######## fp_sweep_cmp ########
fp_sweep_cmp, metal layers overlaid:
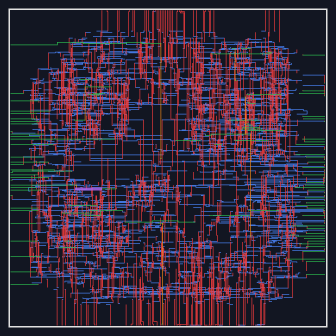
fp_sweep_cmp, clock nets:
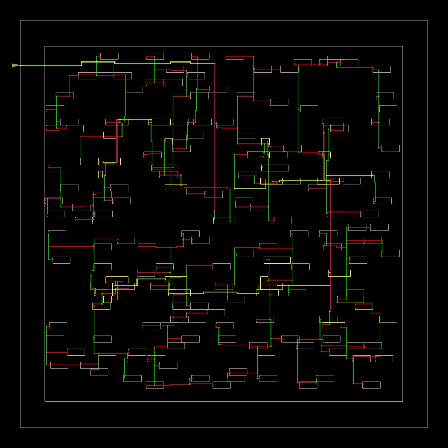
**config.mk**
```make
export PLATFORM = sky130hd
export DESIGN_NAME = fp_sweep_cmp
export DESIGN_NICKNAME = d
export VERILOG_FILES = /design/src/rtl/fp_sweep_cmp_pkg.sv /design/src/rtl/fp_operand_step.sv /design/src/rtl/fp_sweep_cmp.sv
export SDC_FILE = /design/constraint.sdc
export NUM_CORES = 1
export LEC_CHECK = 0
export ABC_AREA = 1
export CORE_MARGIN = 10
export CORE_UTILIZATION = 35
export DETAILED_ROUTE_END_ITERATION = 16
export HOLD_SLACK_MARGIN = 0.03
export PLACE_DENSITY_LB_ADDON = 0.12
export SLEW_MARGIN = 20
export SYNTH_ARGS = -nofsm -noshare
export SYNTH_HDL_FRONTEND = slang
export SYNTH_SLANG_ARGS = --single-unit
```
**constraint.sdc**
```tcl
create_clock -name clk -period 4.2 [get_ports clk]
set_input_delay 0.84 -clock clk [delete_from_list [all_inputs] [get_ports clk]]
set_output_delay 0.84 -clock clk [all_outputs]
set_load 0.02 [all_outputs]
```
**src/rtl/fp_sweep_cmp_pkg.sv**
```systemverilog
// Shared types and constants for the floating-point operand sweeper/comparator.
// NRAS/NTYPES/NEXCEPTIONS carry the same values as the shared IEEE-754 flags header.
package fp_sweep_cmp_pkg;

    localparam int unsigned NRAS        = 5;
    localparam int unsigned NTYPES      = 10;
    localparam int unsigned NEXCEPTIONS = 5;

    typedef enum logic [2:0] {
        IDLE  = 3'd0,
        RUN   = 3'd1,
        DRAIN = 3'd2,
        DONE  = 3'd3,
        HALT  = 3'd4
    } state_e;

    // Magnitude bits (exponent+significand) of the largest finite value.
    function automatic logic [63:0] maxf(input int unsigned nexp, input int unsigned nsig);
        logic [63:0] e;
        logic [63:0] s;
        e = (64'd1 << nexp) - 64'd2;
        s = (64'd1 << nsig) - 64'd1;
        return (e << nsig) | s;
    endfunction

endpackage

```
**src/rtl/fp_operand_step.sv**
```systemverilog
// Next finite operand in the order +0..+MAXF, -0..-MAXF; wrap_c_o flags -MAXF -> +0.
module fp_operand_step
    import fp_sweep_cmp_pkg::*;
#(
    parameter  int unsigned NEXP = 5,
    parameter  int unsigned NSIG = 10,
    localparam int unsigned W    = NEXP + NSIG + 1
) (
    input  logic [W-1:0] op_i,
    output logic [W-1:0] next_c_o,
    output logic         wrap_c_o
);

    localparam logic [W-2:0] MAXF_MAG = (W-1)'(maxf(NEXP, NSIG));

    logic at_max_c;

    // Incrementing the magnitude walks exponent and significand together;
    // the jump at MAXF skips every exp=all-ones encoding.
    assign at_max_c = (op_i[W-2:0] == MAXF_MAG);
    assign next_c_o = at_max_c ? {~op_i[W-1], (W-1)'(0)} : op_i + W'(1);
    assign wrap_c_o = at_max_c & op_i[W-1];

endmodule

```
**src/rtl/fp_sweep_cmp.sv**
```systemverilog
// Exhaustive operand/rounding-attribute sweeper with bit-exact DUT/reference compare.
// Optional flag/exception comparison is enabled with FP_SWEEP_FLAGS_CMP_EN.
module fp_sweep_cmp
    import fp_sweep_cmp_pkg::*;
#(
    parameter  int unsigned NEXP = 5,
    parameter  int unsigned NSIG = 10,
    parameter  int unsigned LAT  = 0,
    parameter  int unsigned CW   = 32,
    localparam int unsigned W    = NEXP + NSIG + 1
) (
    input  logic                   clk,
    input  logic                   clr,
    input  logic                   start,
    input  logic                   stop_on_err,
    input  logic                   sweep_ra,
    input  logic [NRAS-1:0]        ra_fixed,
    output logic [W-1:0]           a,
    output logic [W-1:0]           b,
    output logic [NRAS-1:0]        ra,
    input  logic [W-1:0]           s_dut,
    input  logic [W-1:0]           s_ref,
    output logic                   busy,
    output logic                   done,
    output logic                   error,
    output logic [CW-1:0]          err_count,
    output logic [W-1:0]           err_a,
    output logic [W-1:0]           err_b,
    output logic [NRAS-1:0]        err_ra,
    output logic [W-1:0]           err_dut,
    output logic [W-1:0]           err_ref
`ifdef FP_SWEEP_FLAGS_CMP_EN
    ,
    input  logic [NTYPES-1:0]      flags_dut,
    input  logic [NTYPES-1:0]      flags_ref,
    input  logic [NEXCEPTIONS-1:0] exc_dut,
    input  logic [NEXCEPTIONS-1:0] exc_ref,
    output logic [NTYPES-1:0]      err_flags_dut,
    output logic [NTYPES-1:0]      err_flags_ref,
    output logic [NEXCEPTIONS-1:0] err_exc_dut,
    output logic [NEXCEPTIONS-1:0] err_exc_ref
`endif
);

    typedef struct packed {
        logic            valid;
        logic [W-1:0]    a;
        logic [W-1:0]    b;
        logic [NRAS-1:0] ra;
    } entry_t;

    state_e          state_q, state_d;
    logic [W-1:0]    a_q, a_d, b_q, b_d;
    logic [NRAS-1:0] ra_q, ra_d;
    logic            stop_q, stop_d, sweep_q, sweep_d;
    logic            busy_q, busy_d, done_q, done_d, error_q, error_d;
    logic [CW-1:0]   cnt_q, cnt_d;
    logic [W-1:0]    err_a_q, err_a_d, err_b_q, err_b_d;
    logic [NRAS-1:0] err_ra_q, err_ra_d;
    logic [W-1:0]    err_dut_q, err_dut_d, err_ref_q, err_ref_d;
`ifdef FP_SWEEP_FLAGS_CMP_EN
    logic [NTYPES-1:0]      eflags_dut_q, eflags_dut_d, eflags_ref_q, eflags_ref_d;
    logic [NEXCEPTIONS-1:0] eexc_dut_q, eexc_dut_d, eexc_ref_q, eexc_ref_d;
`endif

    logic [W-1:0] a_nxt_c, b_nxt_c;
    logic         a_wrap_c, b_wrap_c, last_c, active_c, flush_c, inflight_c, diff_c, mismatch_c;
    entry_t       push_c, cmp_c;

    fp_operand_step #(.NEXP(NEXP), .NSIG(NSIG)) u_step_a (
        .op_i     (a_q),
        .next_c_o (a_nxt_c),
        .wrap_c_o (a_wrap_c)
    );

    fp_operand_step #(.NEXP(NEXP), .NSIG(NSIG)) u_step_b (
        .op_i     (b_q),
        .next_c_o (b_nxt_c),
        .wrap_c_o (b_wrap_c)
    );

    assign active_c = (state_q == RUN) || (state_q == DRAIN);
    assign flush_c  = !active_c;
    assign push_c   = '{valid: (state_q == RUN), a: a_q, b: b_q, ra: ra_q};
    assign last_c   = a_wrap_c && b_wrap_c && (!sweep_q || ra_q[NRAS-1]);

    // Delay line aligning issued operands with results arriving LAT cycles later.
    generate
        if (LAT == 0) begin : g_comb
            assign cmp_c      = push_c;
            assign inflight_c = 1'b0;
        end else begin : g_dl
            entry_t dl_q [LAT];

            always_ff @(posedge clk) begin
                if (clr || flush_c) begin
                    for (int i = 0; i < int'(LAT); i++) dl_q[i] <= '0;
                end else begin
                    dl_q[0] <= push_c;
                    for (int i = 1; i < int'(LAT); i++) dl_q[i] <= dl_q[i-1];
                end
            end

            always_comb begin
                inflight_c = 1'b0;
                for (int i = 0; i < int'(LAT); i++) inflight_c = inflight_c | dl_q[i].valid;
            end

            assign cmp_c = dl_q[LAT-1];
        end
    endgenerate

`ifdef FP_SWEEP_FLAGS_CMP_EN
    assign diff_c = (s_dut != s_ref) || (flags_dut != flags_ref) || (exc_dut != exc_ref);
`else
    assign diff_c = (s_dut != s_ref);
`endif
    assign mismatch_c = active_c && cmp_c.valid && diff_c;

    // Next-state and registered-output logic.
    always_comb begin
        state_d   = state_q;
        a_d       = a_q;
        b_d       = b_q;
        ra_d      = ra_q;
        stop_d    = stop_q;
        sweep_d   = sweep_q;
        busy_d    = busy_q;
        done_d    = done_q;
        error_d   = error_q;
        cnt_d     = cnt_q;
        err_a_d   = err_a_q;
        err_b_d   = err_b_q;
        err_ra_d  = err_ra_q;
        err_dut_d = err_dut_q;
        err_ref_d = err_ref_q;
`ifdef FP_SWEEP_FLAGS_CMP_EN
        eflags_dut_d = eflags_dut_q;
        eflags_ref_d = eflags_ref_q;
        eexc_dut_d   = eexc_dut_q;
        eexc_ref_d   = eexc_ref_q;
`endif

        case (state_q)
            IDLE, DONE, HALT: begin
                if (start) begin
                    state_d   = RUN;
                    a_d       = '0;
                    b_d       = '0;
                    ra_d      = sweep_ra ? NRAS'(1) : ra_fixed;
                    stop_d    = stop_on_err;
                    sweep_d   = sweep_ra;
                    busy_d    = 1'b1;
                    done_d    = 1'b0;
                    error_d   = 1'b0;
                    cnt_d     = '0;
                    err_a_d   = '0;
                    err_b_d   = '0;
                    err_ra_d  = '0;
                    err_dut_d = '0;
                    err_ref_d = '0;
`ifdef FP_SWEEP_FLAGS_CMP_EN
                    eflags_dut_d = '0;
                    eflags_ref_d = '0;
                    eexc_dut_d   = '0;
                    eexc_ref_d   = '0;
`endif
                end
            end
            RUN: begin
                if (last_c) begin
                    state_d = DRAIN;
                end else begin
                    b_d = b_nxt_c;
                    if (b_wrap_c) begin
                        a_d = a_nxt_c;
                        if (a_wrap_c && sweep_q) ra_d = ra_q << 1;
                    end
                end
            end
            DRAIN: begin
                if (!inflight_c) begin
                    state_d = DONE;
                    busy_d  = 1'b0;
                    done_d  = 1'b1;
                end
            end
            default: begin
                state_d = IDLE;
            end
        endcase

        // Mismatch bookkeeping overrides the normal sweep progression.
        if (mismatch_c) begin
            error_d = 1'b1;
            if (cnt_q != '1) cnt_d = cnt_q + CW'(1);
            if (!error_q) begin
                err_a_d   = cmp_c.a;
                err_b_d   = cmp_c.b;
                err_ra_d  = cmp_c.ra;
                err_dut_d = s_dut;
                err_ref_d = s_ref;
`ifdef FP_SWEEP_FLAGS_CMP_EN
                eflags_dut_d = flags_dut;
                eflags_ref_d = flags_ref;
                eexc_dut_d   = exc_dut;
                eexc_ref_d   = exc_ref;
`endif
            end
            if (stop_q) begin
                state_d = HALT;
                busy_d  = 1'b0;
                done_d  = 1'b1;
                a_d     = a_q;
                b_d     = b_q;
                ra_d    = ra_q;
            end
        end
    end

    always_ff @(posedge clk) begin
        if (clr) begin
            state_q   <= IDLE;
            a_q       <= '0;
            b_q       <= '0;
            ra_q      <= '0;
            stop_q    <= 1'b0;
            sweep_q   <= 1'b0;
            busy_q    <= 1'b0;
            done_q    <= 1'b0;
            error_q   <= 1'b0;
            cnt_q     <= '0;
            err_a_q   <= '0;
            err_b_q   <= '0;
            err_ra_q  <= '0;
            err_dut_q <= '0;
            err_ref_q <= '0;
`ifdef FP_SWEEP_FLAGS_CMP_EN
            eflags_dut_q <= '0;
            eflags_ref_q <= '0;
            eexc_dut_q   <= '0;
            eexc_ref_q   <= '0;
`endif
        end else begin
            state_q   <= state_d;
            a_q       <= a_d;
            b_q       <= b_d;
            ra_q      <= ra_d;
            stop_q    <= stop_d;
            sweep_q   <= sweep_d;
            busy_q    <= busy_d;
            done_q    <= done_d;
            error_q   <= error_d;
            cnt_q     <= cnt_d;
            err_a_q   <= err_a_d;
            err_b_q   <= err_b_d;
            err_ra_q  <= err_ra_d;
            err_dut_q <= err_dut_d;
            err_ref_q <= err_ref_d;
`ifdef FP_SWEEP_FLAGS_CMP_EN
            eflags_dut_q <= eflags_dut_d;
            eflags_ref_q <= eflags_ref_d;
            eexc_dut_q   <= eexc_dut_d;
            eexc_ref_q   <= eexc_ref_d;
`endif
        end
    end

    assign a         = a_q;
    assign b         = b_q;
    assign ra        = ra_q;
    assign busy      = busy_q;
    assign done      = done_q;
    assign error     = error_q;
    assign err_count = cnt_q;
    assign err_a     = err_a_q;
    assign err_b     = err_b_q;
    assign err_ra    = err_ra_q;
    assign err_dut   = err_dut_q;
    assign err_ref   = err_ref_q;
`ifdef FP_SWEEP_FLAGS_CMP_EN
    assign err_flags_dut = eflags_dut_q;
    assign err_flags_ref = eflags_ref_q;
    assign err_exc_dut   = eexc_dut_q;
    assign err_exc_ref   = eexc_ref_q;
`endif

endmodule

```
==> impl_metrics.env <==
# implementation run metrics
export IMPL_status="finished, final reports clean"
export IMPL_ant_nets=0
export IMPL_combGateArea_um2=4140
export IMPL_root_buffer="clkbuf_16"
export IMPL_timing_hold_ws_ns=0.462
export IMPL_worstPathRequired_ns=4.56
export IMPL_clock_path_buffers=2
export IMPL_rsz0062_at_grt="no"
export IMPL_postCtsSetupRepairBufs=0
export IMPL_crit_end="b[11]$_SDFFE_PP0P_"
export IMPL_ys_ff=146
export IMPL_io_buffer_count=182
export IMPL_synth_simple_area_share_pct=32.6
export IMPL_fillers=2266
export IMPL_met2_usage_pct=28.8
export IMPL_syn_area_um2=7720
export IMPL_min_from="err_dut[8]$_SDFF_PP0_"
export IMPL_dp_hpwl_um=17100
export IMPL_aoi_share_pct=18.2
export IMPL_warnings=26
export IMPL_r2r_start="a[0]$_SDFFE_PP0P_"
export IMPL_fp_nets=1219
export IMPL_worst_slew_pin_slew_ns=0.679
Notes on 'metal layers overlaid' of fp_sweep_cmp above:
| layer | colour | wire length |
|---|---|---|
| metal 1 | blue | 11,000 µm |
| metal 5 | purple | 12.9 µm |
| metal 4 | orange | 226 µm |
| metal 2 | red | 12,000 µm |
| metal 3 | green | 1,390 µm |

Notes on 'clock nets' of fp_sweep_cmp above:
CTS Sinks: 146
sequential cell count: 146

cells in the final DEF (no fill, tap or decap), types with 14 or more instances in the layout:
master,synthesis,layout
dfxtp_1,146,146
nor3_1,42,42
nand2_1,304,304
clkbuf_16,0,17
clkdlybuf4s50_1,0,182
o21ai_1,18,18
o21ai_0,118,118
xor2_1,19,19
nand3_1,53,53
a21oi_1,120,120
inv_1,94,93
nor2_1,129,129
nand4_1,14,14
critical path, delay by kind of cell:
family | cells | cell delay, ns
AOI/OAI and AO/OA | 1 | 0.14
and+or+nand+nor | 10 | 1.60
buffers and inverters | 3 | 0.82

######## fetch_redirect_ctrl_flat ########
fetch_redirect_ctrl_flat, logic cells by family:
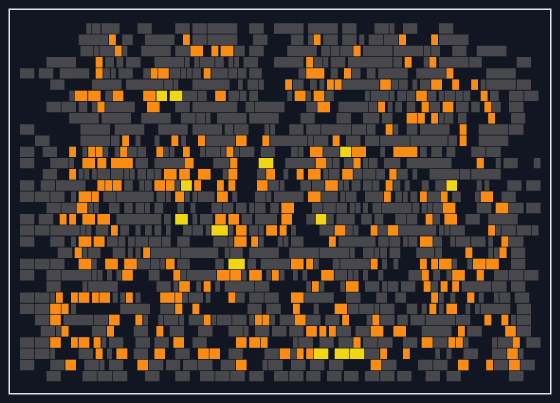
fetch_redirect_ctrl_flat, metal layers overlaid:
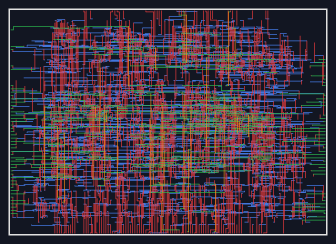
**config.mk**
```make
export PLATFORM = sky130hd
export DESIGN_NAME = fetch_redirect_ctrl_flat
export DESIGN_NICKNAME = d
export VERILOG_FILES = /design/src/rtl/fetch_redirect_ctrl_pkg.sv /design/src/rtl/fetch_redirect_ctrl_if.sv /design/src/rtl/fetch_redirect_ctrl_redirect_prio_sel.sv /design/src/rtl/fetch_redirect_ctrl.sv /design/src/flat_wrapper.sv
export SDC_FILE = /design/constraint.sdc
export NUM_CORES = 1
export LEC_CHECK = 0
export CAP_MARGIN = 40
export CORE_ASPECT_RATIO = 0.7
export CORE_MARGIN = 2
export CORE_UTILIZATION = 45
export DETAILED_ROUTE_END_ITERATION = 8
export GPL_ROUTABILITY_DRIVEN = 0
export PLACE_DENSITY_LB_ADDON = 0.12
export SLEW_MARGIN = 20
export SYNTH_ARGS = -nofsm -noshare
export SYNTH_HDL_FRONTEND = slang
export SYNTH_SLANG_ARGS = --single-unit
```
**constraint.sdc**
```tcl
create_clock -name clk -period 8.1 [get_ports clk]
set_input_delay 2.43 -clock clk [delete_from_list [all_inputs] [get_ports clk]]
set_output_delay 2.43 -clock clk [all_outputs]
set_load 0.02 [all_outputs]
```
**src/rtl/fetch_redirect_ctrl_pkg.sv**
```systemverilog
// Shared encodings and defaults for the fetch next-PC sequencer.
// Redirect classes are ordered so that a numeric compare gives their priority.
`ifndef WORD_WIDTH
`define WORD_WIDTH 32
`endif

package fetch_redirect_ctrl_pkg;

  localparam int WORD_W = `WORD_WIDTH;
  localparam logic [31:0] PC_BASE_DEF = 32'h0000_3000;

  typedef enum logic [1:0] {
    RC_NONE   = 2'd0,
    RC_JUMP   = 2'd1,
    RC_BRANCH = 2'd2,
    RC_TRAP   = 2'd3
  } redir_class_t;

  typedef enum logic {
    ST_IDLE    = 1'b0,
    ST_PENDING = 1'b1
  } state_t;

  // Branch and trap redirects also kill the instruction already in execute.
  function automatic logic class_flushes_e(input redir_class_t c);
    return (c == RC_BRANCH) || (c == RC_TRAP);
  endfunction

endpackage

```
**src/rtl/fetch_redirect_ctrl_if.sv**
```systemverilog
// Fetch-stage control bundle: redirect requests and stall state in,
// next PC, stall, flushes and the stall counter out.
interface fetch_redirect_ctrl_if #(
  parameter int WIDTH     = fetch_redirect_ctrl_pkg::WORD_W,
  parameter int CNT_WIDTH = 32
);
  logic [WIDTH-1:0]     pc;
  logic                 icache_busy;
  logic                 hazard_stall;
  logic                 jump_valid;
  logic [WIDTH-1:0]     jump_target;
  logic                 branch_valid;
  logic [WIDTH-1:0]     branch_target;
  logic                 trap_valid;
  logic [WIDTH-1:0]     trap_target;
  logic [WIDTH-1:0]     npc;
  logic                 stallF;
  logic                 flushD;
  logic                 flushE;
  logic                 redirect_pending;
  logic [CNT_WIDTH-1:0] stall_cycles;

  modport master (
    output pc, icache_busy, hazard_stall, jump_valid, jump_target,
           branch_valid, branch_target, trap_valid, trap_target,
    input  npc, stallF, flushD, flushE, redirect_pending, stall_cycles
  );

  modport slave (
    input  pc, icache_busy, hazard_stall, jump_valid, jump_target,
           branch_valid, branch_target, trap_valid, trap_target,
    output npc, stallF, flushD, flushE, redirect_pending, stall_cycles
  );
endinterface

```
**src/rtl/fetch_redirect_ctrl_redirect_prio_sel.sv**
```systemverilog
// Combinational priority pick among this cycle's redirect requests:
// trap over branch over jump.
module redirect_prio_sel
  import fetch_redirect_ctrl_pkg::*;
#(
  parameter int WIDTH = WORD_W
) (
  input  logic             jump_valid,
  input  logic [WIDTH-1:0] jump_target,
  input  logic             branch_valid,
  input  logic [WIDTH-1:0] branch_target,
  input  logic             trap_valid,
  input  logic [WIDTH-1:0] trap_target,
  output redir_class_t     req_class,
  output logic [WIDTH-1:0] req_target
);

  always_comb begin
    // NOTE: defaults are assigned first so every path writes both outputs and no latch is inferred.
    req_class  = RC_NONE;
    req_target = '0;
    if (trap_valid) begin
      req_class  = RC_TRAP;
      req_target = trap_target;
    end else if (branch_valid) begin
      req_class  = RC_BRANCH;
      req_target = branch_target;
    end else if (jump_valid) begin
      req_class  = RC_JUMP;
      req_target = jump_target;
    end
  end

endmodule

```
**src/rtl/fetch_redirect_ctrl.sv**
```systemverilog
// Next-PC sequencer: picks sequential/jump/branch/trap npc, holds a redirect
// that arrives while fetch is busy, and drives flushes and a stall counter.
module fetch_redirect_ctrl
  import fetch_redirect_ctrl_pkg::*;
#(
  parameter int               WIDTH       = WORD_W,
  parameter logic [WIDTH-1:0] PC_BASE     = WIDTH'(PC_BASE_DEF),
  parameter int               INSTR_BYTES = 4,
  parameter int               CNT_WIDTH   = 32
) (
  input logic                  clk,
  input logic                  rst,
  fetch_redirect_ctrl_if.slave bus
);

  state_t               state;
  redir_class_t         pend_class;
  logic [WIDTH-1:0]     pend_tgt;
  logic [CNT_WIDTH-1:0] stall_cnt;

  redir_class_t     new_class;
  logic [WIDTH-1:0] new_tgt;
  logic             overwrite;
  logic [WIDTH-1:0] npc;
  logic             stall_f;
  logic             flush_d;
  logic             flush_e;

  redirect_prio_sel #(.WIDTH(WIDTH)) u_prio (
    .jump_valid    (bus.jump_valid),
    .jump_target   (bus.jump_target),
    .branch_valid  (bus.branch_valid),
    .branch_target (bus.branch_target),
    .trap_valid    (bus.trap_valid),
    .trap_target   (bus.trap_target),
    .req_class     (new_class),
    .req_target    (new_tgt)
  );

  // Only a strictly older-path (higher class) request may replace a held one.
  assign overwrite = (state == ST_PENDING) && (new_class > pend_class);

  always_comb begin
    npc     = bus.pc + WIDTH'(INSTR_BYTES);
    stall_f = 1'b0;
    flush_d = 1'b0;
    flush_e = 1'b0;
    if (rst) begin
      npc = PC_BASE;
    end else if (state == ST_IDLE) begin
      if (new_class != RC_NONE) begin
        flush_d = 1'b1;
        flush_e = class_flushes_e(new_class);
        stall_f = bus.icache_busy;
        npc     = bus.icache_busy ? bus.pc : new_tgt;
      end else begin
        stall_f = bus.icache_busy | bus.hazard_stall;
      end
    end else begin
      // Younger path is being flushed, so a decode hazard cannot hold the PC here.
      stall_f = bus.icache_busy;
      npc     = overwrite ? new_tgt : pend_tgt;
      if (overwrite) begin
        flush_d = 1'b1;
        flush_e = class_flushes_e(new_class);
      end
    end
  end

  always_ff @(posedge clk) begin
    // NOTE: state registers use non-blocking assignments so every flop samples pre-edge values.
    if (rst) begin
      state      <= ST_IDLE;
      pend_class <= RC_NONE;
      pend_tgt   <= PC_BASE;
      stall_cnt  <= '0;
    end else begin
      if (stall_f && (stall_cnt != '1))
        stall_cnt <= stall_cnt + CNT_WIDTH'(1);
      case (state)
        ST_IDLE: begin
          if ((new_class != RC_NONE) && bus.icache_busy) begin
            state      <= ST_PENDING;
            pend_class <= new_class;
            pend_tgt   <= new_tgt;
          end
        end
        default: begin
          if (!bus.icache_busy) begin
            state      <= ST_IDLE;
            pend_class <= RC_NONE;
          end else if (overwrite) begin
            pend_class <= new_class;
            pend_tgt   <= new_tgt;
          end
        end
      endcase
    end
  end

  assign bus.npc              = npc;
  assign bus.stallF           = stall_f;
  assign bus.flushD           = flush_d;
  assign bus.flushE           = flush_e;
  assign bus.redirect_pending = (state == ST_PENDING);
  assign bus.stall_cycles     = stall_cnt;

endmodule
```
**src/flat_wrapper.sv**
```systemverilog
// flat-port wrapper written by rule: the top's interface ports become plain ports
module fetch_redirect_ctrl_flat import fetch_redirect_ctrl_pkg::*;
#(
  parameter int               WIDTH       = WORD_W,
  parameter logic [WIDTH-1:0] PC_BASE     = WIDTH'(PC_BASE_DEF),
  parameter int               INSTR_BYTES = 4,
  parameter int               CNT_WIDTH   = 32
)
  (clk, rst, bus_pc, bus_icache_busy, bus_hazard_stall, bus_jump_valid, bus_jump_target, bus_branch_valid, bus_branch_target, bus_trap_valid, bus_trap_target, bus_npc, bus_stallF, bus_flushD, bus_flushE, bus_redirect_pending, bus_stall_cycles);
  fetch_redirect_ctrl_if #(.WIDTH(WIDTH), .CNT_WIDTH(CNT_WIDTH)) bus_i ();
  input logic clk;
  input logic rst;
  input wire logic [$bits(bus_i.pc)-1:0] bus_pc;
  input wire logic [$bits(bus_i.icache_busy)-1:0] bus_icache_busy;
  input wire logic [$bits(bus_i.hazard_stall)-1:0] bus_hazard_stall;
  input wire logic [$bits(bus_i.jump_valid)-1:0] bus_jump_valid;
  input wire logic [$bits(bus_i.jump_target)-1:0] bus_jump_target;
  input wire logic [$bits(bus_i.branch_valid)-1:0] bus_branch_valid;
  input wire logic [$bits(bus_i.branch_target)-1:0] bus_branch_target;
  input wire logic [$bits(bus_i.trap_valid)-1:0] bus_trap_valid;
  input wire logic [$bits(bus_i.trap_target)-1:0] bus_trap_target;
  output wire logic [$bits(bus_i.npc)-1:0] bus_npc;
  output wire logic [$bits(bus_i.stallF)-1:0] bus_stallF;
  output wire logic [$bits(bus_i.flushD)-1:0] bus_flushD;
  output wire logic [$bits(bus_i.flushE)-1:0] bus_flushE;
  output wire logic [$bits(bus_i.redirect_pending)-1:0] bus_redirect_pending;
  output wire logic [$bits(bus_i.stall_cycles)-1:0] bus_stall_cycles;
  assign bus_i.pc = bus_pc;
  assign bus_i.icache_busy = bus_icache_busy;
  assign bus_i.hazard_stall = bus_hazard_stall;
  assign bus_i.jump_valid = bus_jump_valid;
  assign bus_i.jump_target = bus_jump_target;
  assign bus_i.branch_valid = bus_branch_valid;
  assign bus_i.branch_target = bus_branch_target;
  assign bus_i.trap_valid = bus_trap_valid;
  assign bus_i.trap_target = bus_trap_target;
  assign bus_npc = bus_i.npc;
  assign bus_stallF = bus_i.stallF;
  assign bus_flushD = bus_i.flushD;
  assign bus_flushE = bus_i.flushE;
  assign bus_redirect_pending = bus_i.redirect_pending;
  assign bus_stall_cycles = bus_i.stall_cycles;
  fetch_redirect_ctrl #(.WIDTH(WIDTH), .PC_BASE(PC_BASE), .INSTR_BYTES(INSTR_BYTES), .CNT_WIDTH(CNT_WIDTH)) u_core (.clk(clk), .rst(rst), .bus(bus_i));
endmodule
```
==> impl_metrics.env <==
# implementation run metrics
export IMPL_root_buffer="clkbuf_16"
export IMPL_synth_simple_area_share_pct=29.5
export IMPL_status="finished, final reports clean"
export IMPL_grt_pass1_vias=6464
export IMPL_clk_pin_slew_ns=0.06
export IMPL_synth_warning_count=0
export IMPL_wl_met2_um=9210
export IMPL_yosysMostFrequentCell="nand2_1"
export IMPL_first_iter_violations=804
export IMPL_placed_area_um2=7310
export IMPL_tns_ns=0
export IMPL_worst_setup_path_end_kind="output port"
export IMPL_worst_path_dominant_cell_family="buffers and inverters"
export IMPL_synth_top_cell_by_area="dfxtp_1"
export IMPL_r2r_setup_slack_ns=5.06
export IMPL_pin_count=203
export IMPL_grt_max_degree=58
export IMPL_cpMaxStageDelayCell="clkdlybuf4s50_1"
export IMPL_nets=1057
export IMPL_grtUsageMet3_pct=10.1
export IMPL_r2r_start="u_core.bus.redirect_pending$_SDFF_PP0_"
export IMPL_fin_skew_ns=0.00667
export IMPL_rows=32
export IMPL_cts_buffers=9
export IMPL_fin_crit_sh_pct=98.2
export IMPL_cp_arrival_ns=5.53
export IMPL_area_leaders="dfxtp_1, nand2_1, a21oi_1"
export IMPL_io_buffer_count=202
export IMPL_power_leakage_nw=2.63
About 'logic cells by family' of fetch_redirect_ctrl_flat:
| family | colour | cells |
|---|---|---|
| aoi and oai cells | orange | 238 |
| non-inverting ao/oa cells | yellow | 13 |

About 'metal layers overlaid' of fetch_redirect_ctrl_flat:
| layer | colour | wire length |
|---|---|---|
| metal 2 | red | 9,210 µm |
| metal 4 | orange | 735 µm |
| metal 3 | green | 2,540 µm |
| metal 1 | blue | 8,100 µm |

-- area by class of cell --
cell class	count	area (µm²)	share of cell area [%]
Multi-Input combinational cell	594	3510	45.5
Clock inverter	6	138	1.78
Sequential cell	67	1340	17.4
Inverter	13	48.8	0.633
Timing Repair Buffer	233	2260	29.3
Tap cell	153	191	2.48
Clock buffer	10	229	2.97
-- power breakdown --
group	internal [mW]	switching (mW)
Sequential	0.342	0.00929
Combinational	0.151	0.172
Clock	0.333	0.153

######## noise_gate ########
**config.mk**
```make
export PLATFORM = sky130hd
export DESIGN_NAME = noise_gate
export DESIGN_NICKNAME = d
export VERILOG_FILES = /design/src/rtl/noise_gate.sv
export SDC_FILE = /design/constraint.sdc
export NUM_CORES = 1
export LEC_CHECK = 0
export ABC_CLOCK_PERIOD_IN_PS = 11200
export CAP_MARGIN = 15
export CORE_ASPECT_RATIO = 0.9
export CORE_MARGIN = 4
export CORE_UTILIZATION = 49
export CTS_BUF_LIST = sky130_fd_sc_hd__clkbuf_16
export DETAILED_ROUTE_END_ITERATION = 10
export PLACE_DENSITY = 0.78
export SLEW_MARGIN = 10
export SYNTH_ARGS = -nofsm -noshare
export SYNTH_HDL_FRONTEND = slang
export SYNTH_SLANG_ARGS = --single-unit
```
**constraint.sdc**
```tcl
create_clock -name clk_in -period 11.2 [get_ports clk_in]
set_clock_uncertainty 0.15 [all_clocks]
set_input_delay 3.36 -clock clk_in [delete_from_list [all_inputs] [get_ports clk_in]]
set_output_delay 3.36 -clock clk_in [all_outputs]
set_load 0.02 [all_outputs]
```
**src/rtl/noise_gate.sv**
```systemverilog
// Streaming noise gate: open/close hysteresis, hold timer and linear gain ramps on attack and release.
// Latency: sample_out/valid_out are registered exactly one cycle after valid_in; one sample per cycle.
// No backpressure: a valid_in strobe is always accepted. Optional stats via NOISE_GATE_STATS_EN.
module noise_gate #(
    parameter int WIDTH        = 24,
    parameter int OPEN_THRESH  = 262144,
    parameter int CLOSE_THRESH = 131072,
    parameter int HOLD_SAMPLES = 4800,
    parameter int ATTACK_STEP  = 1,
    parameter int RELEASE_STEP = 1
) (
    input  logic                    clk_in,
    input  logic                    rst_in,
    input  logic                    valid_in,
    input  logic signed [WIDTH-1:0] sample_in,
    output logic signed [WIDTH-1:0] sample_out,
    output logic                    valid_out,
    output logic                    gate_open_out
`ifdef NOISE_GATE_STATS_EN
    ,
    output logic [15:0]             open_count_out,
    output logic [WIDTH-1:0]        peak_out
`endif
);

    // Hold counter only needs to reach HOLD_SAMPLES.
    localparam int CW = (HOLD_SAMPLES > 1) ? $clog2(HOLD_SAMPLES + 1) : 1;

    localparam logic [WIDTH-1:0] MAG_MAX   = {1'b0, {(WIDTH-1){1'b1}}};
    localparam logic [WIDTH-1:0] MOST_NEG  = {1'b1, {(WIDTH-1){1'b0}}};
    localparam logic [WIDTH-1:0] OPEN_T    = WIDTH'(OPEN_THRESH);
    localparam logic [WIDTH-1:0] CLOSE_T   = WIDTH'(CLOSE_THRESH);
    localparam logic [CW-1:0]    HOLD_LOAD = CW'(HOLD_SAMPLES);
    localparam logic [CW-1:0]    HOLD_LAST = CW'(1);
    localparam logic [8:0]       UNITY     = 9'd256;
    localparam logic [8:0]       A_STEP    = 9'(ATTACK_STEP);
    localparam logic [8:0]       R_STEP    = 9'(RELEASE_STEP);
    // Gain on the first release sample after the hold expires.
    localparam logic [8:0]       REL_FIRST = 9'(256 - RELEASE_STEP);

    typedef enum logic [2:0] {
        CLOSED  = 3'd0,
        ATTACK  = 3'd1,
        OPEN    = 3'd2,
        HOLD    = 3'd3,
        RELEASE = 3'd4
    } state_t;

    state_t                   state;
    logic [8:0]               gain;
    logic [CW-1:0]            hold_cnt;

    logic [WIDTH-1:0]         mag;
    logic                     is_loud;
    logic                     is_quiet;
    logic [9:0]               gain_sum;
    logic [8:0]               gain_up;
    logic [8:0]               gain_dn;
    logic signed [WIDTH+7:0]  prod;

    // Magnitude, threshold decisions, saturating gain steps and the gain product.
    always_comb begin
        mag      = '0;
        is_loud  = 1'b0;
        is_quiet = 1'b0;
        gain_sum = '0;
        gain_up  = '0;
        gain_dn  = '0;
        prod     = '0;

        // The most negative input has no positive twin, so clamp it.
        if (sample_in[WIDTH-1]) begin
            if ($unsigned(sample_in) == MOST_NEG) begin
                mag = MAG_MAX;
            end else begin
                mag = $unsigned(-sample_in);
            end
        end else begin
            mag = $unsigned(sample_in);
        end

        is_loud  = (mag >= OPEN_T);
        is_quiet = (mag < CLOSE_T);

        gain_sum = {1'b0, gain} + {1'b0, A_STEP};
        gain_up  = (gain_sum >= {1'b0, UNITY}) ? UNITY : gain_sum[8:0];
        gain_dn  = (gain <= R_STEP) ? 9'd0 : (gain - R_STEP);

        // gain <= 256 keeps the product inside WIDTH+8 signed bits.
        prod = (WIDTH+8)'(sample_in) * $signed((WIDTH+8)'(gain));
    end

    // Gate FSM, gain ramp, hold timer and registered outputs; advances only on valid samples.
    always_ff @(posedge clk_in or posedge rst_in) begin
        if (rst_in) begin
            state         <= CLOSED;
            gain          <= '0;
            hold_cnt      <= '0;
            sample_out    <= '0;
            valid_out     <= 1'b0;
            gate_open_out <= 1'b0;
        end else begin
            valid_out <= valid_in;
            if (valid_in) begin
                // Output uses the gain held before this sample's update.
                sample_out <= WIDTH'(prod >>> 8);
                case (state)
                    CLOSED: begin
                        if (is_loud) begin
                            gain          <= gain_up;
                            state         <= ATTACK;
                            gate_open_out <= 1'b1;
                        end
                    end
                    ATTACK: begin
                        // Quiet input does not abort an attack in progress.
                        gain <= gain_up;
                        if (gain_up == UNITY) begin
                            state <= OPEN;
                        end
                    end
                    OPEN: begin
                        if (is_quiet) begin
                            hold_cnt <= HOLD_LOAD;
                            state    <= HOLD;
                        end
                    end
                    HOLD: begin
                        if (!is_quiet) begin
                            state <= OPEN;
                        end else if (hold_cnt == HOLD_LAST) begin
                            gain <= REL_FIRST;
                            if (REL_FIRST == 9'd0) begin
                                state         <= CLOSED;
                                gate_open_out <= 1'b0;
                            end else begin
                                state <= RELEASE;
                            end
                        end else begin
                            hold_cnt <= hold_cnt - 1'b1;
                        end
                    end
                    RELEASE: begin
                        // A loud sample re-attacks from the current gain.
                        if (is_loud) begin
                            gain <= gain_up;
                            if (gain_up == UNITY) begin
                                state <= OPEN;
                            end else begin
                                state <= ATTACK;
                            end
                        end else begin
                            gain <= gain_dn;
                            if (gain_dn == 9'd0) begin
                                state         <= CLOSED;
                                gate_open_out <= 1'b0;
                            end
                        end
                    end
                    default: begin
                        state         <= CLOSED;
                        gain          <= '0;
                        gate_open_out <= 1'b0;
                    end
                endcase
            end
        end
    end

`ifdef NOISE_GATE_STATS_EN
    // Count gate openings and track the peak level since the most recent opening.
    always_ff @(posedge clk_in or posedge rst_in) begin
        if (rst_in) begin
            open_count_out <= '0;
            peak_out       <= '0;
        end else if (valid_in) begin
            if (state == CLOSED && is_loud) begin
                open_count_out <= open_count_out + 16'd1;
                peak_out       <= mag;
            end else if (mag > peak_out) begin
                peak_out <= mag;
            end
        end
    end
`endif

endmodule

```
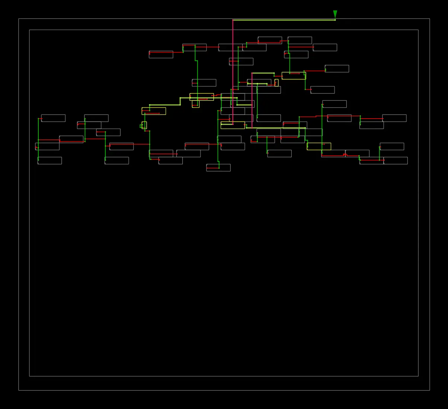
noise_gate: clock nets
CTS Sinks: 51
sequential cell count: 51
Clock group: 0.152 mW

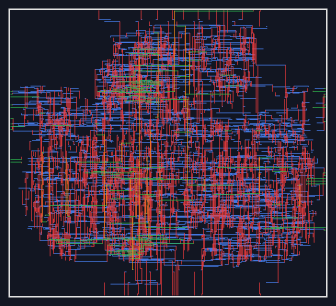
noise_gate: metal layers overlaid
| layer | colour | wire length |
|---|---|---|
| metal 4 | orange | 669 µm |
| metal 3 | green | 1,190 µm |
| metal 1 | blue | 9,850 µm |
| metal 2 | red | 11,400 µm |

==> impl_metrics.env <==
# implementation run metrics
export IMPL_n_clock_buffer=5
export IMPL_slew_violations=0
export IMPL_area_leaders="fa_1, dfrtp_1, ha_1"
export IMPL_drc=0
export IMPL_avgViaCountPerCell=5.59
export IMPL_pg_comb_mw=1.99
export IMPL_placed_area_um2=10600
export IMPL_die_area_um2=22600
export IMPL_worstPathCellList="clkdlybuf4s50_1 -> nand2_1 -> fa_1 -> inv_1 -> fa_1 -> fa_1 -> fa_1 -> fa_1 -> ha_1 -> a211oi_1 -> o21ai_0 -> a21oi_1 -> a21bo_2 -> a21oi_1 -> o41a_1 -> a311o_1 -> xor2_1 -> mux2_2"
export IMPL_r2r_start="gain[3]$_DFFE_PP0P_"
export IMPL_fmax_mhz=106
export IMPL_cp_max_fo=10
export IMPL_grt_pass1_wl_um=40200
export IMPL_critPathLaunchType="input pin"
export IMPL_p_seq_share_pct=12.0
export IMPL_slowest_delay_ns=0.82
export IMPL_die_x_um=158
export IMPL_largest_reg_flops=24
export IMPL_aoi_share_pct=9.74
export IMPL_status="finished, final reports clean"
export IMPL_grt_pass1_vias=8108
export IMPL_cts_buffers=5
export IMPL_cts_resized=0
export IMPL_pwr_density_cell_nw_per_um2=228
export IMPL_rows=49
export IMPL_fillers=1790
export IMPL_synthAdderAreaFrac_pct=43.4
export IMPL_dp_hpwl_um=17600
export IMPL_cp_arrival_ns=9.48
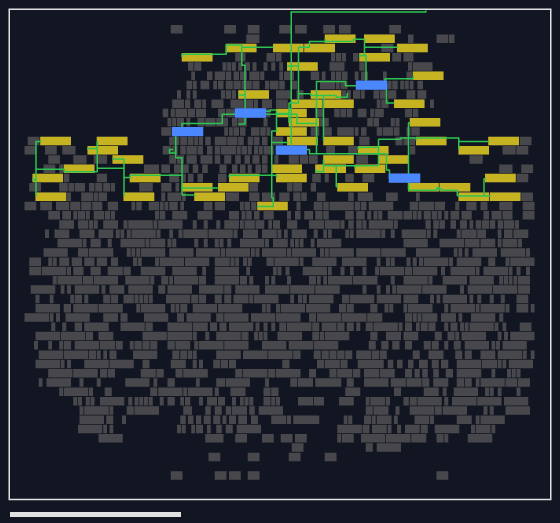
noise_gate: routed clock nets over the placement
Scale bar: 50 µm.
[clock drivers] blue | count: 5
[flip-flops] yellow | count: 51
[clock wires] green | length: 720 µm
routed clock nets: 6

critical path, delay by kind of cell:
family | cells | cell delay (ns)
fa+ha+maj | 6 | 2.88
mux | 1 | 0.26
buf+inv | 2 | 0.87
simple gates | 1 | 0.17
xor+xnor | 1 | 0.15
compound gates | 7 | 1.77
per-layer routing:
layer	GRT usage, %	up-vias	wire [µm]
met5	0	-	0
met1	29.4	3841	9850
li1	-	3509	-
met3	2.67	53	1190
met2	38.6	249	11400
met4	5.97	0	669

######## snake_ptn_gen_flat ########
snake_ptn_gen_flat, metal layers overlaid:
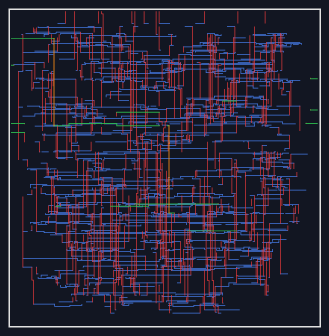
snake_ptn_gen_flat, I/O nets highlighted:
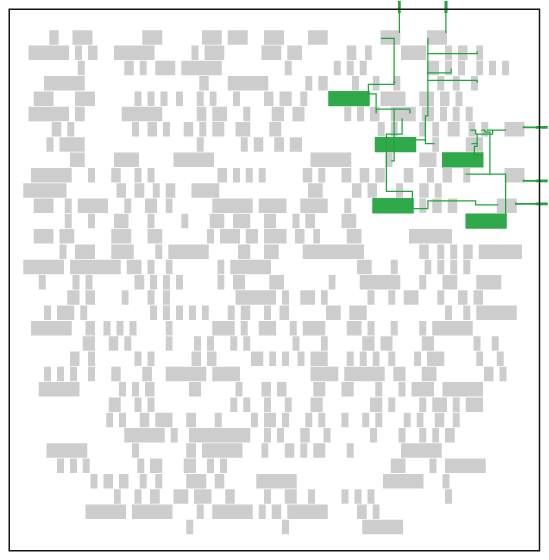
### src/rtl/snake_ptn_gen_if.sv
// Control and display bundle for the snake pattern generator.
// The master drives en/run_stop; the slave (generator) drives position, direction, step, segments and done.
interface snake_ptn_gen_if;
  logic       en;
  logic       run_stop;
  logic [4:0] ptn_cnt;
  logic       updn;
  logic       step;
  logic [6:0] seg;
  logic       done;

  modport master (
    output en,
    output run_stop,
    input  ptn_cnt,
    input  updn,
    input  step,
    input  seg,
    input  done
  );

  modport slave (
    input  en,
    input  run_stop,
    output ptn_cnt,
    output updn,
    output step,
    output seg,
    output done
  );
endinterface

### src/rtl/snake_ptn_gen.sv
// Bouncing "snake" position generator driving a 7-segment digit; one step every TICK_DIV enabled cycles.
// All outputs registered (seg/step change on the same edge as ptn_cnt); en low pauses, run_stop halts until reset.
module snake_ptn_gen #(
  parameter int CNT_LENGTH = 8,
  parameter int TICK_DIV   = 25000000
) (
  input logic            clk,
  input logic            rst,
  snake_ptn_gen_if.slave bus
);

  localparam int             TW        = (TICK_DIV > 1) ? $clog2(TICK_DIV) : 1;
  localparam logic [TW-1:0]  TICK_LAST = TW'(TICK_DIV - 1);
  localparam logic [4:0]     CNT_LAST  = 5'(CNT_LENGTH - 1);
  localparam logic [6:0]     SEG_OFF   = 7'b1111111;

  typedef enum logic [1:0] {
    IDLE = 2'd0,
    RUN  = 2'd1,
    HALT = 2'd2
  } state_t;

  state_t        state_q, state_d;
  logic [TW-1:0] tick_q, tick_d;
  logic [4:0]    cnt_q, cnt_d;
  logic          updn_q, updn_d;
  logic          step_q, step_d;
  logic [6:0]    seg_q, seg_d;
  logic          done_q, done_d;

  // Segment chase order {g,f,e,d,c,b,a}, active low: a, b, g, e, d, c, g, f.
  function automatic logic [6:0] seg_of(input logic [2:0] pos);
    logic [6:0] s;
    case (pos)
      3'd0:    s = 7'b1111110;
      3'd1:    s = 7'b1111101;
      3'd2:    s = 7'b0111111;
      3'd3:    s = 7'b1101111;
      3'd4:    s = 7'b1110111;
      3'd5:    s = 7'b1111011;
      3'd6:    s = 7'b0111111;
      default: s = 7'b1011111;
    endcase
    return s;
  endfunction

  always_comb begin
    state_d = state_q;
    tick_d  = tick_q;
    cnt_d   = cnt_q;
    updn_d  = updn_q;
    step_d  = 1'b0;
    seg_d   = seg_q;
    done_d  = done_q;

    case (state_q)
      IDLE: begin
        done_d = 1'b0;
        seg_d  = SEG_OFF;
        if (bus.en) begin
          state_d = RUN;
          tick_d  = '0;
          cnt_d   = 5'd0;
          updn_d  = 1'b1;
          seg_d   = seg_of(3'd0);
        end
      end

      RUN: begin
        // Halt wins over a coincident step so the frozen position is the pre-halt one.
        if (bus.run_stop) begin
          state_d = HALT;
          done_d  = 1'b1;
        end else if (bus.en) begin
          if (tick_q == TICK_LAST) begin
            tick_d = '0;
            step_d = 1'b1;
            if (updn_q) begin
              if (cnt_q >= CNT_LAST) begin
                cnt_d  = CNT_LAST - 5'd1;
                updn_d = 1'b0;
              end else begin
                cnt_d = cnt_q + 5'd1;
              end
            end else begin
              if (cnt_q == 5'd0) begin
                cnt_d  = 5'd1;
                updn_d = 1'b1;
              end else begin
                cnt_d = cnt_q - 5'd1;
              end
            end
            seg_d = seg_of(cnt_d[2:0]);
          end else begin
            tick_d = tick_q + TW'(1);
          end
        end
      end

      HALT: begin
        done_d = 1'b1;
      end

      default: begin
        state_d = IDLE;
      end
    endcase
  end

  always_ff @(posedge clk) begin
    if (!rst) begin
      state_q <= IDLE;
      tick_q  <= '0;
      cnt_q   <= 5'd0;
      updn_q  <= 1'b1;
      step_q  <= 1'b0;
      seg_q   <= SEG_OFF;
      done_q  <= 1'b0;
    end else begin
      state_q <= state_d;
      tick_q  <= tick_d;
      cnt_q   <= cnt_d;
      updn_q  <= updn_d;
      step_q  <= step_d;
      seg_q   <= seg_d;
      done_q  <= done_d;
    end
  end

  assign bus.ptn_cnt = cnt_q;
  assign bus.updn    = updn_q;
  assign bus.step    = step_q;
  assign bus.seg     = seg_q;
  assign bus.done    = done_q;

endmodule
### src/flat_wrapper.sv
// flat-port wrapper written by rule: the top's interface ports become plain ports
module snake_ptn_gen_flat 
#(
  parameter int CNT_LENGTH = 8,
  parameter int TICK_DIV   = 25000000
)
  (clk, rst, bus_en, bus_run_stop, bus_ptn_cnt, bus_updn, bus_step, bus_seg, bus_done);
  snake_ptn_gen_if bus_i ();
  input logic clk;
  input logic rst;
  input wire logic [$bits(bus_i.en)-1:0] bus_en;
  input wire logic [$bits(bus_i.run_stop)-1:0] bus_run_stop;
  output wire logic [$bits(bus_i.ptn_cnt)-1:0] bus_ptn_cnt;
  output wire logic [$bits(bus_i.updn)-1:0] bus_updn;
  output wire logic [$bits(bus_i.step)-1:0] bus_step;
  output wire logic [$bits(bus_i.seg)-1:0] bus_seg;
  output wire logic [$bits(bus_i.done)-1:0] bus_done;
  assign bus_i.en = bus_en;
  assign bus_i.run_stop = bus_run_stop;
  assign bus_ptn_cnt = bus_i.ptn_cnt;
  assign bus_updn = bus_i.updn;
  assign bus_step = bus_i.step;
  assign bus_seg = bus_i.seg;
  assign bus_done = bus_i.done;
  snake_ptn_gen #(.CNT_LENGTH(CNT_LENGTH), .TICK_DIV(TICK_DIV)) u_core (.clk(clk), .rst(rst), .bus(bus_i));
endmodule
### config.mk
export PLATFORM = sky130hd
export DESIGN_NAME = snake_ptn_gen_flat
export DESIGN_NICKNAME = d
export VERILOG_FILES = /design/src/rtl/snake_ptn_gen_if.sv /design/src/rtl/snake_ptn_gen.sv /design/src/flat_wrapper.sv
export SDC_FILE = /design/constraint.sdc
export NUM_CORES = 1
export LEC_CHECK = 0
export ABC_AREA = 1
export CELL_PAD_IN_SITES_DETAIL_PLACEMENT = 1
export CELL_PAD_IN_SITES_GLOBAL_PLACEMENT = 2
export CORE_AREA = 2 2 92 94
export DETAILED_ROUTE_END_ITERATION = 16
export DIE_AREA = 0 0 94 96
export PLACE_DENSITY_LB_ADDON = 0.05
export SLEW_MARGIN = 20
export SYNTH_ARGS = -nofsm -noshare
export SYNTH_HDL_FRONTEND = slang
export SYNTH_SLANG_ARGS = --single-unit
### constraint.sdc
create_clock -name clk -period 1.83 [get_ports clk]
set_input_delay 0.366 -clock clk [delete_from_list [all_inputs] [get_ports clk]]
set_output_delay 0.366 -clock clk [all_outputs]
set_load 0.01 [all_outputs]
==> impl_metrics.env <==
# implementation run metrics
export IMPL_ys_area_um2=2500
export IMPL_synth_cells=392
export IMPL_clk_pin_slew_ns=0.09
export IMPL_path_buffers=2
export IMPL_grt_usage_pct=17.6
export IMPL_final_cell_mix="nand2_1, nor2_1, inv_1, nand3_1, dfxtp_1"
export IMPL_postCtsSetupRepairBufs=0
export IMPL_min_from="u_core.bus.seg[6]$_SDFFE_PN1P_"
export IMPL_cts_sinks=42
export IMPL_syn_avg_cell_area_um2=6.38
export IMPL_r2r_setup_slack_ns=0.14
export IMPL_status="finished, final reports clean"
export IMPL_synth_edff_count=0
export IMPL_fin_skew_ns=0.00823
export IMPL_critPathLaunchType="flop"
export IMPL_area_leaders="dfxtp_1, nand2_1, nor2_1"
export IMPL_startpoint="u_core.bus.updn$_SDFFE_PN1P_"
export IMPL_final_cell_area_um2=3160
export IMPL_timing_hold_ws_ns=0.469
Notes on 'metal layers overlaid' of snake_ptn_gen_flat above:
| layer | colour | wire length |
|---|---|---|
| metal 3 | green | 134 µm |
| metal 4 | orange | 53.0 µm |
| metal 1 | blue | 3,880 µm |
| metal 2 | red | 3,190 µm |

Notes on 'I/O nets highlighted' of snake_ptn_gen_flat above:
| port | colour | bits | direction | end cells | buffers | wire |
|---|---|---|---|---|---|---|
| `bus_ptn_cnt` | green | 5 | output | 5 | 5 | 178 µm |

## cell type report
class                           instances  area, µm²  area share, %
Multi-Input combinational cell        284       1430           45.4
Sequential cell                        42        845           26.8
Timing Repair Buffer                   43        380           12.1
Inverter                               61        229           7.26
Tap cell                              105        131           4.16
Clock buffer                            5       68.8           2.18
Clock inverter                          3       68.8           2.18
## per-layer routing
layer | track usage [%] | wire, µm
met2 | 28.2 | 3190
met1 | 25.2 | 3880
met4 | 3.74 | 53
met5 | 0 | 0
met3 | 2.66 | 134
## where the power goes
group          internal, mW  switching [mW]
registers              1.05          0.0856
clock network         0.547           0.358
logic                 0.670           0.848

######## alu_arbiter ########
==> src/rtl/alu_arbiter.sv <==
// alu_arbiter: two-requester round-robin front end for one shared ALU.
// Each accepted operation walks IDLE -> EXEC -> RESP. Operands are latched
// toward the ALU, and the ALU result is captured one cycle later. The response
// is then held until the consumer takes it.
//
// Optional feature (build macro ALU_ARB_DIVZERO_TRAP_EN):
//   defined   - a divide (Ctrl=1001) with B=0 skips EXEC. It answers directly
//               with Result=all-ones, Zero=0, Err=1.
//   undefined - Out_Rsp_Err is tied to 0, and divide-by-zero goes to the ALU.
//
// Ports:
//   In_CLK, In_Rst_n            clock, synchronous active-low reset
//   In_ReqN_Valid/A/B/Ctrl      requester N operation (N = 0, 1)
//   Out_ReqN_Ready              requester N accepted this cycle (IDLE only)
//   Out_ALU_A/B/Ctrl            latched operands driven to the shared ALU
//   In_ALU_Result/Zero          shared ALU outputs
//   Out_Rsp_Valid/Id/Result/Zero/Err, In_Rsp_Ready   response handshake
module alu_arbiter #(
    parameter int unsigned DATA_W = 16
) (
    input  logic              In_CLK,
    input  logic              In_Rst_n,
    input  logic              In_Req0_Valid,
    input  logic [DATA_W-1:0] In_Req0_A,
    input  logic [DATA_W-1:0] In_Req0_B,
    input  logic [3:0]        In_Req0_Ctrl,
    input  logic              In_Req1_Valid,
    input  logic [DATA_W-1:0] In_Req1_A,
    input  logic [DATA_W-1:0] In_Req1_B,
    input  logic [3:0]        In_Req1_Ctrl,
    output logic              Out_Req0_Ready,
    output logic              Out_Req1_Ready,
    output logic [DATA_W-1:0] Out_ALU_A,
    output logic [DATA_W-1:0] Out_ALU_B,
    output logic [3:0]        Out_ALU_Ctrl,
    input  logic [DATA_W-1:0] In_ALU_Result,
    input  logic              In_ALU_Zero,
    output logic              Out_Rsp_Valid,
    output logic              Out_Rsp_Id,
    output logic [DATA_W-1:0] Out_Rsp_Result,
    output logic              Out_Rsp_Zero,
    output logic              Out_Rsp_Err,
    input  logic              In_Rsp_Ready
);

    localparam int unsigned CTRL_W = 4;

    typedef enum logic [1:0] {
        IDLE = 2'd0,
        EXEC = 2'd1,
        RESP = 2'd2
    } state_t;

    state_t state;
    state_t state_next;

    // Arbitration and selection
    logic              last_grant;
    logic              grant_any;
    logic              grant_id;
    logic [DATA_W-1:0] sel_a;
    logic [DATA_W-1:0] sel_b;
    logic [CTRL_W-1:0] sel_ctrl;
    logic              accept;
    logic              trap;

    // Registered datapath
    logic [DATA_W-1:0] alu_a;
    logic [DATA_W-1:0] alu_b;
    logic [CTRL_W-1:0] alu_ctrl;
    logic              rsp_valid;
    logic              rsp_id;
    logic [DATA_W-1:0] rsp_result;
    logic              rsp_zero;

    // Grant: a lone requester wins outright; on a tie, the one not served last wins
    always_comb begin
        grant_any = In_Req0_Valid | In_Req1_Valid;
        if (In_Req0_Valid && In_Req1_Valid) begin
            grant_id = ~last_grant;
        end else begin
            grant_id = In_Req1_Valid;
        end
        sel_a    = grant_id ? In_Req1_A    : In_Req0_A;
        sel_b    = grant_id ? In_Req1_B    : In_Req0_B;
        sel_ctrl = grant_id ? In_Req1_Ctrl : In_Req0_Ctrl;
    end

    assign accept = (state == IDLE) && grant_any;

`ifdef ALU_ARB_DIVZERO_TRAP_EN
    localparam logic [CTRL_W-1:0] CTRL_DIV = 4'b1001;

    assign trap = (sel_ctrl == CTRL_DIV) && (sel_b == '0);
`else
    assign trap = 1'b0;
`endif

    // State register
    always_ff @(posedge In_CLK) begin
        if (!In_Rst_n) begin
            state <= IDLE;
        end else begin
            state <= state_next;
        end
    end

    // Next-state logic
    always_comb begin
        state_next = state;
        case (state)
            IDLE: begin
                if (grant_any) begin
                    state_next = trap ? RESP : EXEC;
                end
            end
            EXEC: state_next = RESP;
            RESP: begin
                if (In_Rsp_Ready) begin
                    state_next = IDLE;
                end
            end
            default: state_next = IDLE;
        endcase
    end

    // Ready is a same-cycle handshake, so it is decoded combinationally from the grant
    always_comb begin
        Out_Req0_Ready = 1'b0;
        Out_Req1_Ready = 1'b0;
        if (In_Rst_n && (state == IDLE) && grant_any) begin
            Out_Req0_Ready = ~grant_id;
            Out_Req1_Ready = grant_id;
        end
    end

    // Operand latch, grant pointer and response capture
    always_ff @(posedge In_CLK) begin
        if (!In_Rst_n) begin
            alu_a      <= '0;
            alu_b      <= '0;
            alu_ctrl   <= '0;
            last_grant <= 1'b1;
            rsp_valid  <= 1'b0;
            rsp_id     <= 1'b0;
            rsp_result <= '0;
            rsp_zero   <= 1'b0;
        end else begin
            if (accept) begin
                alu_a      <= sel_a;
                alu_b      <= sel_b;
                alu_ctrl   <= sel_ctrl;
                rsp_id     <= grant_id;
                last_grant <= grant_id;
            end
            // A trapped divide answers straight from IDLE
            if (accept && trap) begin
                rsp_valid  <= 1'b1;
                rsp_result <= '1;
                rsp_zero   <= 1'b0;
            end
            if (state == EXEC) begin
                rsp_valid  <= 1'b1;
                rsp_result <= In_ALU_Result;
                rsp_zero   <= In_ALU_Zero;
            end
            if ((state == RESP) && In_Rsp_Ready) begin
                rsp_valid <= 1'b0;
            end
        end
    end

`ifdef ALU_ARB_DIVZERO_TRAP_EN
    logic rsp_err;

    // Err follows the trap decision taken at acceptance and is held through RESP
    always_ff @(posedge In_CLK) begin
        if (!In_Rst_n) begin
            rsp_err <= 1'b0;
        end else if (accept) begin
            rsp_err <= trap;
        end
    end

    assign Out_Rsp_Err = rsp_err;
`else
    assign Out_Rsp_Err = 1'b0;
`endif

    assign Out_ALU_A      = alu_a;
    assign Out_ALU_B      = alu_b;
    assign Out_ALU_Ctrl   = alu_ctrl;
    assign Out_Rsp_Valid  = rsp_valid;
    assign Out_Rsp_Id     = rsp_id;
    assign Out_Rsp_Result = rsp_result;
    assign Out_Rsp_Zero   = rsp_zero;

endmodule

==> config.mk <==
export PLATFORM = sky130hd
export DESIGN_NAME = alu_arbiter
export DESIGN_NICKNAME = d
export VERILOG_FILES = /design/src/rtl/alu_arbiter.sv
export SDC_FILE = /design/constraint.sdc
export NUM_CORES = 1
export LEC_CHECK = 0
export ABC_CLOCK_PERIOD_IN_PS = 1350
export CAP_MARGIN = 10
export CORE_ASPECT_RATIO = 0.8
export CORE_MARGIN = 2
export CORE_UTILIZATION = 24
export DETAILED_ROUTE_END_ITERATION = 8
export PLACE_DENSITY = 0.65
export SYNTH_ARGS = -nofsm -noshare
export SYNTH_HDL_FRONTEND = slang
export SYNTH_SLANG_ARGS = --single-unit
==> constraint.sdc <==
create_clock -name In_CLK -period 1.35 [get_ports In_CLK]
set_input_delay 0.2025 -clock In_CLK [delete_from_list [all_inputs] [get_ports In_CLK]]
set_output_delay 0.2025 -clock In_CLK [all_outputs]
set_load 0.03 [all_outputs]
==> impl_metrics.env <==
# implementation run metrics
export IMPL_clock_power_mw=2.65
export IMPL_area_leaders="dfxtp_1, a211oi_2, mux2i_1"
export IMPL_top_power_group="clock"
export IMPL_combGateArea_um2=1380
export IMPL_r2r_end="Out_ALU_Ctrl[2]$_SDFFE_PN0P_"
export IMPL_logic_gate_count=179
export IMPL_pin_count=152
export IMPL_reg2reg_depth=5
export IMPL_syn_area_um2=2660
export IMPL_yosysMostFrequentCell="dfxtp_1"
export IMPL_p_total_mw=6.47
export IMPL_drv_cap=0
export IMPL_synth_cells=267
export IMPL_setup_ws_ns=-0.0941
export IMPL_grt_pass1_vias=2533
export IMPL_violations="negative setup slack"
export IMPL_p_seq_share_pct=30.8
export IMPL_via_count=2573
export IMPL_finalSetupViolations=2
export IMPL_r2r_start="last_grant$_SDFFE_PN1P_"
export IMPL_worstPathRequired_ns=1.15
export IMPL_antenna_found_initial=0
export IMPL_ys_area_um2=2660
export IMPL_synth_edff_count=0
export IMPL_top_usage_layer="met2"
export IMPL_synth_top_cell_by_area="dfxtp_1"
export IMPL_wl_um=8600
export IMPL_status="complete, but fails checks"
## sequential cells by signal (all words and copies together), names as in the netlist
register,cells
Out_ALU_A,16
Out_ALU_B,16
Out_Rsp_Result,16
Out_ALU_Ctrl,4
state,2
Out_Rsp_Id,1
Out_Rsp_Valid,1
Out_Rsp_Zero,1
last_grant,1
## cell families (layout without fill, tap and decap cells)
logic type      after synthesis  count (layout)  synth area share (%)
compound gates               95              95                  27.4
flops                        58              58                  43.7
simple gates                 46              47                  8.29
mux                          36              36                  13.6
buf+inv                      31             192                  6.88
other cells                   1               1                 0.141
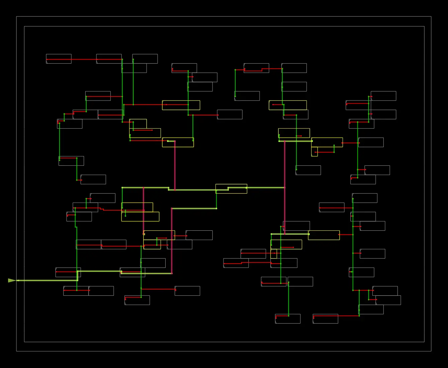
alu_arbiter: clock nets
CTS Buf Count: 9
clk latency late pin: 0.32 ns
Clock Skews: 0.00671 ns
clock buffers: 11
sequential cell count: 58

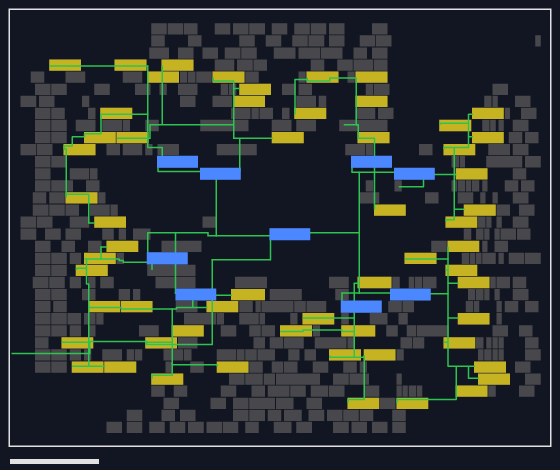
alu_arbiter: routed clock nets over the placement
Scale bar: 20 µm.
[clock drivers] blue | count: 9
[clock wires] green | length: 828 µm
[flip-flops] yellow | count: 58
routed clock nets: 10


######## gbuff_out_writer ########
<file path="src/rtl/gbuff_out_writer_pkg.sv">
// gbuff_out_writer_pkg: shared widths and FSM encoding for the output writer
package gbuff_out_writer_pkg;
  localparam int WORD_SIZE = 32;
  localparam int GBUFF_ADDR_SIZE = 8;
  typedef enum logic [1:0] {IDLE = 2'd0, RUN = 2'd1, DONE = 2'd2} state_e;
endpackage

</file>
<file path="src/rtl/gbuff_out_writer.sv">
// gbuff_out_writer: writes result beats row-major into the output global buffer
module gbuff_out_writer
  import gbuff_out_writer_pkg::*;
#(
  parameter int DATA_W = WORD_SIZE,
  parameter int ADDR_W = GBUFF_ADDR_SIZE
) (
  input  logic              clk,
  input  logic              rst,
  input  logic              start,
  input  logic [3:0]        m,
  input  logic [3:0]        n,
  input  logic              res_valid,
  input  logic [DATA_W-1:0] res_data,
  output logic              res_ready,
  output logic              wr_en,
  output logic [ADDR_W-1:0] wr_addr,
  output logic [DATA_W-1:0] wr_data,
  output logic              done
);
  localparam int LANES = DATA_W / 8;
  state_e state_q, state_d;
  logic [3:0] m_q, m_d, n_q, n_d, row_q, row_d;
  logic [1:0] wpr_q, wpr_d, blk_q, blk_d;
  logic [ADDR_W-1:0] addr_q, addr_d, wr_addr_q, wr_addr_d;
  logic [DATA_W-1:0] wr_data_q, wr_data_d, masked;
  logic wr_en_q, wr_en_d, last_q, last_d;
  logic ready, hs, eol, fin;
  assign ready = state_q == RUN && !last_q && !rst;
  assign hs = res_valid && ready;
  assign eol = blk_q == wpr_q - 2'd1;
  assign fin = eol && row_q == m_q - 4'd1;
  assign res_ready = ready;
  assign wr_en = wr_en_q && !rst;
  assign wr_addr = rst ? '0 : wr_addr_q;
  assign wr_data = rst ? '0 : wr_data_q;
  assign done = state_q == DONE && !rst;
  // zero the lanes whose column lies beyond n
  always_comb begin
    masked = res_data;
    for (int j = 0; j < LANES; j++)
      if (LANES * int'(blk_q) + j >= int'(n_q)) masked[8*j+:8] = 8'h00;
  end
  // next state: job capture, beat counters and registered write port
  always_comb begin
    state_d = state_q;
    m_d = m_q;
    n_d = n_q;
    wpr_d = wpr_q;
    row_d = hs && eol ? row_q + 4'd1 : row_q;
    blk_d = hs ? (eol ? 2'd0 : blk_q + 2'd1) : blk_q;
    addr_d = hs ? addr_q + ADDR_W'(1) : addr_q;
    last_d = last_q || (hs && fin);
    wr_en_d = hs;
    wr_addr_d = hs ? addr_q : wr_addr_q;
    wr_data_d = hs ? masked : wr_data_q;
    if (state_q == RUN && last_q) state_d = DONE;
    if (state_q != RUN && start) begin
      m_d = m;
      n_d = n;
      wpr_d = n <= 4'd4 ? 2'd1 : n <= 4'd8 ? 2'd2 : 2'd3;
      row_d = '0;
      blk_d = '0;
      addr_d = '0;
      last_d = 1'b0;
      state_d = m != 4'd0 && n != 4'd0 ? RUN : DONE;
    end
  end
  // state registers with synchronous reset
  always_ff @(posedge clk) begin
    if (rst) begin
      state_q <= IDLE;
      m_q <= '0;
      n_q <= '0;
      wpr_q <= '0;
      row_q <= '0;
      blk_q <= '0;
      addr_q <= '0;
      last_q <= 1'b0;
      wr_en_q <= 1'b0;
      wr_addr_q <= '0;
      wr_data_q <= '0;
    end else begin
      state_q <= state_d;
      m_q <= m_d;
      n_q <= n_d;
      wpr_q <= wpr_d;
      row_q <= row_d;
      blk_q <= blk_d;
      addr_q <= addr_d;
      last_q <= last_d;
      wr_en_q <= wr_en_d;
      wr_addr_q <= wr_addr_d;
      wr_data_q <= wr_data_d;
    end
  end
endmodule

</file>
<file path="config.mk">
export PLATFORM = sky130hd
export DESIGN_NAME = gbuff_out_writer
export DESIGN_NICKNAME = d
export VERILOG_FILES = /design/src/rtl/gbuff_out_writer_pkg.sv /design/src/rtl/gbuff_out_writer.sv
export SDC_FILE = /design/constraint.sdc
export NUM_CORES = 1
export LEC_CHECK = 0
export CAP_MARGIN = 20
export CORE_UTILIZATION = 47
export DETAILED_ROUTE_END_ITERATION = 7
export PLACE_DENSITY = 0.84
export SLEW_MARGIN = 20
export SYNTH_ARGS = -nofsm -noshare
export SYNTH_HDL_FRONTEND = slang
export SYNTH_SLANG_ARGS = --single-unit
export TNS_END_PERCENT = 1
</file>
<file path="constraint.sdc">
create_clock -name clk -period 2 [get_ports clk]
set_clock_uncertainty 0.1 [all_clocks]
set_input_delay 0.5 -clock clk [delete_from_list [all_inputs] [get_ports clk]]
set_output_delay 0.5 -clock clk [all_outputs]
set_load 0.02 [all_outputs]
</file>
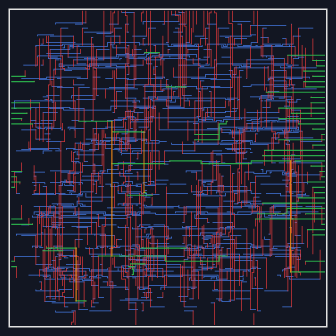
gbuff_out_writer: metal layers overlaid
| layer | colour | wire length |
|---|---|---|
| metal 1 | blue | 3,170 µm |
| metal 2 | red | 3,220 µm |
| metal 3 | green | 466 µm |
| metal 4 | orange | 92.5 µm |

==> impl_metrics.env <==
# implementation run metrics
export IMPL_status="finished, final reports clean"
export IMPL_root_buffer="clkbuf_8"
export IMPL_drive_gt1_share_pct=18.0
export IMPL_comb_cell_share_pct=34.8
export IMPL_slowest_delay_ns=0.33
export IMPL_ant_nets=0
export IMPL_critPathLaunchType="input pin"
export IMPL_wire_per_inst_um=13.5
export IMPL_combinationalPowerShare_pct=11.2
export IMPL_postCtsSetupRepairBufs=0
export IMPL_via_count=2649
export IMPL_holdPathStages=2
export IMPL_rows=28
export IMPL_cp_arrival_ns=1.36
export IMPL_core_area_um2=5990
export IMPL_cts_resized=46
export IMPL_fp_nets=369
export IMPL_grt_max_degree=39
export IMPL_antenna_found_initial=0
export IMPL_yosys_top_cells_count="dfxtp_1, nand2_1, nor2b_1, a21oi_1"
export IMPL_xor_share_pct=3.55
export IMPL_worstPathRequired_ns=1.40
export IMPL_flop_count=68
export IMPL_grt_usage_pct=22.1
export IMPL_r2r_start="n_q[2]$_SDFFE_PP0P_"
export IMPL_clock_area_share_pct=5.25
export IMPL_drt_pass1_iterations=4
export IMPL_area_leaders="dfxtp_1, nor2b_1, nand2_1"
[per-stage QoR]
| step | instances | area (µm²) | hold slack (ns) |
|---|---|---|---|
| 2_1_floorplan | 319 | 2960 | 0.336 |
| 3_5_place_dp | 499 | 4140 | 0.353 |
| 4_1_cts | 515 | 4310 | 0.362 |
| 6_report | 515 | 4290 | 0.358 |
| 5_1_grt | 515 | 4290 | 0.389 |
| 3_3_place_gp | 499 | 4140 | 0.347 |
[per-layer routing]
metal	track usage [%]	vias to the layer above	share of wire [%]
met2	36.0	81	46
met5	0	-	0
met1	27.4	1214	46
met3	6.63	9	6.7
li1	-	1345	-
met4	8.21	0	1.3

######## bitstream_self_loader_flat ########
bitstream_self_loader_flat, logic cells by family:
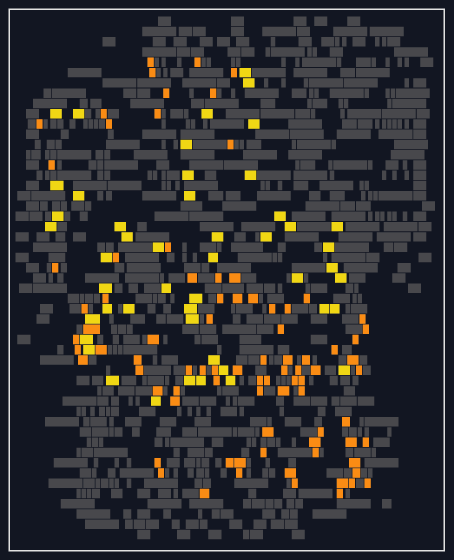
bitstream_self_loader_flat, clock nets:
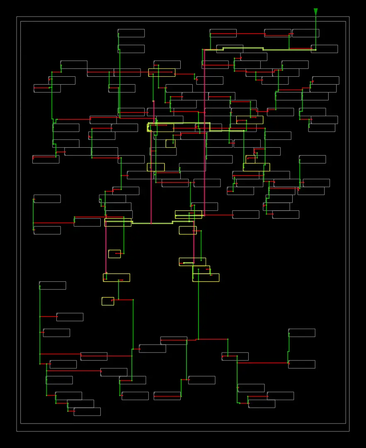
bitstream_self_loader_flat, I/O nets highlighted:
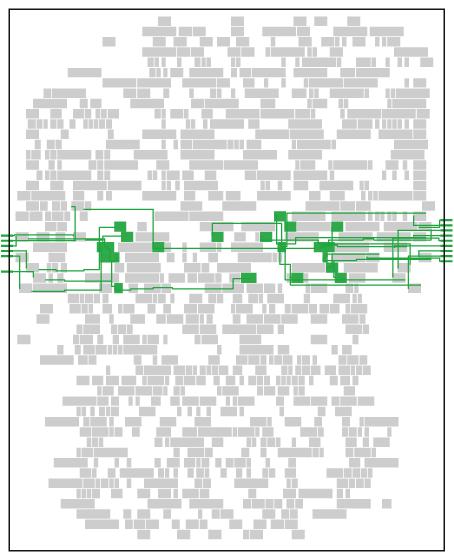
**config.mk**
```make
export PLATFORM = sky130hd
export DESIGN_NAME = bitstream_self_loader_flat
export DESIGN_NICKNAME = d
export VERILOG_FILES = /design/src/rtl/bitstream_self_loader_if.sv /design/src/rtl/bitstream_self_loader.sv /design/src/flat_wrapper.sv
export SDC_FILE = /design/constraint.sdc
export NUM_CORES = 1
export LEC_CHECK = 0
export CORE_ASPECT_RATIO = 1.25
export CORE_UTILIZATION = 41
export CTS_CLUSTER_SIZE = 40
export DETAILED_ROUTE_END_ITERATION = 8
export MAX_ROUTING_LAYER = met4
export SYNTH_ARGS = -nofsm -noshare
export SYNTH_HDL_FRONTEND = slang
export SYNTH_SLANG_ARGS = --single-unit
export TNS_END_PERCENT = 20
```
**constraint.sdc**
```tcl
create_clock -name CLK -period 7.4 [get_ports CLK]
set_clock_uncertainty 0.05 [all_clocks]
set_input_delay 1.48 -clock CLK [delete_from_list [all_inputs] [get_ports CLK]]
set_output_delay 1.48 -clock CLK [all_outputs]
set_load 0.05 [all_outputs]
```
**src/rtl/bitstream_self_loader_if.sv**
```systemverilog
// Bundles the loader's control, ROM read and fabric self-write signals.
// The master side is the loader; the slave side is its surroundings (controller, ROM, fabric).
interface bitstream_self_loader_if #(
    parameter int ADDR_W = 14
);
    logic              start;
    logic [ADDR_W:0]   len_bytes;
    logic              abort;
    logic              rom_en;
    logic [ADDR_W-1:0] rom_addr;
    logic [7:0]        rom_data;
    logic [31:0]       SelfWriteData;
    logic              SelfWriteStrobe;
    logic              busy;
    logic              done;
    logic [ADDR_W-2:0] words_written;

    modport master (
        input  start, len_bytes, abort, rom_data,
        output rom_en, rom_addr, SelfWriteData, SelfWriteStrobe, busy, done, words_written
    );

    modport slave (
        output start, len_bytes, abort, rom_data,
        input  rom_en, rom_addr, SelfWriteData, SelfWriteStrobe, busy, done, words_written
    );
endinterface

```
**src/rtl/bitstream_self_loader.sv**
```systemverilog
// Streams a byte-wide bitstream from synchronous ROM into the eFPGA self-write port,
// packing 4 bytes big-endian per word and spacing each strobe with setup/hold gaps.
module bitstream_self_loader #(
    parameter int MAX_BITBYTES = 16384,
    parameter int ADDR_W       = 14,
    parameter int PRE_GAP      = 2,
    parameter int POST_GAP     = 2
) (
    input  logic CLK,
    input  logic resetn,
    bitstream_self_loader_if.master bus
);
    localparam int              FETCH_LEN  = 5;
    localparam logic [ADDR_W:0] MAX_LEN    = (ADDR_W+1)'(MAX_BITBYTES);
    localparam logic [7:0]      FETCH_LAST = 8'(FETCH_LEN - 1);
    localparam logic [7:0]      SETUP_LAST = 8'(PRE_GAP - 1);
    localparam logic [7:0]      HOLD_LAST  = 8'(POST_GAP - 1);

    typedef enum logic [2:0] {
        S_IDLE,
        S_FETCH,
        S_SETUP,
        S_STROBE,
        S_HOLD,
        S_DONE
    } state_t;

    state_t            state, state_nxt;
    logic [7:0]        cnt;
    logic [ADDR_W:0]   len_q;
    logic [ADDR_W:0]   len_clamped;
    logic [ADDR_W:0]   pad_idx;
    logic [ADDR_W-1:0] base;
    logic [23:0]       lanes;
    logic [31:0]       data_q;
    logic [ADDR_W-2:0] words_q;
    logic [7:0]        fetch_byte;
    logic              accept;
    logic              phase_last;
    logic              word_last;

    assign len_clamped = (bus.len_bytes > MAX_LEN) ? MAX_LEN : bus.len_bytes;
    assign accept      = (state == S_IDLE) && bus.start && !bus.abort;
    assign word_last   = ({1'b0, base} + (ADDR_W+1)'(4)) >= len_q;

    // The byte arriving on FETCH cycle cnt was addressed one cycle earlier.
    assign pad_idx    = {1'b0, base} + (ADDR_W+1)'(cnt) - (ADDR_W+1)'(1);
    assign fetch_byte = (pad_idx >= len_q) ? 8'h00 : bus.rom_data;

    // NOTE: every variable assigned in always_comb gets a default first, so no latch is inferred.
    always_comb begin
        phase_last = 1'b1;
        case (state)
            S_FETCH: phase_last = (cnt == FETCH_LAST);
            S_SETUP: phase_last = (cnt == SETUP_LAST);
            S_HOLD:  phase_last = (cnt == HOLD_LAST);
            default: phase_last = 1'b1;
        endcase
    end

    // NOTE: sequential state uses non-blocking assignments so every flop samples pre-edge values.
    always_ff @(posedge CLK or negedge resetn) begin
        if (!resetn) begin
            state <= S_IDLE;
        end else begin
            state <= state_nxt;
        end
    end

    always_comb begin
        state_nxt = state;
        if (bus.abort) begin
            state_nxt = S_IDLE;
        end else begin
            case (state)
                S_IDLE:   if (bus.start) state_nxt = (len_clamped == '0) ? S_DONE : S_FETCH;
                S_FETCH:  if (phase_last) state_nxt = S_SETUP;
                S_SETUP:  if (phase_last) state_nxt = S_STROBE;
                S_STROBE: state_nxt = S_HOLD;
                S_HOLD:   if (phase_last) state_nxt = word_last ? S_DONE : S_FETCH;
                S_DONE:   state_nxt = S_IDLE;
                default:  state_nxt = S_IDLE;
            endcase
        end
    end

    always_ff @(posedge CLK or negedge resetn) begin
        if (!resetn) begin
            cnt     <= '0;
            len_q   <= '0;
            base    <= '0;
            lanes   <= '0;
            data_q  <= '0;
            words_q <= '0;
        end else begin
            if (state_nxt != state || state == S_IDLE) begin
                cnt <= '0;
            end else begin
                cnt <= cnt + 8'd1;
            end

            if (accept) begin
                len_q   <= len_clamped;
                base    <= '0;
                words_q <= '0;
            end

            if (state == S_HOLD && state_nxt == S_FETCH) begin
                base <= base + ADDR_W'(4);
            end

            // The last byte bypasses the lane register so the word lands on the FETCH->SETUP edge.
            if (state == S_FETCH && cnt != 8'd0) begin
                if (state_nxt == S_SETUP) begin
                    data_q <= {lanes, fetch_byte};
                end else begin
                    lanes <= {lanes[15:0], fetch_byte};
                end
            end

            if (state == S_SETUP && state_nxt == S_STROBE) begin
                words_q <= words_q + (ADDR_W-1)'(1);
            end
        end
    end

    always_comb begin
        bus.rom_en          = 1'b0;
        bus.rom_addr        = '0;
        bus.SelfWriteStrobe = 1'b0;
        bus.busy            = 1'b0;
        bus.done            = 1'b0;
        case (state)
            S_FETCH: begin
                bus.busy = 1'b1;
                if (cnt < 8'd4) begin
                    bus.rom_en   = 1'b1;
                    bus.rom_addr = {base[ADDR_W-1:2], cnt[1:0]};
                end
            end
            S_SETUP, S_HOLD: bus.busy = 1'b1;
            S_STROBE: begin
                bus.busy            = 1'b1;
                bus.SelfWriteStrobe = 1'b1;
            end
            S_DONE:  bus.done = 1'b1;
            default: bus.busy = 1'b0;
        endcase
    end

    assign bus.SelfWriteData = data_q;
    assign bus.words_written = words_q;
endmodule

```
**src/flat_wrapper.sv**
```systemverilog
// flat-port wrapper written by rule: the top's interface ports become plain ports
module bitstream_self_loader_flat 
#(
    parameter int MAX_BITBYTES = 16384,
    parameter int ADDR_W       = 14,
    parameter int PRE_GAP      = 2,
    parameter int POST_GAP     = 2
)
  (CLK, resetn, bus_start, bus_len_bytes, bus_abort, bus_rom_data, bus_rom_en, bus_rom_addr, bus_SelfWriteData, bus_SelfWriteStrobe, bus_busy, bus_done, bus_words_written);
  bitstream_self_loader_if #(.ADDR_W(ADDR_W)) bus_i ();
  input  logic CLK;
  input  logic resetn;
  input wire logic [$bits(bus_i.start)-1:0] bus_start;
  input wire logic [$bits(bus_i.len_bytes)-1:0] bus_len_bytes;
  input wire logic [$bits(bus_i.abort)-1:0] bus_abort;
  input wire logic [$bits(bus_i.rom_data)-1:0] bus_rom_data;
  output wire logic [$bits(bus_i.rom_en)-1:0] bus_rom_en;
  output wire logic [$bits(bus_i.rom_addr)-1:0] bus_rom_addr;
  output wire logic [$bits(bus_i.SelfWriteData)-1:0] bus_SelfWriteData;
  output wire logic [$bits(bus_i.SelfWriteStrobe)-1:0] bus_SelfWriteStrobe;
  output wire logic [$bits(bus_i.busy)-1:0] bus_busy;
  output wire logic [$bits(bus_i.done)-1:0] bus_done;
  output wire logic [$bits(bus_i.words_written)-1:0] bus_words_written;
  assign bus_i.start = bus_start;
  assign bus_i.len_bytes = bus_len_bytes;
  assign bus_i.abort = bus_abort;
  assign bus_i.rom_data = bus_rom_data;
  assign bus_rom_en = bus_i.rom_en;
  assign bus_rom_addr = bus_i.rom_addr;
  assign bus_SelfWriteData = bus_i.SelfWriteData;
  assign bus_SelfWriteStrobe = bus_i.SelfWriteStrobe;
  assign bus_busy = bus_i.busy;
  assign bus_done = bus_i.done;
  assign bus_words_written = bus_i.words_written;
  bitstream_self_loader #(.MAX_BITBYTES(MAX_BITBYTES), .ADDR_W(ADDR_W), .PRE_GAP(PRE_GAP), .POST_GAP(POST_GAP)) u_core (.CLK(CLK), .resetn(resetn), .bus(bus_i));
endmodule
```
==> impl_metrics.env <==
# implementation run metrics
export IMPL_pg_comb_mw=0.397
export IMPL_insertedDiodeCount=0
export IMPL_grt_pass1_vias=5472
export IMPL_cpMaxStageDelayCell="clkdlybuf4s50_1"
export IMPL_critPathKind="flop to output port"
export IMPL_grt_ovfl_total=0
export IMPL_r2r_start="u_core.base[2]$_DFFE_PN0P_"
export IMPL_die_area_um2=16400
export IMPL_io_buffer_count=89
export IMPL_hold_viol=0
export IMPL_met1_usage_pct=28.5
export IMPL_drc=0
export IMPL_largest_reg_flops=32
export IMPL_ys_ff=107
export IMPL_flop_count=107
export IMPL_finalSetupViolations=0
export IMPL_status="finished, final reports clean"
export IMPL_buf_share_pct=11.7
export IMPL_worst_setup_path_end_kind="output port"
export IMPL_p_seq_share_pct=44.0
export IMPL_r2r_end="u_core.base[10]$_DFFE_PN0P_"
export IMPL_initCoreUtil_pct=41.9
## Picture notes: 'logic cells by family' of bitstream_self_loader_flat
| family | colour | cells |
|---|---|---|
| aoi and oai cells | orange | 85 |
| non-inverting ao/oa cells | yellow | 48 |

## Picture notes: 'clock nets' of bitstream_self_loader_flat
CTS Buf Count: 9
Clock group: 0.499 mW
clk latency late pin: 0.36 ns
clock buffers: 9
CTS Sinks: 107

## Picture notes: 'I/O nets highlighted' of bitstream_self_loader_flat
| port | colour | bits | direction | end cells | buffers | wire |
|---|---|---|---|---|---|---|
| `bus_len_bytes` | green | 15 | input | 21 | 15 | 827 µm |

==> Yosys cell counts (all sizes together) (14+ instances only) <==
| master | n |
|---|---|
| buf | 17 |
| clkbuf | 14 |
| dfrtp | 107 |
| inv | 56 |
| nand2 | 115 |
| o21ai | 35 |
| mux2 | 19 |
| nor3 | 17 |
| xnor2 | 17 |
| ha | 57 |
| a22o | 21 |
| nand3 | 29 |
| nor2 | 39 |
| a21oi | 22 |
| nor4 | 22 |
==> stage by stage <==
step	hold WS [ns]	area (µm²)
global placement	0.396	7550
floorplan	0.383	6530
CTS	0.422	7860
detailed placement	0.403	7550
global route	0.442	7860
finish	0.421	7860

######## spike_rate_classifier ########
File: src/rtl/spike_rate_classifier.sv
// rtl/spike_rate_classifier.sv - windowed per-neuron spike counter with argmax readout
module spike_rate_classifier #(
   parameter int N     = 8,
   parameter int IDXW  = 3,
   parameter int CW    = 6,
   parameter int WIN_W = 8
) (
   input  logic             clk,
   input  logic             reset,
   input  logic             enable,
   input  logic             clear,
   input  logic [WIN_W-1:0] window_len,
   input  logic [N-1:0]     spikes_in,
   input  logic             result_ready,
   output logic             result_valid,
   output logic [IDXW-1:0]  winner_idx,
   output logic [CW-1:0]    winner_count,
   output logic             tie,
   output logic             no_spike,
   output logic             busy
);

   typedef enum logic [1:0] {
      S_IDLE  = 2'd0,
      S_COUNT = 2'd1,
      S_SCAN  = 2'd2,
      S_OUT   = 2'd3
   } state_t;

   localparam logic [CW-1:0]   CNT_MAX  = '1;
   localparam logic [IDXW-1:0] LAST_IDX = IDXW'(N - 1);

   state_t            state_q, state_d;
   logic [CW-1:0]     cnt_q [N];
   logic [CW-1:0]     cnt_d [N];
   logic [WIN_W-1:0]  win_q, win_d;
   logic [IDXW-1:0]   scan_idx_q, scan_idx_d;
   logic [CW-1:0]     max_val_q, max_val_d;
   logic [IDXW-1:0]   max_idx_q, max_idx_d;
   logic              tie_q, tie_d;

   logic [WIN_W-1:0]  len_eff;
   logic [WIN_W:0]    win_inc;
   logic [CW-1:0]     cur_cnt;

   // A programmed length of 0 is treated as a one-sample window.
   assign len_eff = (window_len == '0) ? {{(WIN_W-1){1'b0}}, 1'b1} : window_len;
   assign win_inc = {1'b0, win_q} + {{WIN_W{1'b0}}, 1'b1};
   assign cur_cnt = cnt_q[scan_idx_q];

   // Next-state logic: counting, sequential argmax scan, result hold and handshake.
   always_comb begin
      state_d    = state_q;
      cnt_d      = cnt_q;
      win_d      = win_q;
      scan_idx_d = scan_idx_q;
      max_val_d  = max_val_q;
      max_idx_d  = max_idx_q;
      tie_d      = tie_q;

      case (state_q)
         S_IDLE, S_COUNT: begin
            if (enable) begin
               for (int i = 0; i < N; i++) begin
                  if (spikes_in[i] && (cnt_q[i] != CNT_MAX)) begin
                     cnt_d[i] = cnt_q[i] + 1'b1;
                  end
               end
               win_d = win_inc[WIN_W-1:0];
               // >= rather than == so a window shortened below the
               // current sample count closes on this edge.
               if (win_inc >= {1'b0, len_eff}) begin
                  state_d    = S_SCAN;
                  scan_idx_d = '0;
                  max_val_d  = '0;
                  max_idx_d  = '0;
                  tie_d      = 1'b0;
               end else begin
                  state_d = S_COUNT;
               end
            end
         end

         S_SCAN: begin
            if (enable) begin
               // Strict > keeps the lowest index on equal counts.
               if (cur_cnt > max_val_q) begin
                  max_val_d = cur_cnt;
                  max_idx_d = scan_idx_q;
                  tie_d     = 1'b0;
               end else if ((cur_cnt == max_val_q) && (max_val_q != '0)) begin
                  tie_d = 1'b1;
               end
               if (scan_idx_q == LAST_IDX) begin
                  state_d = S_OUT;
               end else begin
                  scan_idx_d = scan_idx_q + 1'b1;
               end
            end
         end

         S_OUT: begin
            if (result_ready) begin
               for (int i = 0; i < N; i++) begin
                  cnt_d[i] = '0;
               end
               win_d      = '0;
               scan_idx_d = '0;
               max_val_d  = '0;
               max_idx_d  = '0;
               tie_d      = 1'b0;
               state_d    = enable ? S_COUNT : S_IDLE;
            end
         end

         default: begin
            state_d = S_IDLE;
         end
      endcase

      // Synchronous clear overrides everything, including a same-edge transfer.
      if (clear) begin
         for (int i = 0; i < N; i++) begin
            cnt_d[i] = '0;
         end
         win_d      = '0;
         scan_idx_d = '0;
         max_val_d  = '0;
         max_idx_d  = '0;
         tie_d      = 1'b0;
         state_d    = S_IDLE;
      end
   end

   // State and datapath registers with asynchronous active-low reset.
   always_ff @(posedge clk or negedge reset) begin
      if (!reset) begin
         state_q    <= S_IDLE;
         for (int i = 0; i < N; i++) begin
            cnt_q[i] <= '0;
         end
         win_q      <= '0;
         scan_idx_q <= '0;
         max_val_q  <= '0;
         max_idx_q  <= '0;
         tie_q      <= 1'b0;
      end else begin
         state_q    <= state_d;
         for (int i = 0; i < N; i++) begin
            cnt_q[i] <= cnt_d[i];
         end
         win_q      <= win_d;
         scan_idx_q <= scan_idx_d;
         max_val_q  <= max_val_d;
         max_idx_q  <= max_idx_d;
         tie_q      <= tie_d;
      end
   end

   // Result fields are only presented while the result is offered.
   assign result_valid = (state_q == S_OUT);
   assign winner_idx   = result_valid ? max_idx_q : '0;
   assign winner_count = result_valid ? max_val_q : '0;
   assign tie          = result_valid & tie_q;
   assign no_spike     = result_valid & (max_val_q == '0);
   assign busy         = (state_q == S_SCAN) || (state_q == S_OUT);

endmodule

File: config.mk
export PLATFORM = sky130hd
export DESIGN_NAME = spike_rate_classifier
export DESIGN_NICKNAME = d
export VERILOG_FILES = /design/src/rtl/spike_rate_classifier.sv
export SDC_FILE = /design/constraint.sdc
export NUM_CORES = 1
export LEC_CHECK = 0
export CORE_ASPECT_RATIO = 2
export CORE_MARGIN = 4
export CORE_UTILIZATION = 45
export CTS_CLUSTER_SIZE = 40
export DETAILED_ROUTE_END_ITERATION = 10
export PLACE_DENSITY = 0.71
export SLEW_MARGIN = 20
export SYNTH_ARGS = -nofsm -noshare
export SYNTH_HDL_FRONTEND = slang
export SYNTH_SLANG_ARGS = --single-unit
File: constraint.sdc
create_clock -name clk -period 9.55 [get_ports clk]
set_input_delay 1.91 -clock clk [delete_from_list [all_inputs] [get_ports clk]]
set_output_delay 1.91 -clock clk [all_outputs]
set_load 0.05 [all_outputs]
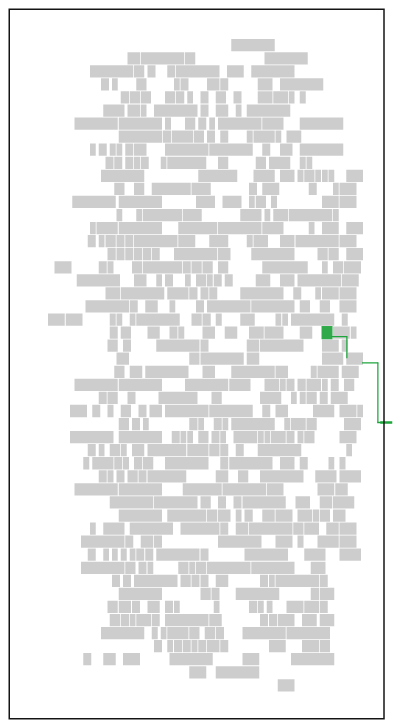
spike_rate_classifier: I/O nets highlighted
| port | colour | bits | direction | end cells | buffers | wire |
|---|---|---|---|---|---|---|
| `tie` | green | 1 | output | 1 | 1 | 24.0 µm |

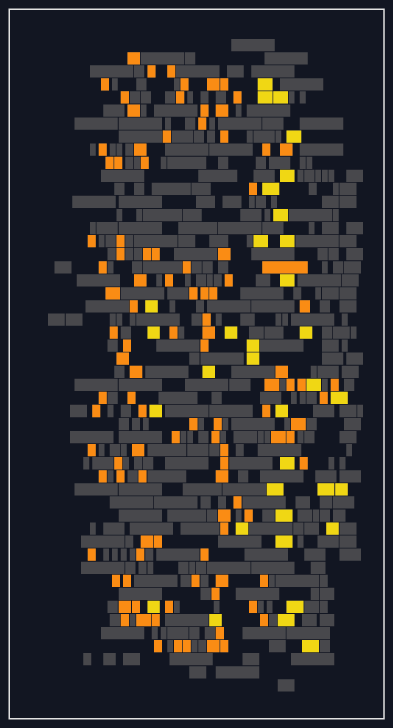
spike_rate_classifier: logic cells by family
| family | colour | cells |
|---|---|---|
| aoi and oai cells | orange | 107 |
| non-inverting ao/oa cells | yellow | 34 |

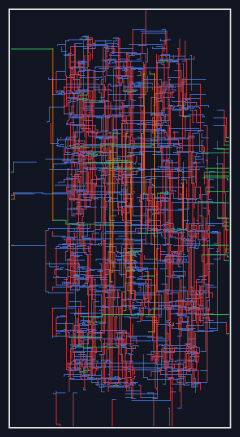
spike_rate_classifier: metal layers overlaid
| layer | colour | wire length |
|---|---|---|
| metal 3 | green | 373 µm |
| metal 4 | orange | 468 µm |
| metal 2 | red | 6,070 µm |
| metal 1 | blue | 4,150 µm |

==> impl_metrics.env <==
# implementation run metrics
export IMPL_tns_ns=0
export IMPL_dp_hpwl_um=8180
export IMPL_grt_pass1_wl_um=18300
export IMPL_ys_area_um2=4370
export IMPL_startpoint="state_q[1]$_DFFE_PN0P_"
export IMPL_flop_count=71
export IMPL_status="finished, final reports clean"
export IMPL_synth_edff_count=0
export IMPL_cts_resized=0
export IMPL_cp_arrival_ns=2.40
export IMPL_area_leaders="dfrtp_1, o21ai_0, ha_1"
export IMPL_relSlewSlack_pct=34.4
export IMPL_slew_violations=0
export IMPL_clock_path_buffers=2
export IMPL_critPathLaunchType="flop"
export IMPL_path_depth=3
export IMPL_r2r_start="scan_idx_q[0]$_DFFE_PN0P_"
[registers in the layout, summed over array words and instances, names as in the netlist]
signal	flops
scan_idx_q	3
max_idx_q	3
win_q	8
max_val_q	6
cnt_q	48
state_q	2
tie_q	1
[stage by stage]
step	std cells	total power [mW]	hold slack, ns	worst slack [ns]	util [%]
2_1_floorplan	458	0.401	0.457	5.86	-
3_3_place_gp	608	0.436	0.468	5.30	50.8
3_5_place_dp	608	0.442	0.472	5.25	50.8
4_1_cts	623	0.740	0.485	5.22	53.5
5_1_grt	623	0.770	0.494	5.10	53.5
6_report	623	0.736	0.481	5.24	53.5

######## cluster_priority_encoder ########
==> src/rtl/cluster_priority_encoder.sv <==
// -----------------------------------------------------------------------------
// cluster_priority_encoder
//
// Purpose:
//   Two-stage priority encoder over a segmented valid-pattern-flag vector, plus
//   a capture FSM that assembles one streaming result per pass into a frame
//   list of cluster addresses.  The upstream truncator removes the lowest set
//   bit each cycle, so the streaming results of passes 0..MXCLUSTERS-1 are the
//   first MXCLUSTERS set bits of the latched vector in ascending order.
//
// Ports:
//   clock        in   fabric clock, rising-edge logic
//   reset        in   asynchronous, active-high reset
//   pass_in      in   pass number of the vector in vpfs_in (0 = freshly latched)
//   vpfs_in      in   truncated valid-pattern-flag vector, MXSEGS*64 bits
//   enc_adr      out  streaming address of lowest set bit, all-ones if none
//   enc_vld      out  streaming valid for enc_adr
//   cluster_adr  out  frame cluster list, slot i at [i*ADRB +: ADRB]
//   cluster_vld  out  per-slot valid of the frame list
//   cluster_cnt  out  number of valid slots
//   overflow     out  frame held more set bits than there are slots
//   frame_valid  out  one-cycle strobe, frame outputs were updated
// -----------------------------------------------------------------------------
module cluster_priority_encoder #(
    parameter int MXSEGS     = 12,
    parameter int MXCLUSTERS = 8,
    parameter int ADRB       = 10
) (
    input  logic                         clock,
    input  logic                         reset,
    input  logic [2:0]                   pass_in,
    input  logic [MXSEGS*64-1:0]         vpfs_in,
    output logic [ADRB-1:0]              enc_adr,
    output logic                         enc_vld,
    output logic [MXCLUSTERS*ADRB-1:0]   cluster_adr,
    output logic [MXCLUSTERS-1:0]        cluster_vld,
    output logic [3:0]                   cluster_cnt,
    output logic                         overflow,
    output logic                         frame_valid
);

    // Upper address bits carry the segment number, lower 6 the bit index.
    localparam int              SEGB        = ADRB - 6;
    localparam logic [ADRB-1:0] INVALID_ADR = {ADRB{1'b1}};
    localparam logic [2:0]      LAST_PASS   = 3'(MXCLUSTERS - 1);

    typedef enum logic [0:0] {
        ST_IDLE    = 1'b0,
        ST_CAPTURE = 1'b1
    } state_t;

    // -------------------------------------------------------------------------
    // Helper functions
    // -------------------------------------------------------------------------

    // Index of the lowest set bit of a 64-bit segment (0 when empty).
    function automatic logic [5:0] f_low_idx(input logic [63:0] v);
        logic [5:0] r;
        r = 6'd0;
        for (int i = 63; i >= 0; i--) begin
            r = v[i] ? 6'(i) : r;
        end
        return r;
    endfunction

    // Two or more bits set: clearing the lowest set bit leaves something.
    function automatic logic f_is_multi(input logic [63:0] v);
        return (v & (v - 64'd1)) != 64'd0;
    endfunction

    // Number of set bits in the slot-valid vector.
    function automatic logic [3:0] f_popcount(input logic [MXCLUSTERS-1:0] v);
        logic [3:0] c;
        c = 4'd0;
        for (int i = 0; i < MXCLUSTERS; i++) begin
            c = c + {3'd0, v[i]};
        end
        return c;
    endfunction

    // -------------------------------------------------------------------------
    // Stage 1: per-segment summary
    // -------------------------------------------------------------------------
    logic [MXSEGS-1:0]      w_s1_any;
    logic [MXSEGS-1:0]      w_s1_multi;
    logic [MXSEGS-1:0][5:0] w_s1_idx;

    logic [MXSEGS-1:0]      r_s1_any;
    logic [MXSEGS-1:0]      r_s1_multi;
    logic [MXSEGS-1:0][5:0] r_s1_idx;
    logic [2:0]             r_s1_pass;
    logic                   r_s1_ok;

    // Summarise each 64-bit segment of the incoming vector.
    always_comb begin
        w_s1_any   = {MXSEGS{1'b0}};
        w_s1_multi = {MXSEGS{1'b0}};
        w_s1_idx   = {(MXSEGS*6){1'b0}};
        for (int s = 0; s < MXSEGS; s++) begin
            w_s1_any[s]   = |vpfs_in[s*64 +: 64];
            w_s1_multi[s] = f_is_multi(vpfs_in[s*64 +: 64]);
            w_s1_idx[s]   = f_low_idx(vpfs_in[s*64 +: 64]);
        end
    end

    // Stage-1 register; r_s1_ok marks the first real sample after reset.
    always_ff @(posedge clock or posedge reset) begin
        if (reset) begin
            r_s1_any   <= {MXSEGS{1'b0}};
            r_s1_multi <= {MXSEGS{1'b0}};
            r_s1_idx   <= {(MXSEGS*6){1'b0}};
            r_s1_pass  <= 3'd0;
            r_s1_ok    <= 1'b0;
        end else begin
            r_s1_any   <= w_s1_any;
            r_s1_multi <= w_s1_multi;
            r_s1_idx   <= w_s1_idx;
            r_s1_pass  <= pass_in;
            r_s1_ok    <= 1'b1;
        end
    end

    // -------------------------------------------------------------------------
    // Stage 2: lowest active segment select
    // -------------------------------------------------------------------------
    logic            w_found;
    logic [SEGB-1:0] w_sel;
    logic [5:0]      w_sel_idx;
    logic            w_more;
    logic [ADRB-1:0] w_s2_adr_nxt;

    logic [ADRB-1:0] r_s2_adr;
    logic            r_s2_vld;
    logic            r_s2_more;
    logic [2:0]      r_s2_pass;
    logic            r_s2_ok;

    // Pick the lowest active segment; "more" collects the selected segment's
    // multi flag and any activity in segments above it.
    always_comb begin
        w_found   = 1'b0;
        w_sel     = {SEGB{1'b0}};
        w_sel_idx = 6'd0;
        w_more    = 1'b0;
        for (int s = 0; s < MXSEGS; s++) begin
            if (w_found) begin
                w_more = w_more | r_s1_any[s];
            end else if (r_s1_any[s]) begin
                w_found   = 1'b1;
                w_sel     = SEGB'(s);
                w_sel_idx = r_s1_idx[s];
                w_more    = r_s1_multi[s];
            end else begin
                w_more = w_more;
            end
        end
        w_s2_adr_nxt = w_found ? {w_sel, w_sel_idx} : INVALID_ADR;
    end

    // Stage-2 register; also the streaming outputs.
    always_ff @(posedge clock or posedge reset) begin
        if (reset) begin
            r_s2_adr  <= INVALID_ADR;
            r_s2_vld  <= 1'b0;
            r_s2_more <= 1'b0;
            r_s2_pass <= 3'd0;
            r_s2_ok   <= 1'b0;
        end else begin
            r_s2_adr  <= w_s2_adr_nxt;
            r_s2_vld  <= w_found;
            r_s2_more <= w_more;
            r_s2_pass <= r_s1_pass;
            r_s2_ok   <= r_s1_ok;
        end
    end

    assign enc_adr = r_s2_adr;
    assign enc_vld = r_s2_vld;

    // -------------------------------------------------------------------------
    // Capture FSM and slot storage
    // -------------------------------------------------------------------------
    state_t                  r_state;
    state_t                  w_state_nxt;
    logic [2:0]              r_last_pass;
    logic [2:0]              w_pass_nxt;
    logic                    w_clear;
    logic                    w_wr_en;
    logic                    w_load;

    logic [ADRB-1:0]         r_slot_adr [MXCLUSTERS];
    logic [MXCLUSTERS-1:0]   r_slot_vld;

    // Next-state logic: pass 0 (re)starts a frame, consecutive passes fill
    // slots, the last pass completes the frame, anything else aborts.
    always_comb begin
        w_state_nxt = r_state;
        w_pass_nxt  = r_last_pass;
        w_clear     = 1'b0;
        w_wr_en     = 1'b0;
        w_load      = 1'b0;
        if (r_s2_ok) begin
            case (r_state)
                ST_IDLE: begin
                    if (r_s2_pass == 3'd0) begin
                        w_state_nxt = ST_CAPTURE;
                        w_pass_nxt  = 3'd0;
                        w_clear     = 1'b1;
                        w_wr_en     = 1'b1;
                    end else begin
                        w_state_nxt = ST_IDLE;
                    end
                end
                ST_CAPTURE: begin
                    if (r_s2_pass == 3'd0) begin
                        // Early re-latch: drop the partial frame, start over.
                        w_state_nxt = ST_CAPTURE;
                        w_pass_nxt  = 3'd0;
                        w_clear     = 1'b1;
                        w_wr_en     = 1'b1;
                    end else if (r_s2_pass == (r_last_pass + 3'd1)) begin
                        w_pass_nxt = r_s2_pass;
                        w_wr_en    = 1'b1;
                        if (r_s2_pass == LAST_PASS) begin
                            w_load      = 1'b1;
                            w_state_nxt = ST_IDLE;
                        end else begin
                            w_state_nxt = ST_CAPTURE;
                        end
                    end else begin
                        w_state_nxt = ST_IDLE;
                    end
                end
                default: begin
                    w_state_nxt = ST_IDLE;
                end
            endcase
        end else begin
            w_state_nxt = r_state;
        end
    end

    // State register and slot writes (clear happens before the slot-0 write).
    always_ff @(posedge clock or posedge reset) begin
        if (reset) begin
            r_state     <= ST_IDLE;
            r_last_pass <= 3'd0;
            r_slot_vld  <= {MXCLUSTERS{1'b0}};
            for (int i = 0; i < MXCLUSTERS; i++) begin
                r_slot_adr[i] <= INVALID_ADR;
            end
        end else begin
            r_state     <= w_state_nxt;
            r_last_pass <= w_pass_nxt;
            if (w_clear) begin
                r_slot_vld <= {MXCLUSTERS{1'b0}};
                for (int i = 0; i < MXCLUSTERS; i++) begin
                    r_slot_adr[i] <= INVALID_ADR;
                end
            end
            if (w_wr_en) begin
                r_slot_adr[r_s2_pass] <= r_s2_adr;
                r_slot_vld[r_s2_pass] <= r_s2_vld;
            end
        end
    end

    // -------------------------------------------------------------------------
    // Frame outputs
    // -------------------------------------------------------------------------
    logic [MXCLUSTERS*ADRB-1:0] w_frame_adr;
    logic [MXCLUSTERS-1:0]      w_frame_vld;

    // Slot contents with the result being written this cycle merged in, so
    // the load on the last pass already includes that pass.
    always_comb begin
        w_frame_adr = {MXCLUSTERS{INVALID_ADR}};
        w_frame_vld = {MXCLUSTERS{1'b0}};
        for (int i = 0; i < MXCLUSTERS; i++) begin
            if (w_wr_en && (r_s2_pass == 3'(i))) begin
                w_frame_adr[i*ADRB +: ADRB] = r_s2_adr;
                w_frame_vld[i]              = r_s2_vld;
            end else begin
                w_frame_adr[i*ADRB +: ADRB] = r_slot_adr[i];
                w_frame_vld[i]              = r_slot_vld[i];
            end
        end
    end

    logic [MXCLUSTERS*ADRB-1:0] r_cluster_adr;
    logic [MXCLUSTERS-1:0]      r_cluster_vld;
    logic [3:0]                 r_cluster_cnt;
    logic                       r_overflow;
    logic                       r_frame_valid;

    // Frame output registers: load on completion, otherwise hold.
    always_ff @(posedge clock or posedge reset) begin
        if (reset) begin
            r_cluster_adr <= {MXCLUSTERS{INVALID_ADR}};
            r_cluster_vld <= {MXCLUSTERS{1'b0}};
            r_cluster_cnt <= 4'd0;
            r_overflow    <= 1'b0;
            r_frame_valid <= 1'b0;
        end else if (w_load) begin
            r_cluster_adr <= w_frame_adr;
            r_cluster_vld <= w_frame_vld;
            r_cluster_cnt <= f_popcount(w_frame_vld);
            r_overflow    <= r_s2_more;
            r_frame_valid <= 1'b1;
        end else begin
            r_frame_valid <= 1'b0;
        end
    end

    assign cluster_adr = r_cluster_adr;
    assign cluster_vld = r_cluster_vld;
    assign cluster_cnt = r_cluster_cnt;
    assign overflow    = r_overflow;
    assign frame_valid = r_frame_valid;

endmodule

==> config.mk <==
export PLATFORM = sky130hd
export DESIGN_NAME = cluster_priority_encoder
export DESIGN_NICKNAME = d
export VERILOG_FILES = /design/src/rtl/cluster_priority_encoder.sv
export SDC_FILE = /design/constraint.sdc
export NUM_CORES = 2
export LEC_CHECK = 0
export ABC_CLOCK_PERIOD_IN_PS = 11000
export CAP_MARGIN = 10
export CELL_PAD_IN_SITES_DETAIL_PLACEMENT = 1
export CELL_PAD_IN_SITES_GLOBAL_PLACEMENT = 1
export CORE_AREA = 2 2 344 346
export CTS_BUF_LIST = sky130_fd_sc_hd__clkbuf_8
export DETAILED_ROUTE_END_ITERATION = 8
export DIE_AREA = 0 0 346 348
export PLACE_DENSITY = 0.74
export SLEW_MARGIN = 10
export SYNTH_ARGS = -nofsm -noshare
export SYNTH_HDL_FRONTEND = slang
export SYNTH_SLANG_ARGS = --single-unit
==> constraint.sdc <==
create_clock -name clock -period 11 [get_ports clock]
set_input_delay 2.2 -clock clock [delete_from_list [all_inputs] [get_ports clock]]
set_output_delay 2.2 -clock clock [all_outputs]
set_load 0.01 [all_outputs]
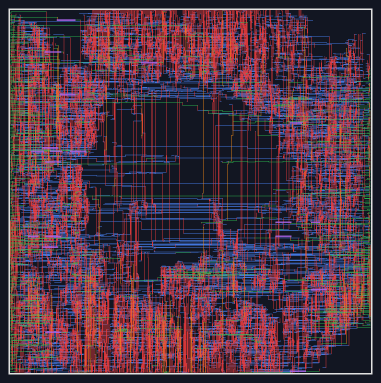
cluster_priority_encoder: metal layers overlaid
| layer | colour | wire length |
|---|---|---|
| metal 4 | orange | 4,580 µm |
| metal 3 | green | 10,100 µm |
| metal 1 | blue | 67.1 mm |
| metal 5 | purple | 244 µm |
| metal 2 | red | 78.6 mm |

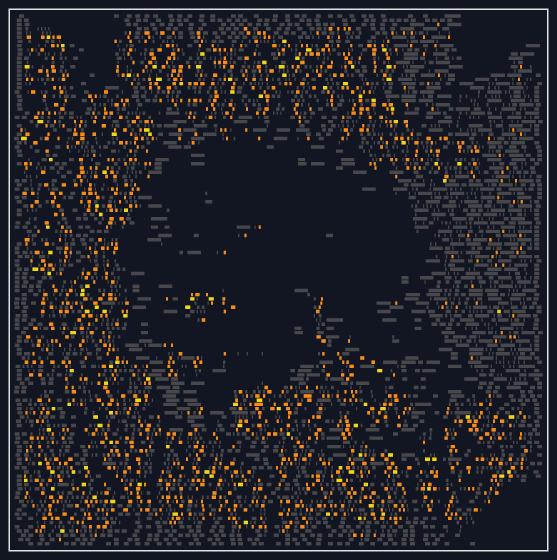
cluster_priority_encoder: logic cells by family
| family | colour | cells | where |
|---|---|---|---|
| non-inverting ao/oa cells | yellow | 115 | all over the die |
| aoi and oai cells | orange | 1,190 | all over the die |

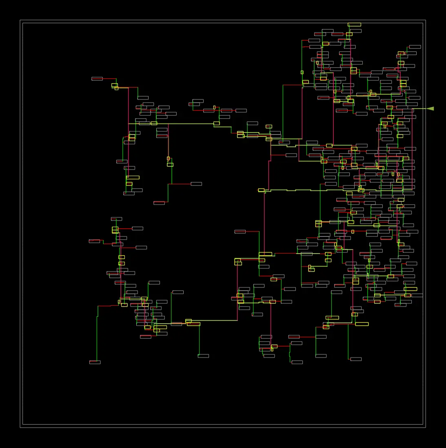
cluster_priority_encoder: clock nets
clock buffers: 77
sequential cell count: 292
Clock Skews: 0.0346 ns
Clock group: 1.35 mW
clk latency late pin: 0.66 ns

==> impl_metrics.env <==
# implementation run metrics
export IMPL_status="finished, final reports clean"
export IMPL_drc=0
export IMPL_min_from="r_s1_pass[1]$_DFF_PP0_"
export IMPL_synth_simple_area_share_pct=35.8
export IMPL_seq_area_share_pct=18.6
export IMPL_worst_path_dominant_cell_family="simple AND/OR/NAND/NOR gates"
export IMPL_warnings=32
export IMPL_grt_max_degree=178
export IMPL_grt_usage_pct=25.4
export IMPL_hold_class="flop to flop"
export IMPL_cp_max_fo=12
export IMPL_post_route_min_period_ns=5.87
export IMPL_ir_drop_v=0.0000799
export IMPL_clock_area_share_pct=3.54
export IMPL_first_iter_violations=2354
export IMPL_met2_usage_pct=44.8
export IMPL_die_h_um=348
export IMPL_n_tap_cell=1536
export IMPL_area_dominant_class="multi-input combinational cells"
export IMPL_seq_area_um2=7510
export IMPL_ys_async_sr_fraction_pct=100
export IMPL_crit_end="r_s1_multi[1]$_DFF_PP0_"
export IMPL_pin_count=878
[registers in the layout, indices dropped and copies added, names as in the netlist, 3 cells and up]
register,count
enc_adr,10
cluster_cnt,4
cluster_adr,80
r_s1_pass,3
r_slot_vld,8
r_slot_adr,70
r_s2_pass,3
r_s1_any,12
r_s1_idx,72
r_s1_multi,12
cluster_vld,8
r_last_pass,3
[layout by cell type (no fill, tap or decap), types with 132 or more instances in the layout]
cell type and instances:
clkdlybuf4s50_1 877, nand2_1 550, nor2_1 494, o21ai_0 329, a21oi_1 312, nor4_1 249
inv_1 200, nor3_1 191, dfstp_2 160, dfrtp_1 132

######## serial_paralelo ########
serial_paralelo, metal layers overlaid:
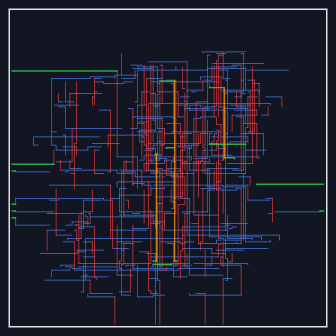
serial_paralelo, routed clock nets over the placement:
Scale bar: 20 µm.
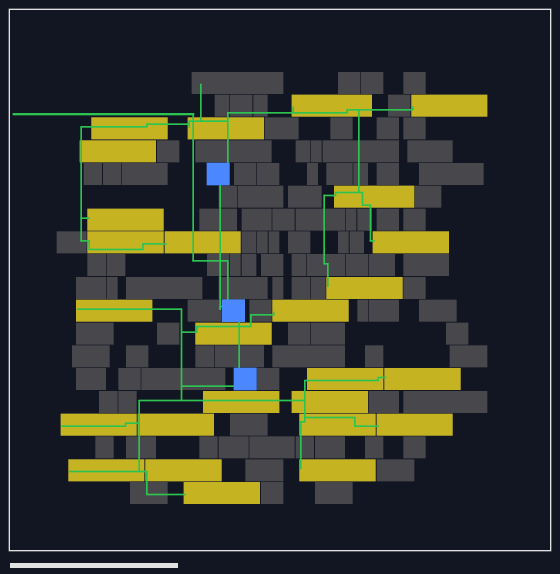
$ cat config.mk
export PLATFORM = sky130hd
export DESIGN_NAME = serial_paralelo
export DESIGN_NICKNAME = d
export VERILOG_FILES = /design/src/rtl/serial_paralelo.sv
export SDC_FILE = /design/constraint.sdc
export NUM_CORES = 1
export LEC_CHECK = 0
export CORE_MARGIN = 5
export CORE_UTILIZATION = 40
export CTS_BUF_LIST = sky130_fd_sc_hd__clkbuf_4
export DETAILED_ROUTE_END_ITERATION = 8
export GPL_TIMING_DRIVEN = 0
export PLACE_DENSITY = 0.65
export SYNTH_ARGS = -nofsm -noshare
export SYNTH_HDL_FRONTEND = slang
export SYNTH_SLANG_ARGS = --single-unit
$ cat constraint.sdc
create_clock -name clk_32f -period 1.5 [get_ports clk_32f]
set_input_delay 0.225 -clock clk_32f [delete_from_list [all_inputs] [get_ports clk_32f]]
set_output_delay 0.225 -clock clk_32f [all_outputs]
set_load 0.01 [all_outputs]
$ cat src/rtl/serial_paralelo.sv
// serial_paralelo: receive-side deserializer for the paralelo_serial line stream.
// It finds byte alignment by hunting for the comma symbol. After LOCK_COUNT
// consecutive aligned commas it enters LOCKED, and from then on it delivers
// every non-comma byte.
//
// Ports:
//   clk_32f    in   1  line clock; one serial bit is sampled on each rising edge
//   reset      in   1  asynchronous, active-high reset
//   data_in    in   1  serial bit, MSB of each byte first
//   data_out   out  8  last received non-comma byte (00 outside LOCKED)
//   valid_out  out  1  data_out holds the byte from the most recent byte slot
//   active     out  1  link is LOCKED
module serial_paralelo #(
  parameter logic [7:0]  COMMA      = 8'hBC,
  parameter int unsigned LOCK_COUNT = 4
) (
  input  logic       clk_32f,
  input  logic       reset,
  input  logic       data_in,
  output logic [7:0] data_out,
  output logic       valid_out,
  output logic       active
);

  localparam int unsigned BYTE_W = 8;
  localparam int unsigned CNT_W  = 3;
  localparam int unsigned BC_W   = 4;

  typedef enum logic [1:0] {
    ST_UNLOCKED = 2'd0,
    ST_LOCKING  = 2'd1,
    ST_LOCKED   = 2'd2
  } state_t;

  state_t              state_q, state_d;
  logic [BYTE_W-1:0]   sr_q;
  logic [CNT_W-1:0]    bit_cnt_q, bit_cnt_d;
  logic [BC_W-1:0]     bc_cnt_q, bc_cnt_d;
  logic [BYTE_W-1:0]   data_out_d;
  logic                valid_out_d;
  logic                active_d;

  // Candidate byte ending with the bit sampled at this edge
  logic [BYTE_W-1:0]   nxt;
  logic                is_comma;
  logic                byte_evt;
  logic [BC_W-1:0]     bc_inc;
  logic                lock_hit;

  assign nxt      = {sr_q[BYTE_W-2:0], data_in};
  assign is_comma = (nxt == COMMA);
  assign byte_evt = (bit_cnt_q == CNT_W'(7));
  assign bc_inc   = BC_W'(bc_cnt_q + BC_W'(1));
  assign lock_hit = (bc_inc == BC_W'(LOCK_COUNT));

  // State and datapath registers
  always_ff @(posedge clk_32f or posedge reset) begin
    if (reset) begin
      state_q   <= ST_UNLOCKED;
      sr_q      <= '0;
      bit_cnt_q <= '0;
      bc_cnt_q  <= '0;
      data_out  <= '0;
      valid_out <= 1'b0;
      active    <= 1'b0;
    end else begin
      state_q   <= state_d;
      sr_q      <= nxt;
      bit_cnt_q <= bit_cnt_d;
      bc_cnt_q  <= bc_cnt_d;
      data_out  <= data_out_d;
      valid_out <= valid_out_d;
      active    <= active_d;
    end
  end

  // Next-state and next-output logic
  always_comb begin
    state_d     = state_q;
    bit_cnt_d   = bit_cnt_q;
    bc_cnt_d    = bc_cnt_q;
    data_out_d  = data_out;
    valid_out_d = valid_out;
    active_d    = active;

    unique case (state_q)
      ST_UNLOCKED: begin
        // Slide one bit per edge; the bit counter carries no meaning here
        bit_cnt_d   = '0;
        bc_cnt_d    = '0;
        data_out_d  = '0;
        valid_out_d = 1'b0;
        active_d    = 1'b0;
        if (is_comma) begin
          bc_cnt_d = BC_W'(1);
          state_d  = ST_LOCKING;
        end
      end

      ST_LOCKING: begin
        bit_cnt_d   = CNT_W'(bit_cnt_q + CNT_W'(1));
        data_out_d  = '0;
        valid_out_d = 1'b0;
        active_d    = 1'b0;
        if (byte_evt) begin
          if (is_comma) begin
            bc_cnt_d = bc_inc;
            if (lock_hit) begin
              state_d  = ST_LOCKED;
              active_d = 1'b1;
            end
          end else begin
            // Alignment lost: restart the hunt on the following edge
            bc_cnt_d = '0;
            state_d  = ST_UNLOCKED;
          end
        end
      end

      ST_LOCKED: begin
        // Alignment is frozen; only reset leaves this state
        bit_cnt_d = CNT_W'(bit_cnt_q + CNT_W'(1));
        active_d  = 1'b1;
        if (byte_evt) begin
          if (is_comma) begin
            valid_out_d = 1'b0;
          end else begin
            data_out_d  = nxt;
            valid_out_d = 1'b1;
          end
        end
      end

      default: begin
        state_d     = ST_UNLOCKED;
        bit_cnt_d   = '0;
        bc_cnt_d    = '0;
        data_out_d  = '0;
        valid_out_d = 1'b0;
        active_d    = 1'b0;
      end
    endcase
  end

endmodule

==> impl_metrics.env <==
# implementation run metrics
export IMPL_violations="negative setup slack"
export IMPL_slew_violations=0
export IMPL_yosys_area_top_type_share_pct=54.9
export IMPL_status="complete, but fails checks"
export IMPL_cts_sinks=26
export IMPL_ir_drop_v=0.000482
export IMPL_worst_path_dominant_cell_family="AND-OR/OR-AND gates"
export IMPL_fmax_mhz=618
export IMPL_wire_per_inst_um=16.5
export IMPL_grtUsageMet3_pct=1.90
export IMPL_n_tap_cell=31
export IMPL_nets=146
export IMPL_wl_um=2740
export IMPL_ys_flop_type="dfrtp_1"
export IMPL_comb_cell_share_pct=36.9
export IMPL_setup_ws_ns=-0.118
export IMPL_worstPathRequired_ns=1.74
export IMPL_grt_pass1_wl_um=4230
export IMPL_fillers=222
export IMPL_placed_cells=140
export IMPL_first_iter_violations=31
export IMPL_slowest_delay_ns=0.38
export IMPL_finalSetupViolations=11
export IMPL_r2r_setup_slack_ns=-0.12
export IMPL_hold_viol=0
export IMPL_top_usage_layer="met2"
export IMPL_pin_count=13
export IMPL_path_depth=6
export IMPL_cts_tree="yes"
## Picture notes: 'metal layers overlaid' of serial_paralelo
| layer | colour | wire length |
|---|---|---|
| metal 4 | orange | 72.8 µm |
| metal 2 | red | 1,370 µm |
| metal 1 | blue | 1,230 µm |
| metal 3 | green | 68.8 µm |

## Picture notes: 'routed clock nets over the placement' of serial_paralelo
[clock drivers] blue | count: 3
[flip-flops] yellow | count: 26
[clock wires] green | length: 318 µm
routed clock nets: 4

-- state kept, by name, indices dropped and copies added (netlist names) --
name       count
data_out       8
sr_q           7
bc_cnt_q       4
bit_cnt_q      3
state_q        2
active         1
valid_out      1
-- power breakdown --
group | switching (mW) | leakage [nW] | total [mW] | internal, mW
sequential | 0.0179 | 0.343 | 0.736 | 0.718
clock | 0.211 | 0.0279 | 0.481 | 0.270
combinational | 0.0713 | 0.556 | 0.125 | 0.0541
total | 0.300 | 0.928 | 1.34 | 1.04

######## mem_port_arbiter ########
mem_port_arbiter, routed clock nets over the placement:
Scale bar: 20 µm.
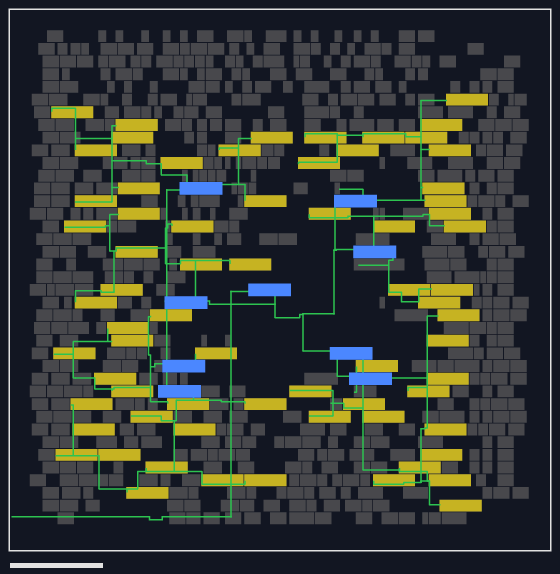
--- src/rtl/mem_arb_pkg.sv ---
// Shared types and constants for the memory port arbiter: FSM states,
// port owner encoding and the word size used for beat address stepping.
package mem_arb_pkg;

  typedef enum logic [1:0] {
    ST_IDLE,
    ST_BUSY,
    ST_DONE
  } state_e;

  typedef enum logic [1:0] {
    OWN_NONE,
    OWN_IC,
    OWN_DC
  } owner_e;

  localparam int WORD_BYTES = 4;

endpackage

--- src/rtl/mem_arb_pick.sv ---
// Combinational winner select between the I-cache and D-cache requesters.
// Fixed D-cache priority by default; ARB_ROUND_ROBIN_EN alternates on conflicts.
module mem_arb_pick
  import mem_arb_pkg::*;
(
  input  logic   ic_req_i,
  input  logic   dc_req_i,
`ifdef ARB_ROUND_ROBIN_EN
  input  owner_e last_owner_i,
`endif
  output owner_e winner_o
);

  // A lone requester always wins; only simultaneous requests consult the policy.
  always_comb begin
    winner_o = OWN_NONE;
    if (ic_req_i && dc_req_i) begin
`ifdef ARB_ROUND_ROBIN_EN
      winner_o = (last_owner_i == OWN_DC) ? OWN_IC : OWN_DC;
`else
      winner_o = OWN_DC;
`endif
    end else if (dc_req_i) begin
      winner_o = OWN_DC;
    end else if (ic_req_i) begin
      winner_o = OWN_IC;
    end
  end

endmodule

--- src/rtl/mem_port_arbiter.sv ---
// Shares one memory port between I-cache and D-cache, one full line per grant.
// Define ARB_ROUND_ROBIN_EN for alternating arbitration instead of D-cache priority.
module mem_port_arbiter
  import mem_arb_pkg::*;
#(
  parameter int BEATS  = 4,
  parameter int ADDR_W = 32
) (
  input  logic                     clk,
  input  logic                     rst,
  input  logic                     ic_req_valid,
  input  logic [ADDR_W-1:0]        ic_req_addr,
  output logic                     ic_rsp_valid,
  output logic [31:0]              ic_rsp_data,
  output logic                     ic_done,
  input  logic                     dc_req_valid,
  input  logic [ADDR_W-1:0]        dc_req_addr,
  input  logic                     dc_req_wr,
  input  logic [31:0]              dc_wr_data,
  output logic [$clog2(BEATS)-1:0] dc_beat_idx,
  output logic                     dc_rsp_valid,
  output logic [31:0]              dc_rsp_data,
  output logic                     dc_done,
  output logic [ADDR_W-1:0]        mem_req_addr,
  output logic                     mem_req_valid,
  output logic                     mem_req_wr,
  output logic [31:0]              mem_wr_data,
  input  logic [31:0]              mem_req_data,
  input  logic                     mem_req_ready
);

  localparam int BW = $clog2(BEATS);
  localparam int WB_W = $clog2(WORD_BYTES);
  localparam logic [BW-1:0] LAST_BEAT = BW'(BEATS - 1);
  localparam logic [ADDR_W-1:0] LINE_MASK = ADDR_W'(BEATS * WORD_BYTES - 1);

  state_e             state_q, state_d;
  owner_e             owner_q, owner_d;
  logic [ADDR_W-1:0]  base_q, base_d;
  logic               wr_q, wr_d;
  logic [BW-1:0]      beat_q, beat_d;
  logic               icRspValid_q, dcRspValid_q;
  logic [31:0]        rspData_q;
  owner_e             winner;
  logic               rdAccept;

`ifdef ARB_ROUND_ROBIN_EN
  owner_e lastOwner_q;

  always_ff @(posedge clk or posedge rst) begin
    if (rst) begin
      lastOwner_q <= OWN_IC;
    end else if (state_q == ST_IDLE && winner != OWN_NONE) begin
      lastOwner_q <= winner;
    end
  end
`endif

  mem_arb_pick uPick (
    .ic_req_i     (ic_req_valid),
    .dc_req_i     (dc_req_valid),
`ifdef ARB_ROUND_ROBIN_EN
    .last_owner_i (lastOwner_q),
`endif
    .winner_o     (winner)
  );

  always_ff @(posedge clk or posedge rst) begin
    if (rst) begin
      state_q <= ST_IDLE;
      owner_q <= OWN_NONE;
      base_q  <= '0;
      wr_q    <= 1'b0;
      beat_q  <= '0;
    end else begin
      state_q <= state_d;
      owner_q <= owner_d;
      base_q  <= base_d;
      wr_q    <= wr_d;
      beat_q  <= beat_d;
    end
  end

  // Owner, line base and direction are latched only at grant and held to the end of the line.
  always_comb begin
    state_d = state_q;
    owner_d = owner_q;
    base_d  = base_q;
    wr_d    = wr_q;
    beat_d  = beat_q;
    case (state_q)
      ST_IDLE: begin
        if (winner != OWN_NONE) begin
          state_d = ST_BUSY;
          owner_d = winner;
          base_d  = ((winner == OWN_DC) ? dc_req_addr : ic_req_addr) & ~LINE_MASK;
          wr_d    = (winner == OWN_DC) && dc_req_wr;
          beat_d  = '0;
        end
      end
      ST_BUSY: begin
        if (mem_req_ready) begin
          beat_d = beat_q + BW'(1);
          if (beat_q == LAST_BEAT) begin
            state_d = ST_DONE;
          end
        end
      end
      ST_DONE: begin
        state_d = ST_IDLE;
        owner_d = OWN_NONE;
        wr_d    = 1'b0;
      end
      default: state_d = ST_IDLE;
    endcase
  end

  always_comb begin
    mem_req_valid = 1'b0;
    mem_req_addr  = '0;
    mem_req_wr    = 1'b0;
    mem_wr_data   = '0;
    ic_done       = 1'b0;
    dc_done       = 1'b0;
    case (state_q)
      ST_BUSY: begin
        mem_req_valid = 1'b1;
        mem_req_addr  = base_q | ADDR_W'({beat_q, {WB_W{1'b0}}});
        mem_req_wr    = wr_q;
        if (wr_q && owner_q == OWN_DC) begin
          mem_wr_data = dc_wr_data;
        end
      end
      ST_DONE: begin
        ic_done = (owner_q == OWN_IC);
        dc_done = (owner_q == OWN_DC);
      end
      default: ;
    endcase
  end

  assign rdAccept = (state_q == ST_BUSY) && mem_req_ready && !wr_q;

  // Read data is registered, so the last response lands in the DONE cycle with the done pulse.
  always_ff @(posedge clk or posedge rst) begin
    if (rst) begin
      icRspValid_q <= 1'b0;
      dcRspValid_q <= 1'b0;
      rspData_q    <= '0;
    end else begin
      icRspValid_q <= rdAccept && (owner_q == OWN_IC);
      dcRspValid_q <= rdAccept && (owner_q == OWN_DC);
      if (rdAccept) begin
        rspData_q <= mem_req_data;
      end
    end
  end

  assign ic_rsp_valid = icRspValid_q;
  assign dc_rsp_valid = dcRspValid_q;
  assign ic_rsp_data  = icRspValid_q ? rspData_q : '0;
  assign dc_rsp_data  = dcRspValid_q ? rspData_q : '0;
  assign dc_beat_idx  = (owner_q == OWN_DC) ? beat_q : '0;

endmodule
--- config.mk ---
export PLATFORM = sky130hd
export DESIGN_NAME = mem_port_arbiter
export DESIGN_NICKNAME = d
export VERILOG_FILES = /design/src/rtl/mem_arb_pkg.sv /design/src/rtl/mem_arb_pick.sv /design/src/rtl/mem_port_arbiter.sv
export SDC_FILE = /design/constraint.sdc
export NUM_CORES = 1
export LEC_CHECK = 0
export CORE_MARGIN = 4
export CORE_UTILIZATION = 35
export DETAILED_ROUTE_END_ITERATION = 6
export GPL_TIMING_DRIVEN = 0
export PLACE_DENSITY = 0.79
export SYNTH_ARGS = -nofsm -noshare
export SYNTH_HDL_FRONTEND = slang
export SYNTH_SLANG_ARGS = --single-unit
--- constraint.sdc ---
create_clock -name clk -period 2.58 [get_ports clk]
set_input_delay 0.258 -clock clk [delete_from_list [all_inputs] [get_ports clk]]
set_output_delay 0.258 -clock clk [all_outputs]
set_load 0.05 [all_outputs]
==> impl_metrics.env <==
# implementation run metrics
export IMPL_grt_usage_pct=18.1
export IMPL_io_buffer_count=258
export IMPL_pg_comb_mw=4.73
export IMPL_seq_area_share_pct=24.7
export IMPL_top_register="rspData_q"
export IMPL_r2r_end="rspData_q[13]$_DFFE_PP0N_"
export IMPL_ant_nets=0
export IMPL_antenna_found_initial=0
export IMPL_rows=39
export IMPL_layout_cells_most_common="clkdlybuf4s50_1"
export IMPL_fin_crit_sh_pct=95.1
export IMPL_yosys_cells=352
export IMPL_grt_pass1_wl_um=19000
export IMPL_area_leaders="dfrtp_1, and2_1, mux2_2"
export IMPL_status="finished, final reports clean"
export IMPL_final_cell_mix="clkdlybuf4s50_1, and2_1, dfrtp_1, mux2_2, clkbuf_2"
export IMPL_die_area_um2=13400
export IMPL_wl_met1_um=4860
export IMPL_fillers=958
export IMPL_syn_area_um2=4070
export IMPL_largest_reg_flops=32
export IMPL_nNonClkBuffers=285
export IMPL_layout_top_registers="rspData_q: 32 flops, base_q: 28 flops"
export IMPL_postCtsSetupRepairBufs=0
About 'routed clock nets over the placement' of mem_port_arbiter:
[flip-flops] yellow | count: 69
[clock drivers] blue | count: 9
[clock wires] green | length: 936 µm
routed clock nets: 10
flops lie: all over the die

==> how the worst min path moves through the flow <==
stage	from	depth (start not counted)	slack (ns)	end
after detailed placement	base_q[4]$_DFFE_PP0P_	1	0.49	base_q[4]$_DFFE_PP0P_
after global routing	dc_req_valid	3	0.47	base_q[30]$_DFFE_PP0P_
final	dc_req_valid	3	0.46	base_q[30]$_DFFE_PP0P_
after CTS	dc_req_valid	3	0.46	base_q[30]$_DFFE_PP0P_
after floorplan	dc_req_wr	2	0.40	wr_q$_DFFE_PP0P_
after global placement	base_q[28]$_DFFE_PP0P_	1	0.48	base_q[28]$_DFFE_PP0P_


==> gallery <==
I/O nets highlighted.
(a)
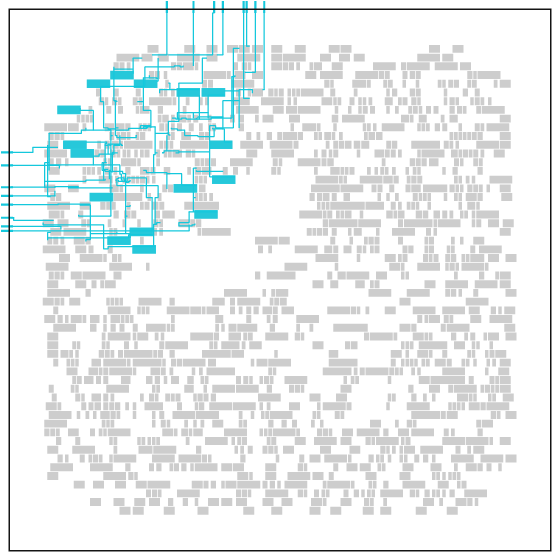
(b)
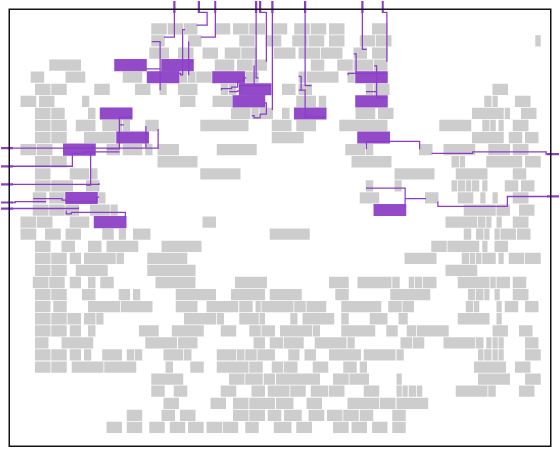
(c)
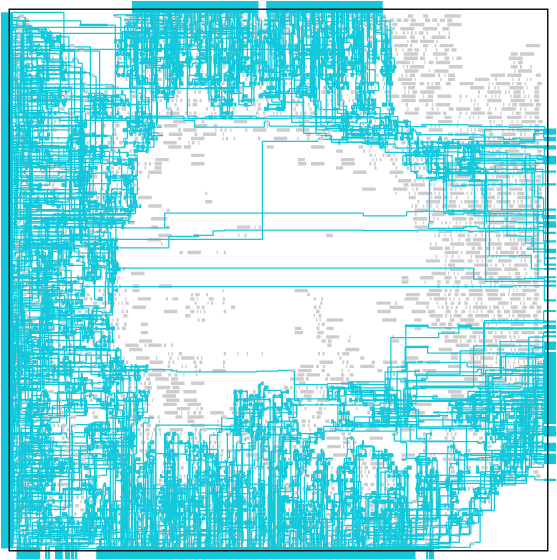
(d)
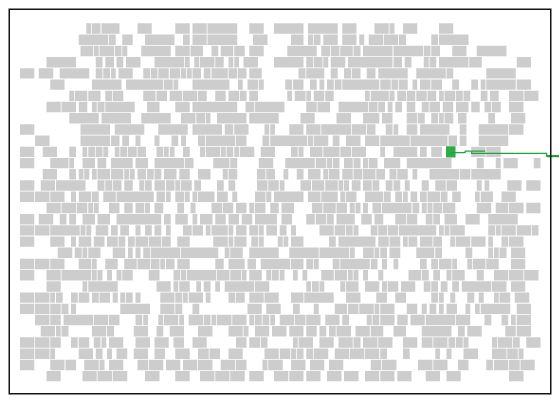
(e)
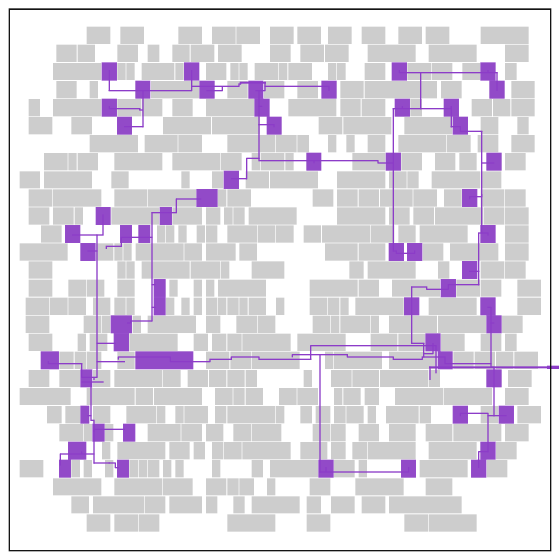
(f)
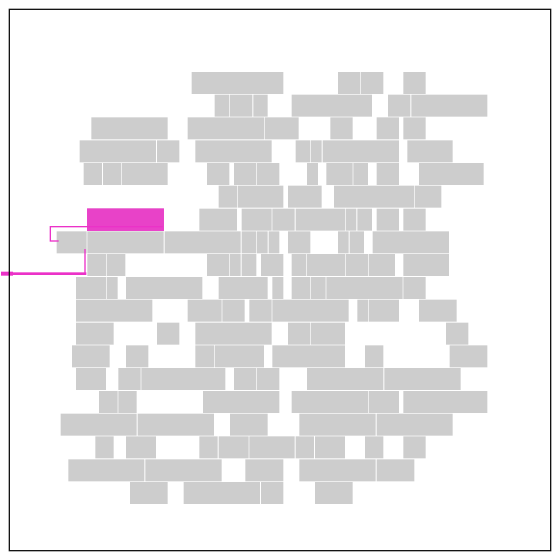
| picture | from |
|---|---|
| (a) | fp_sweep_cmp |
| (c) | cluster_priority_encoder |
| (b) | alu_arbiter |
| (d) | fetch_redirect_ctrl_flat |
| (e) | gbuff_out_writer |
| (f) | serial_paralelo |


## Gallery

Routed clock nets over the placement.
panel A
Scale bar: 50 µm.
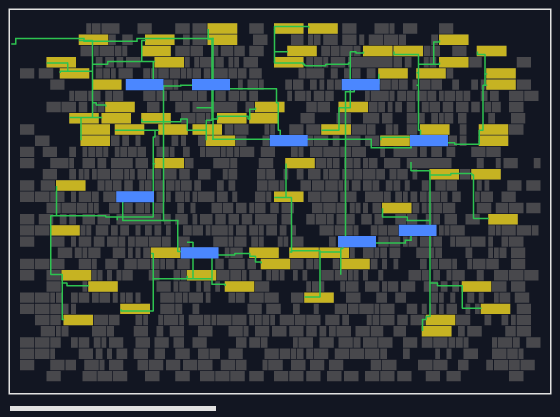
panel B
Scale bar: 50 µm.
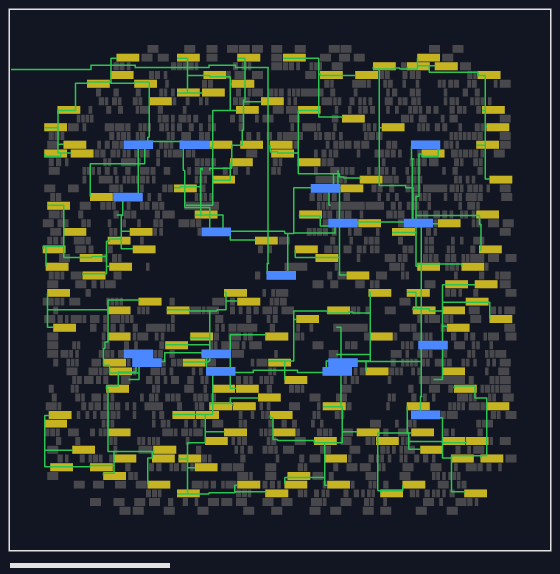
panel C
Scale bar: 20 µm.
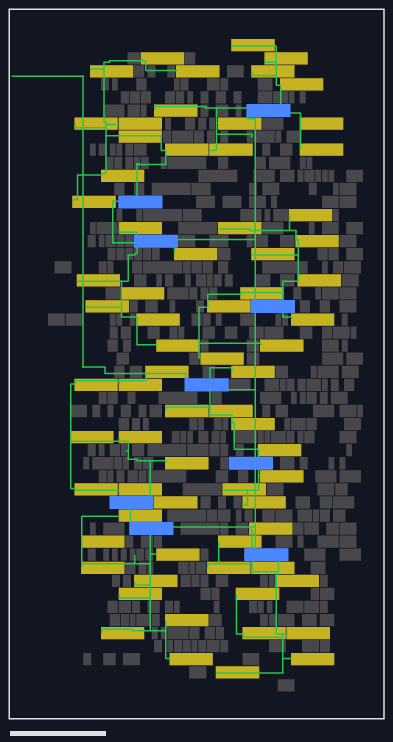
panel D
Scale bar: 20 µm.
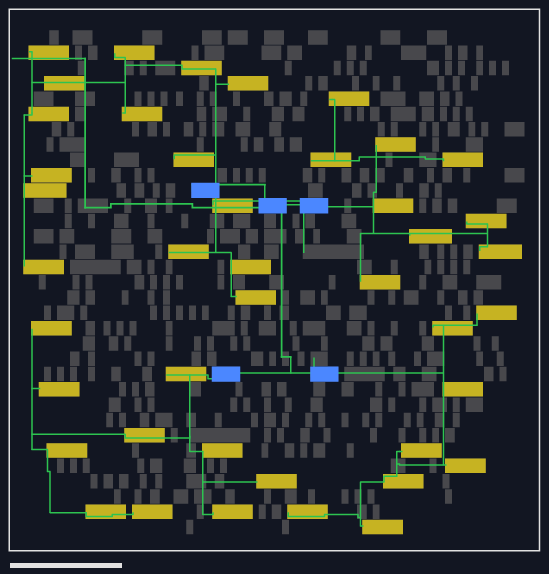
panel E
Scale bar: 20 µm.
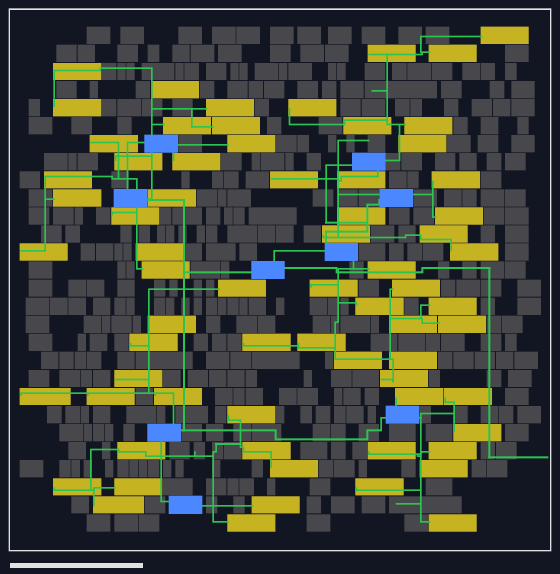
panel F
Scale bar: 100 µm.
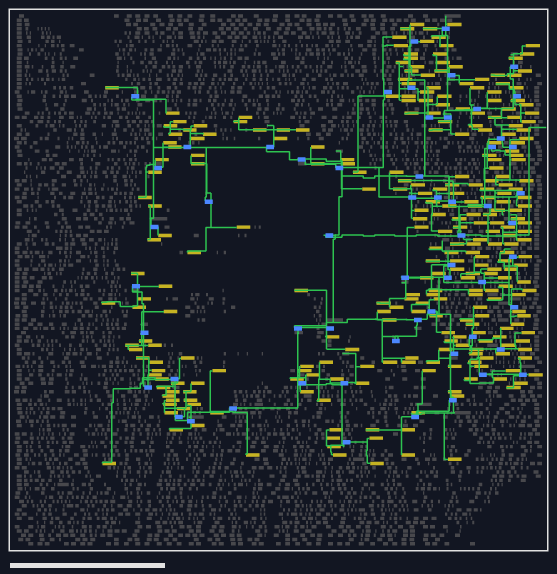
fp_sweep_cmp is panel B.
gbuff_out_writer is panel E.
fetch_redirect_ctrl_flat is panel A.
cluster_priority_encoder is panel F.
spike_rate_classifier is panel C.
snake_ptn_gen_flat is panel D.

Key to panel A:
[clock wires] green | length: 973 µm
[clock drivers] blue | count: 9
[flip-flops] yellow | count: 67
flops lie: all over the die
routed clock nets: 10

Power is estimated from default activity; no workload was simulated.
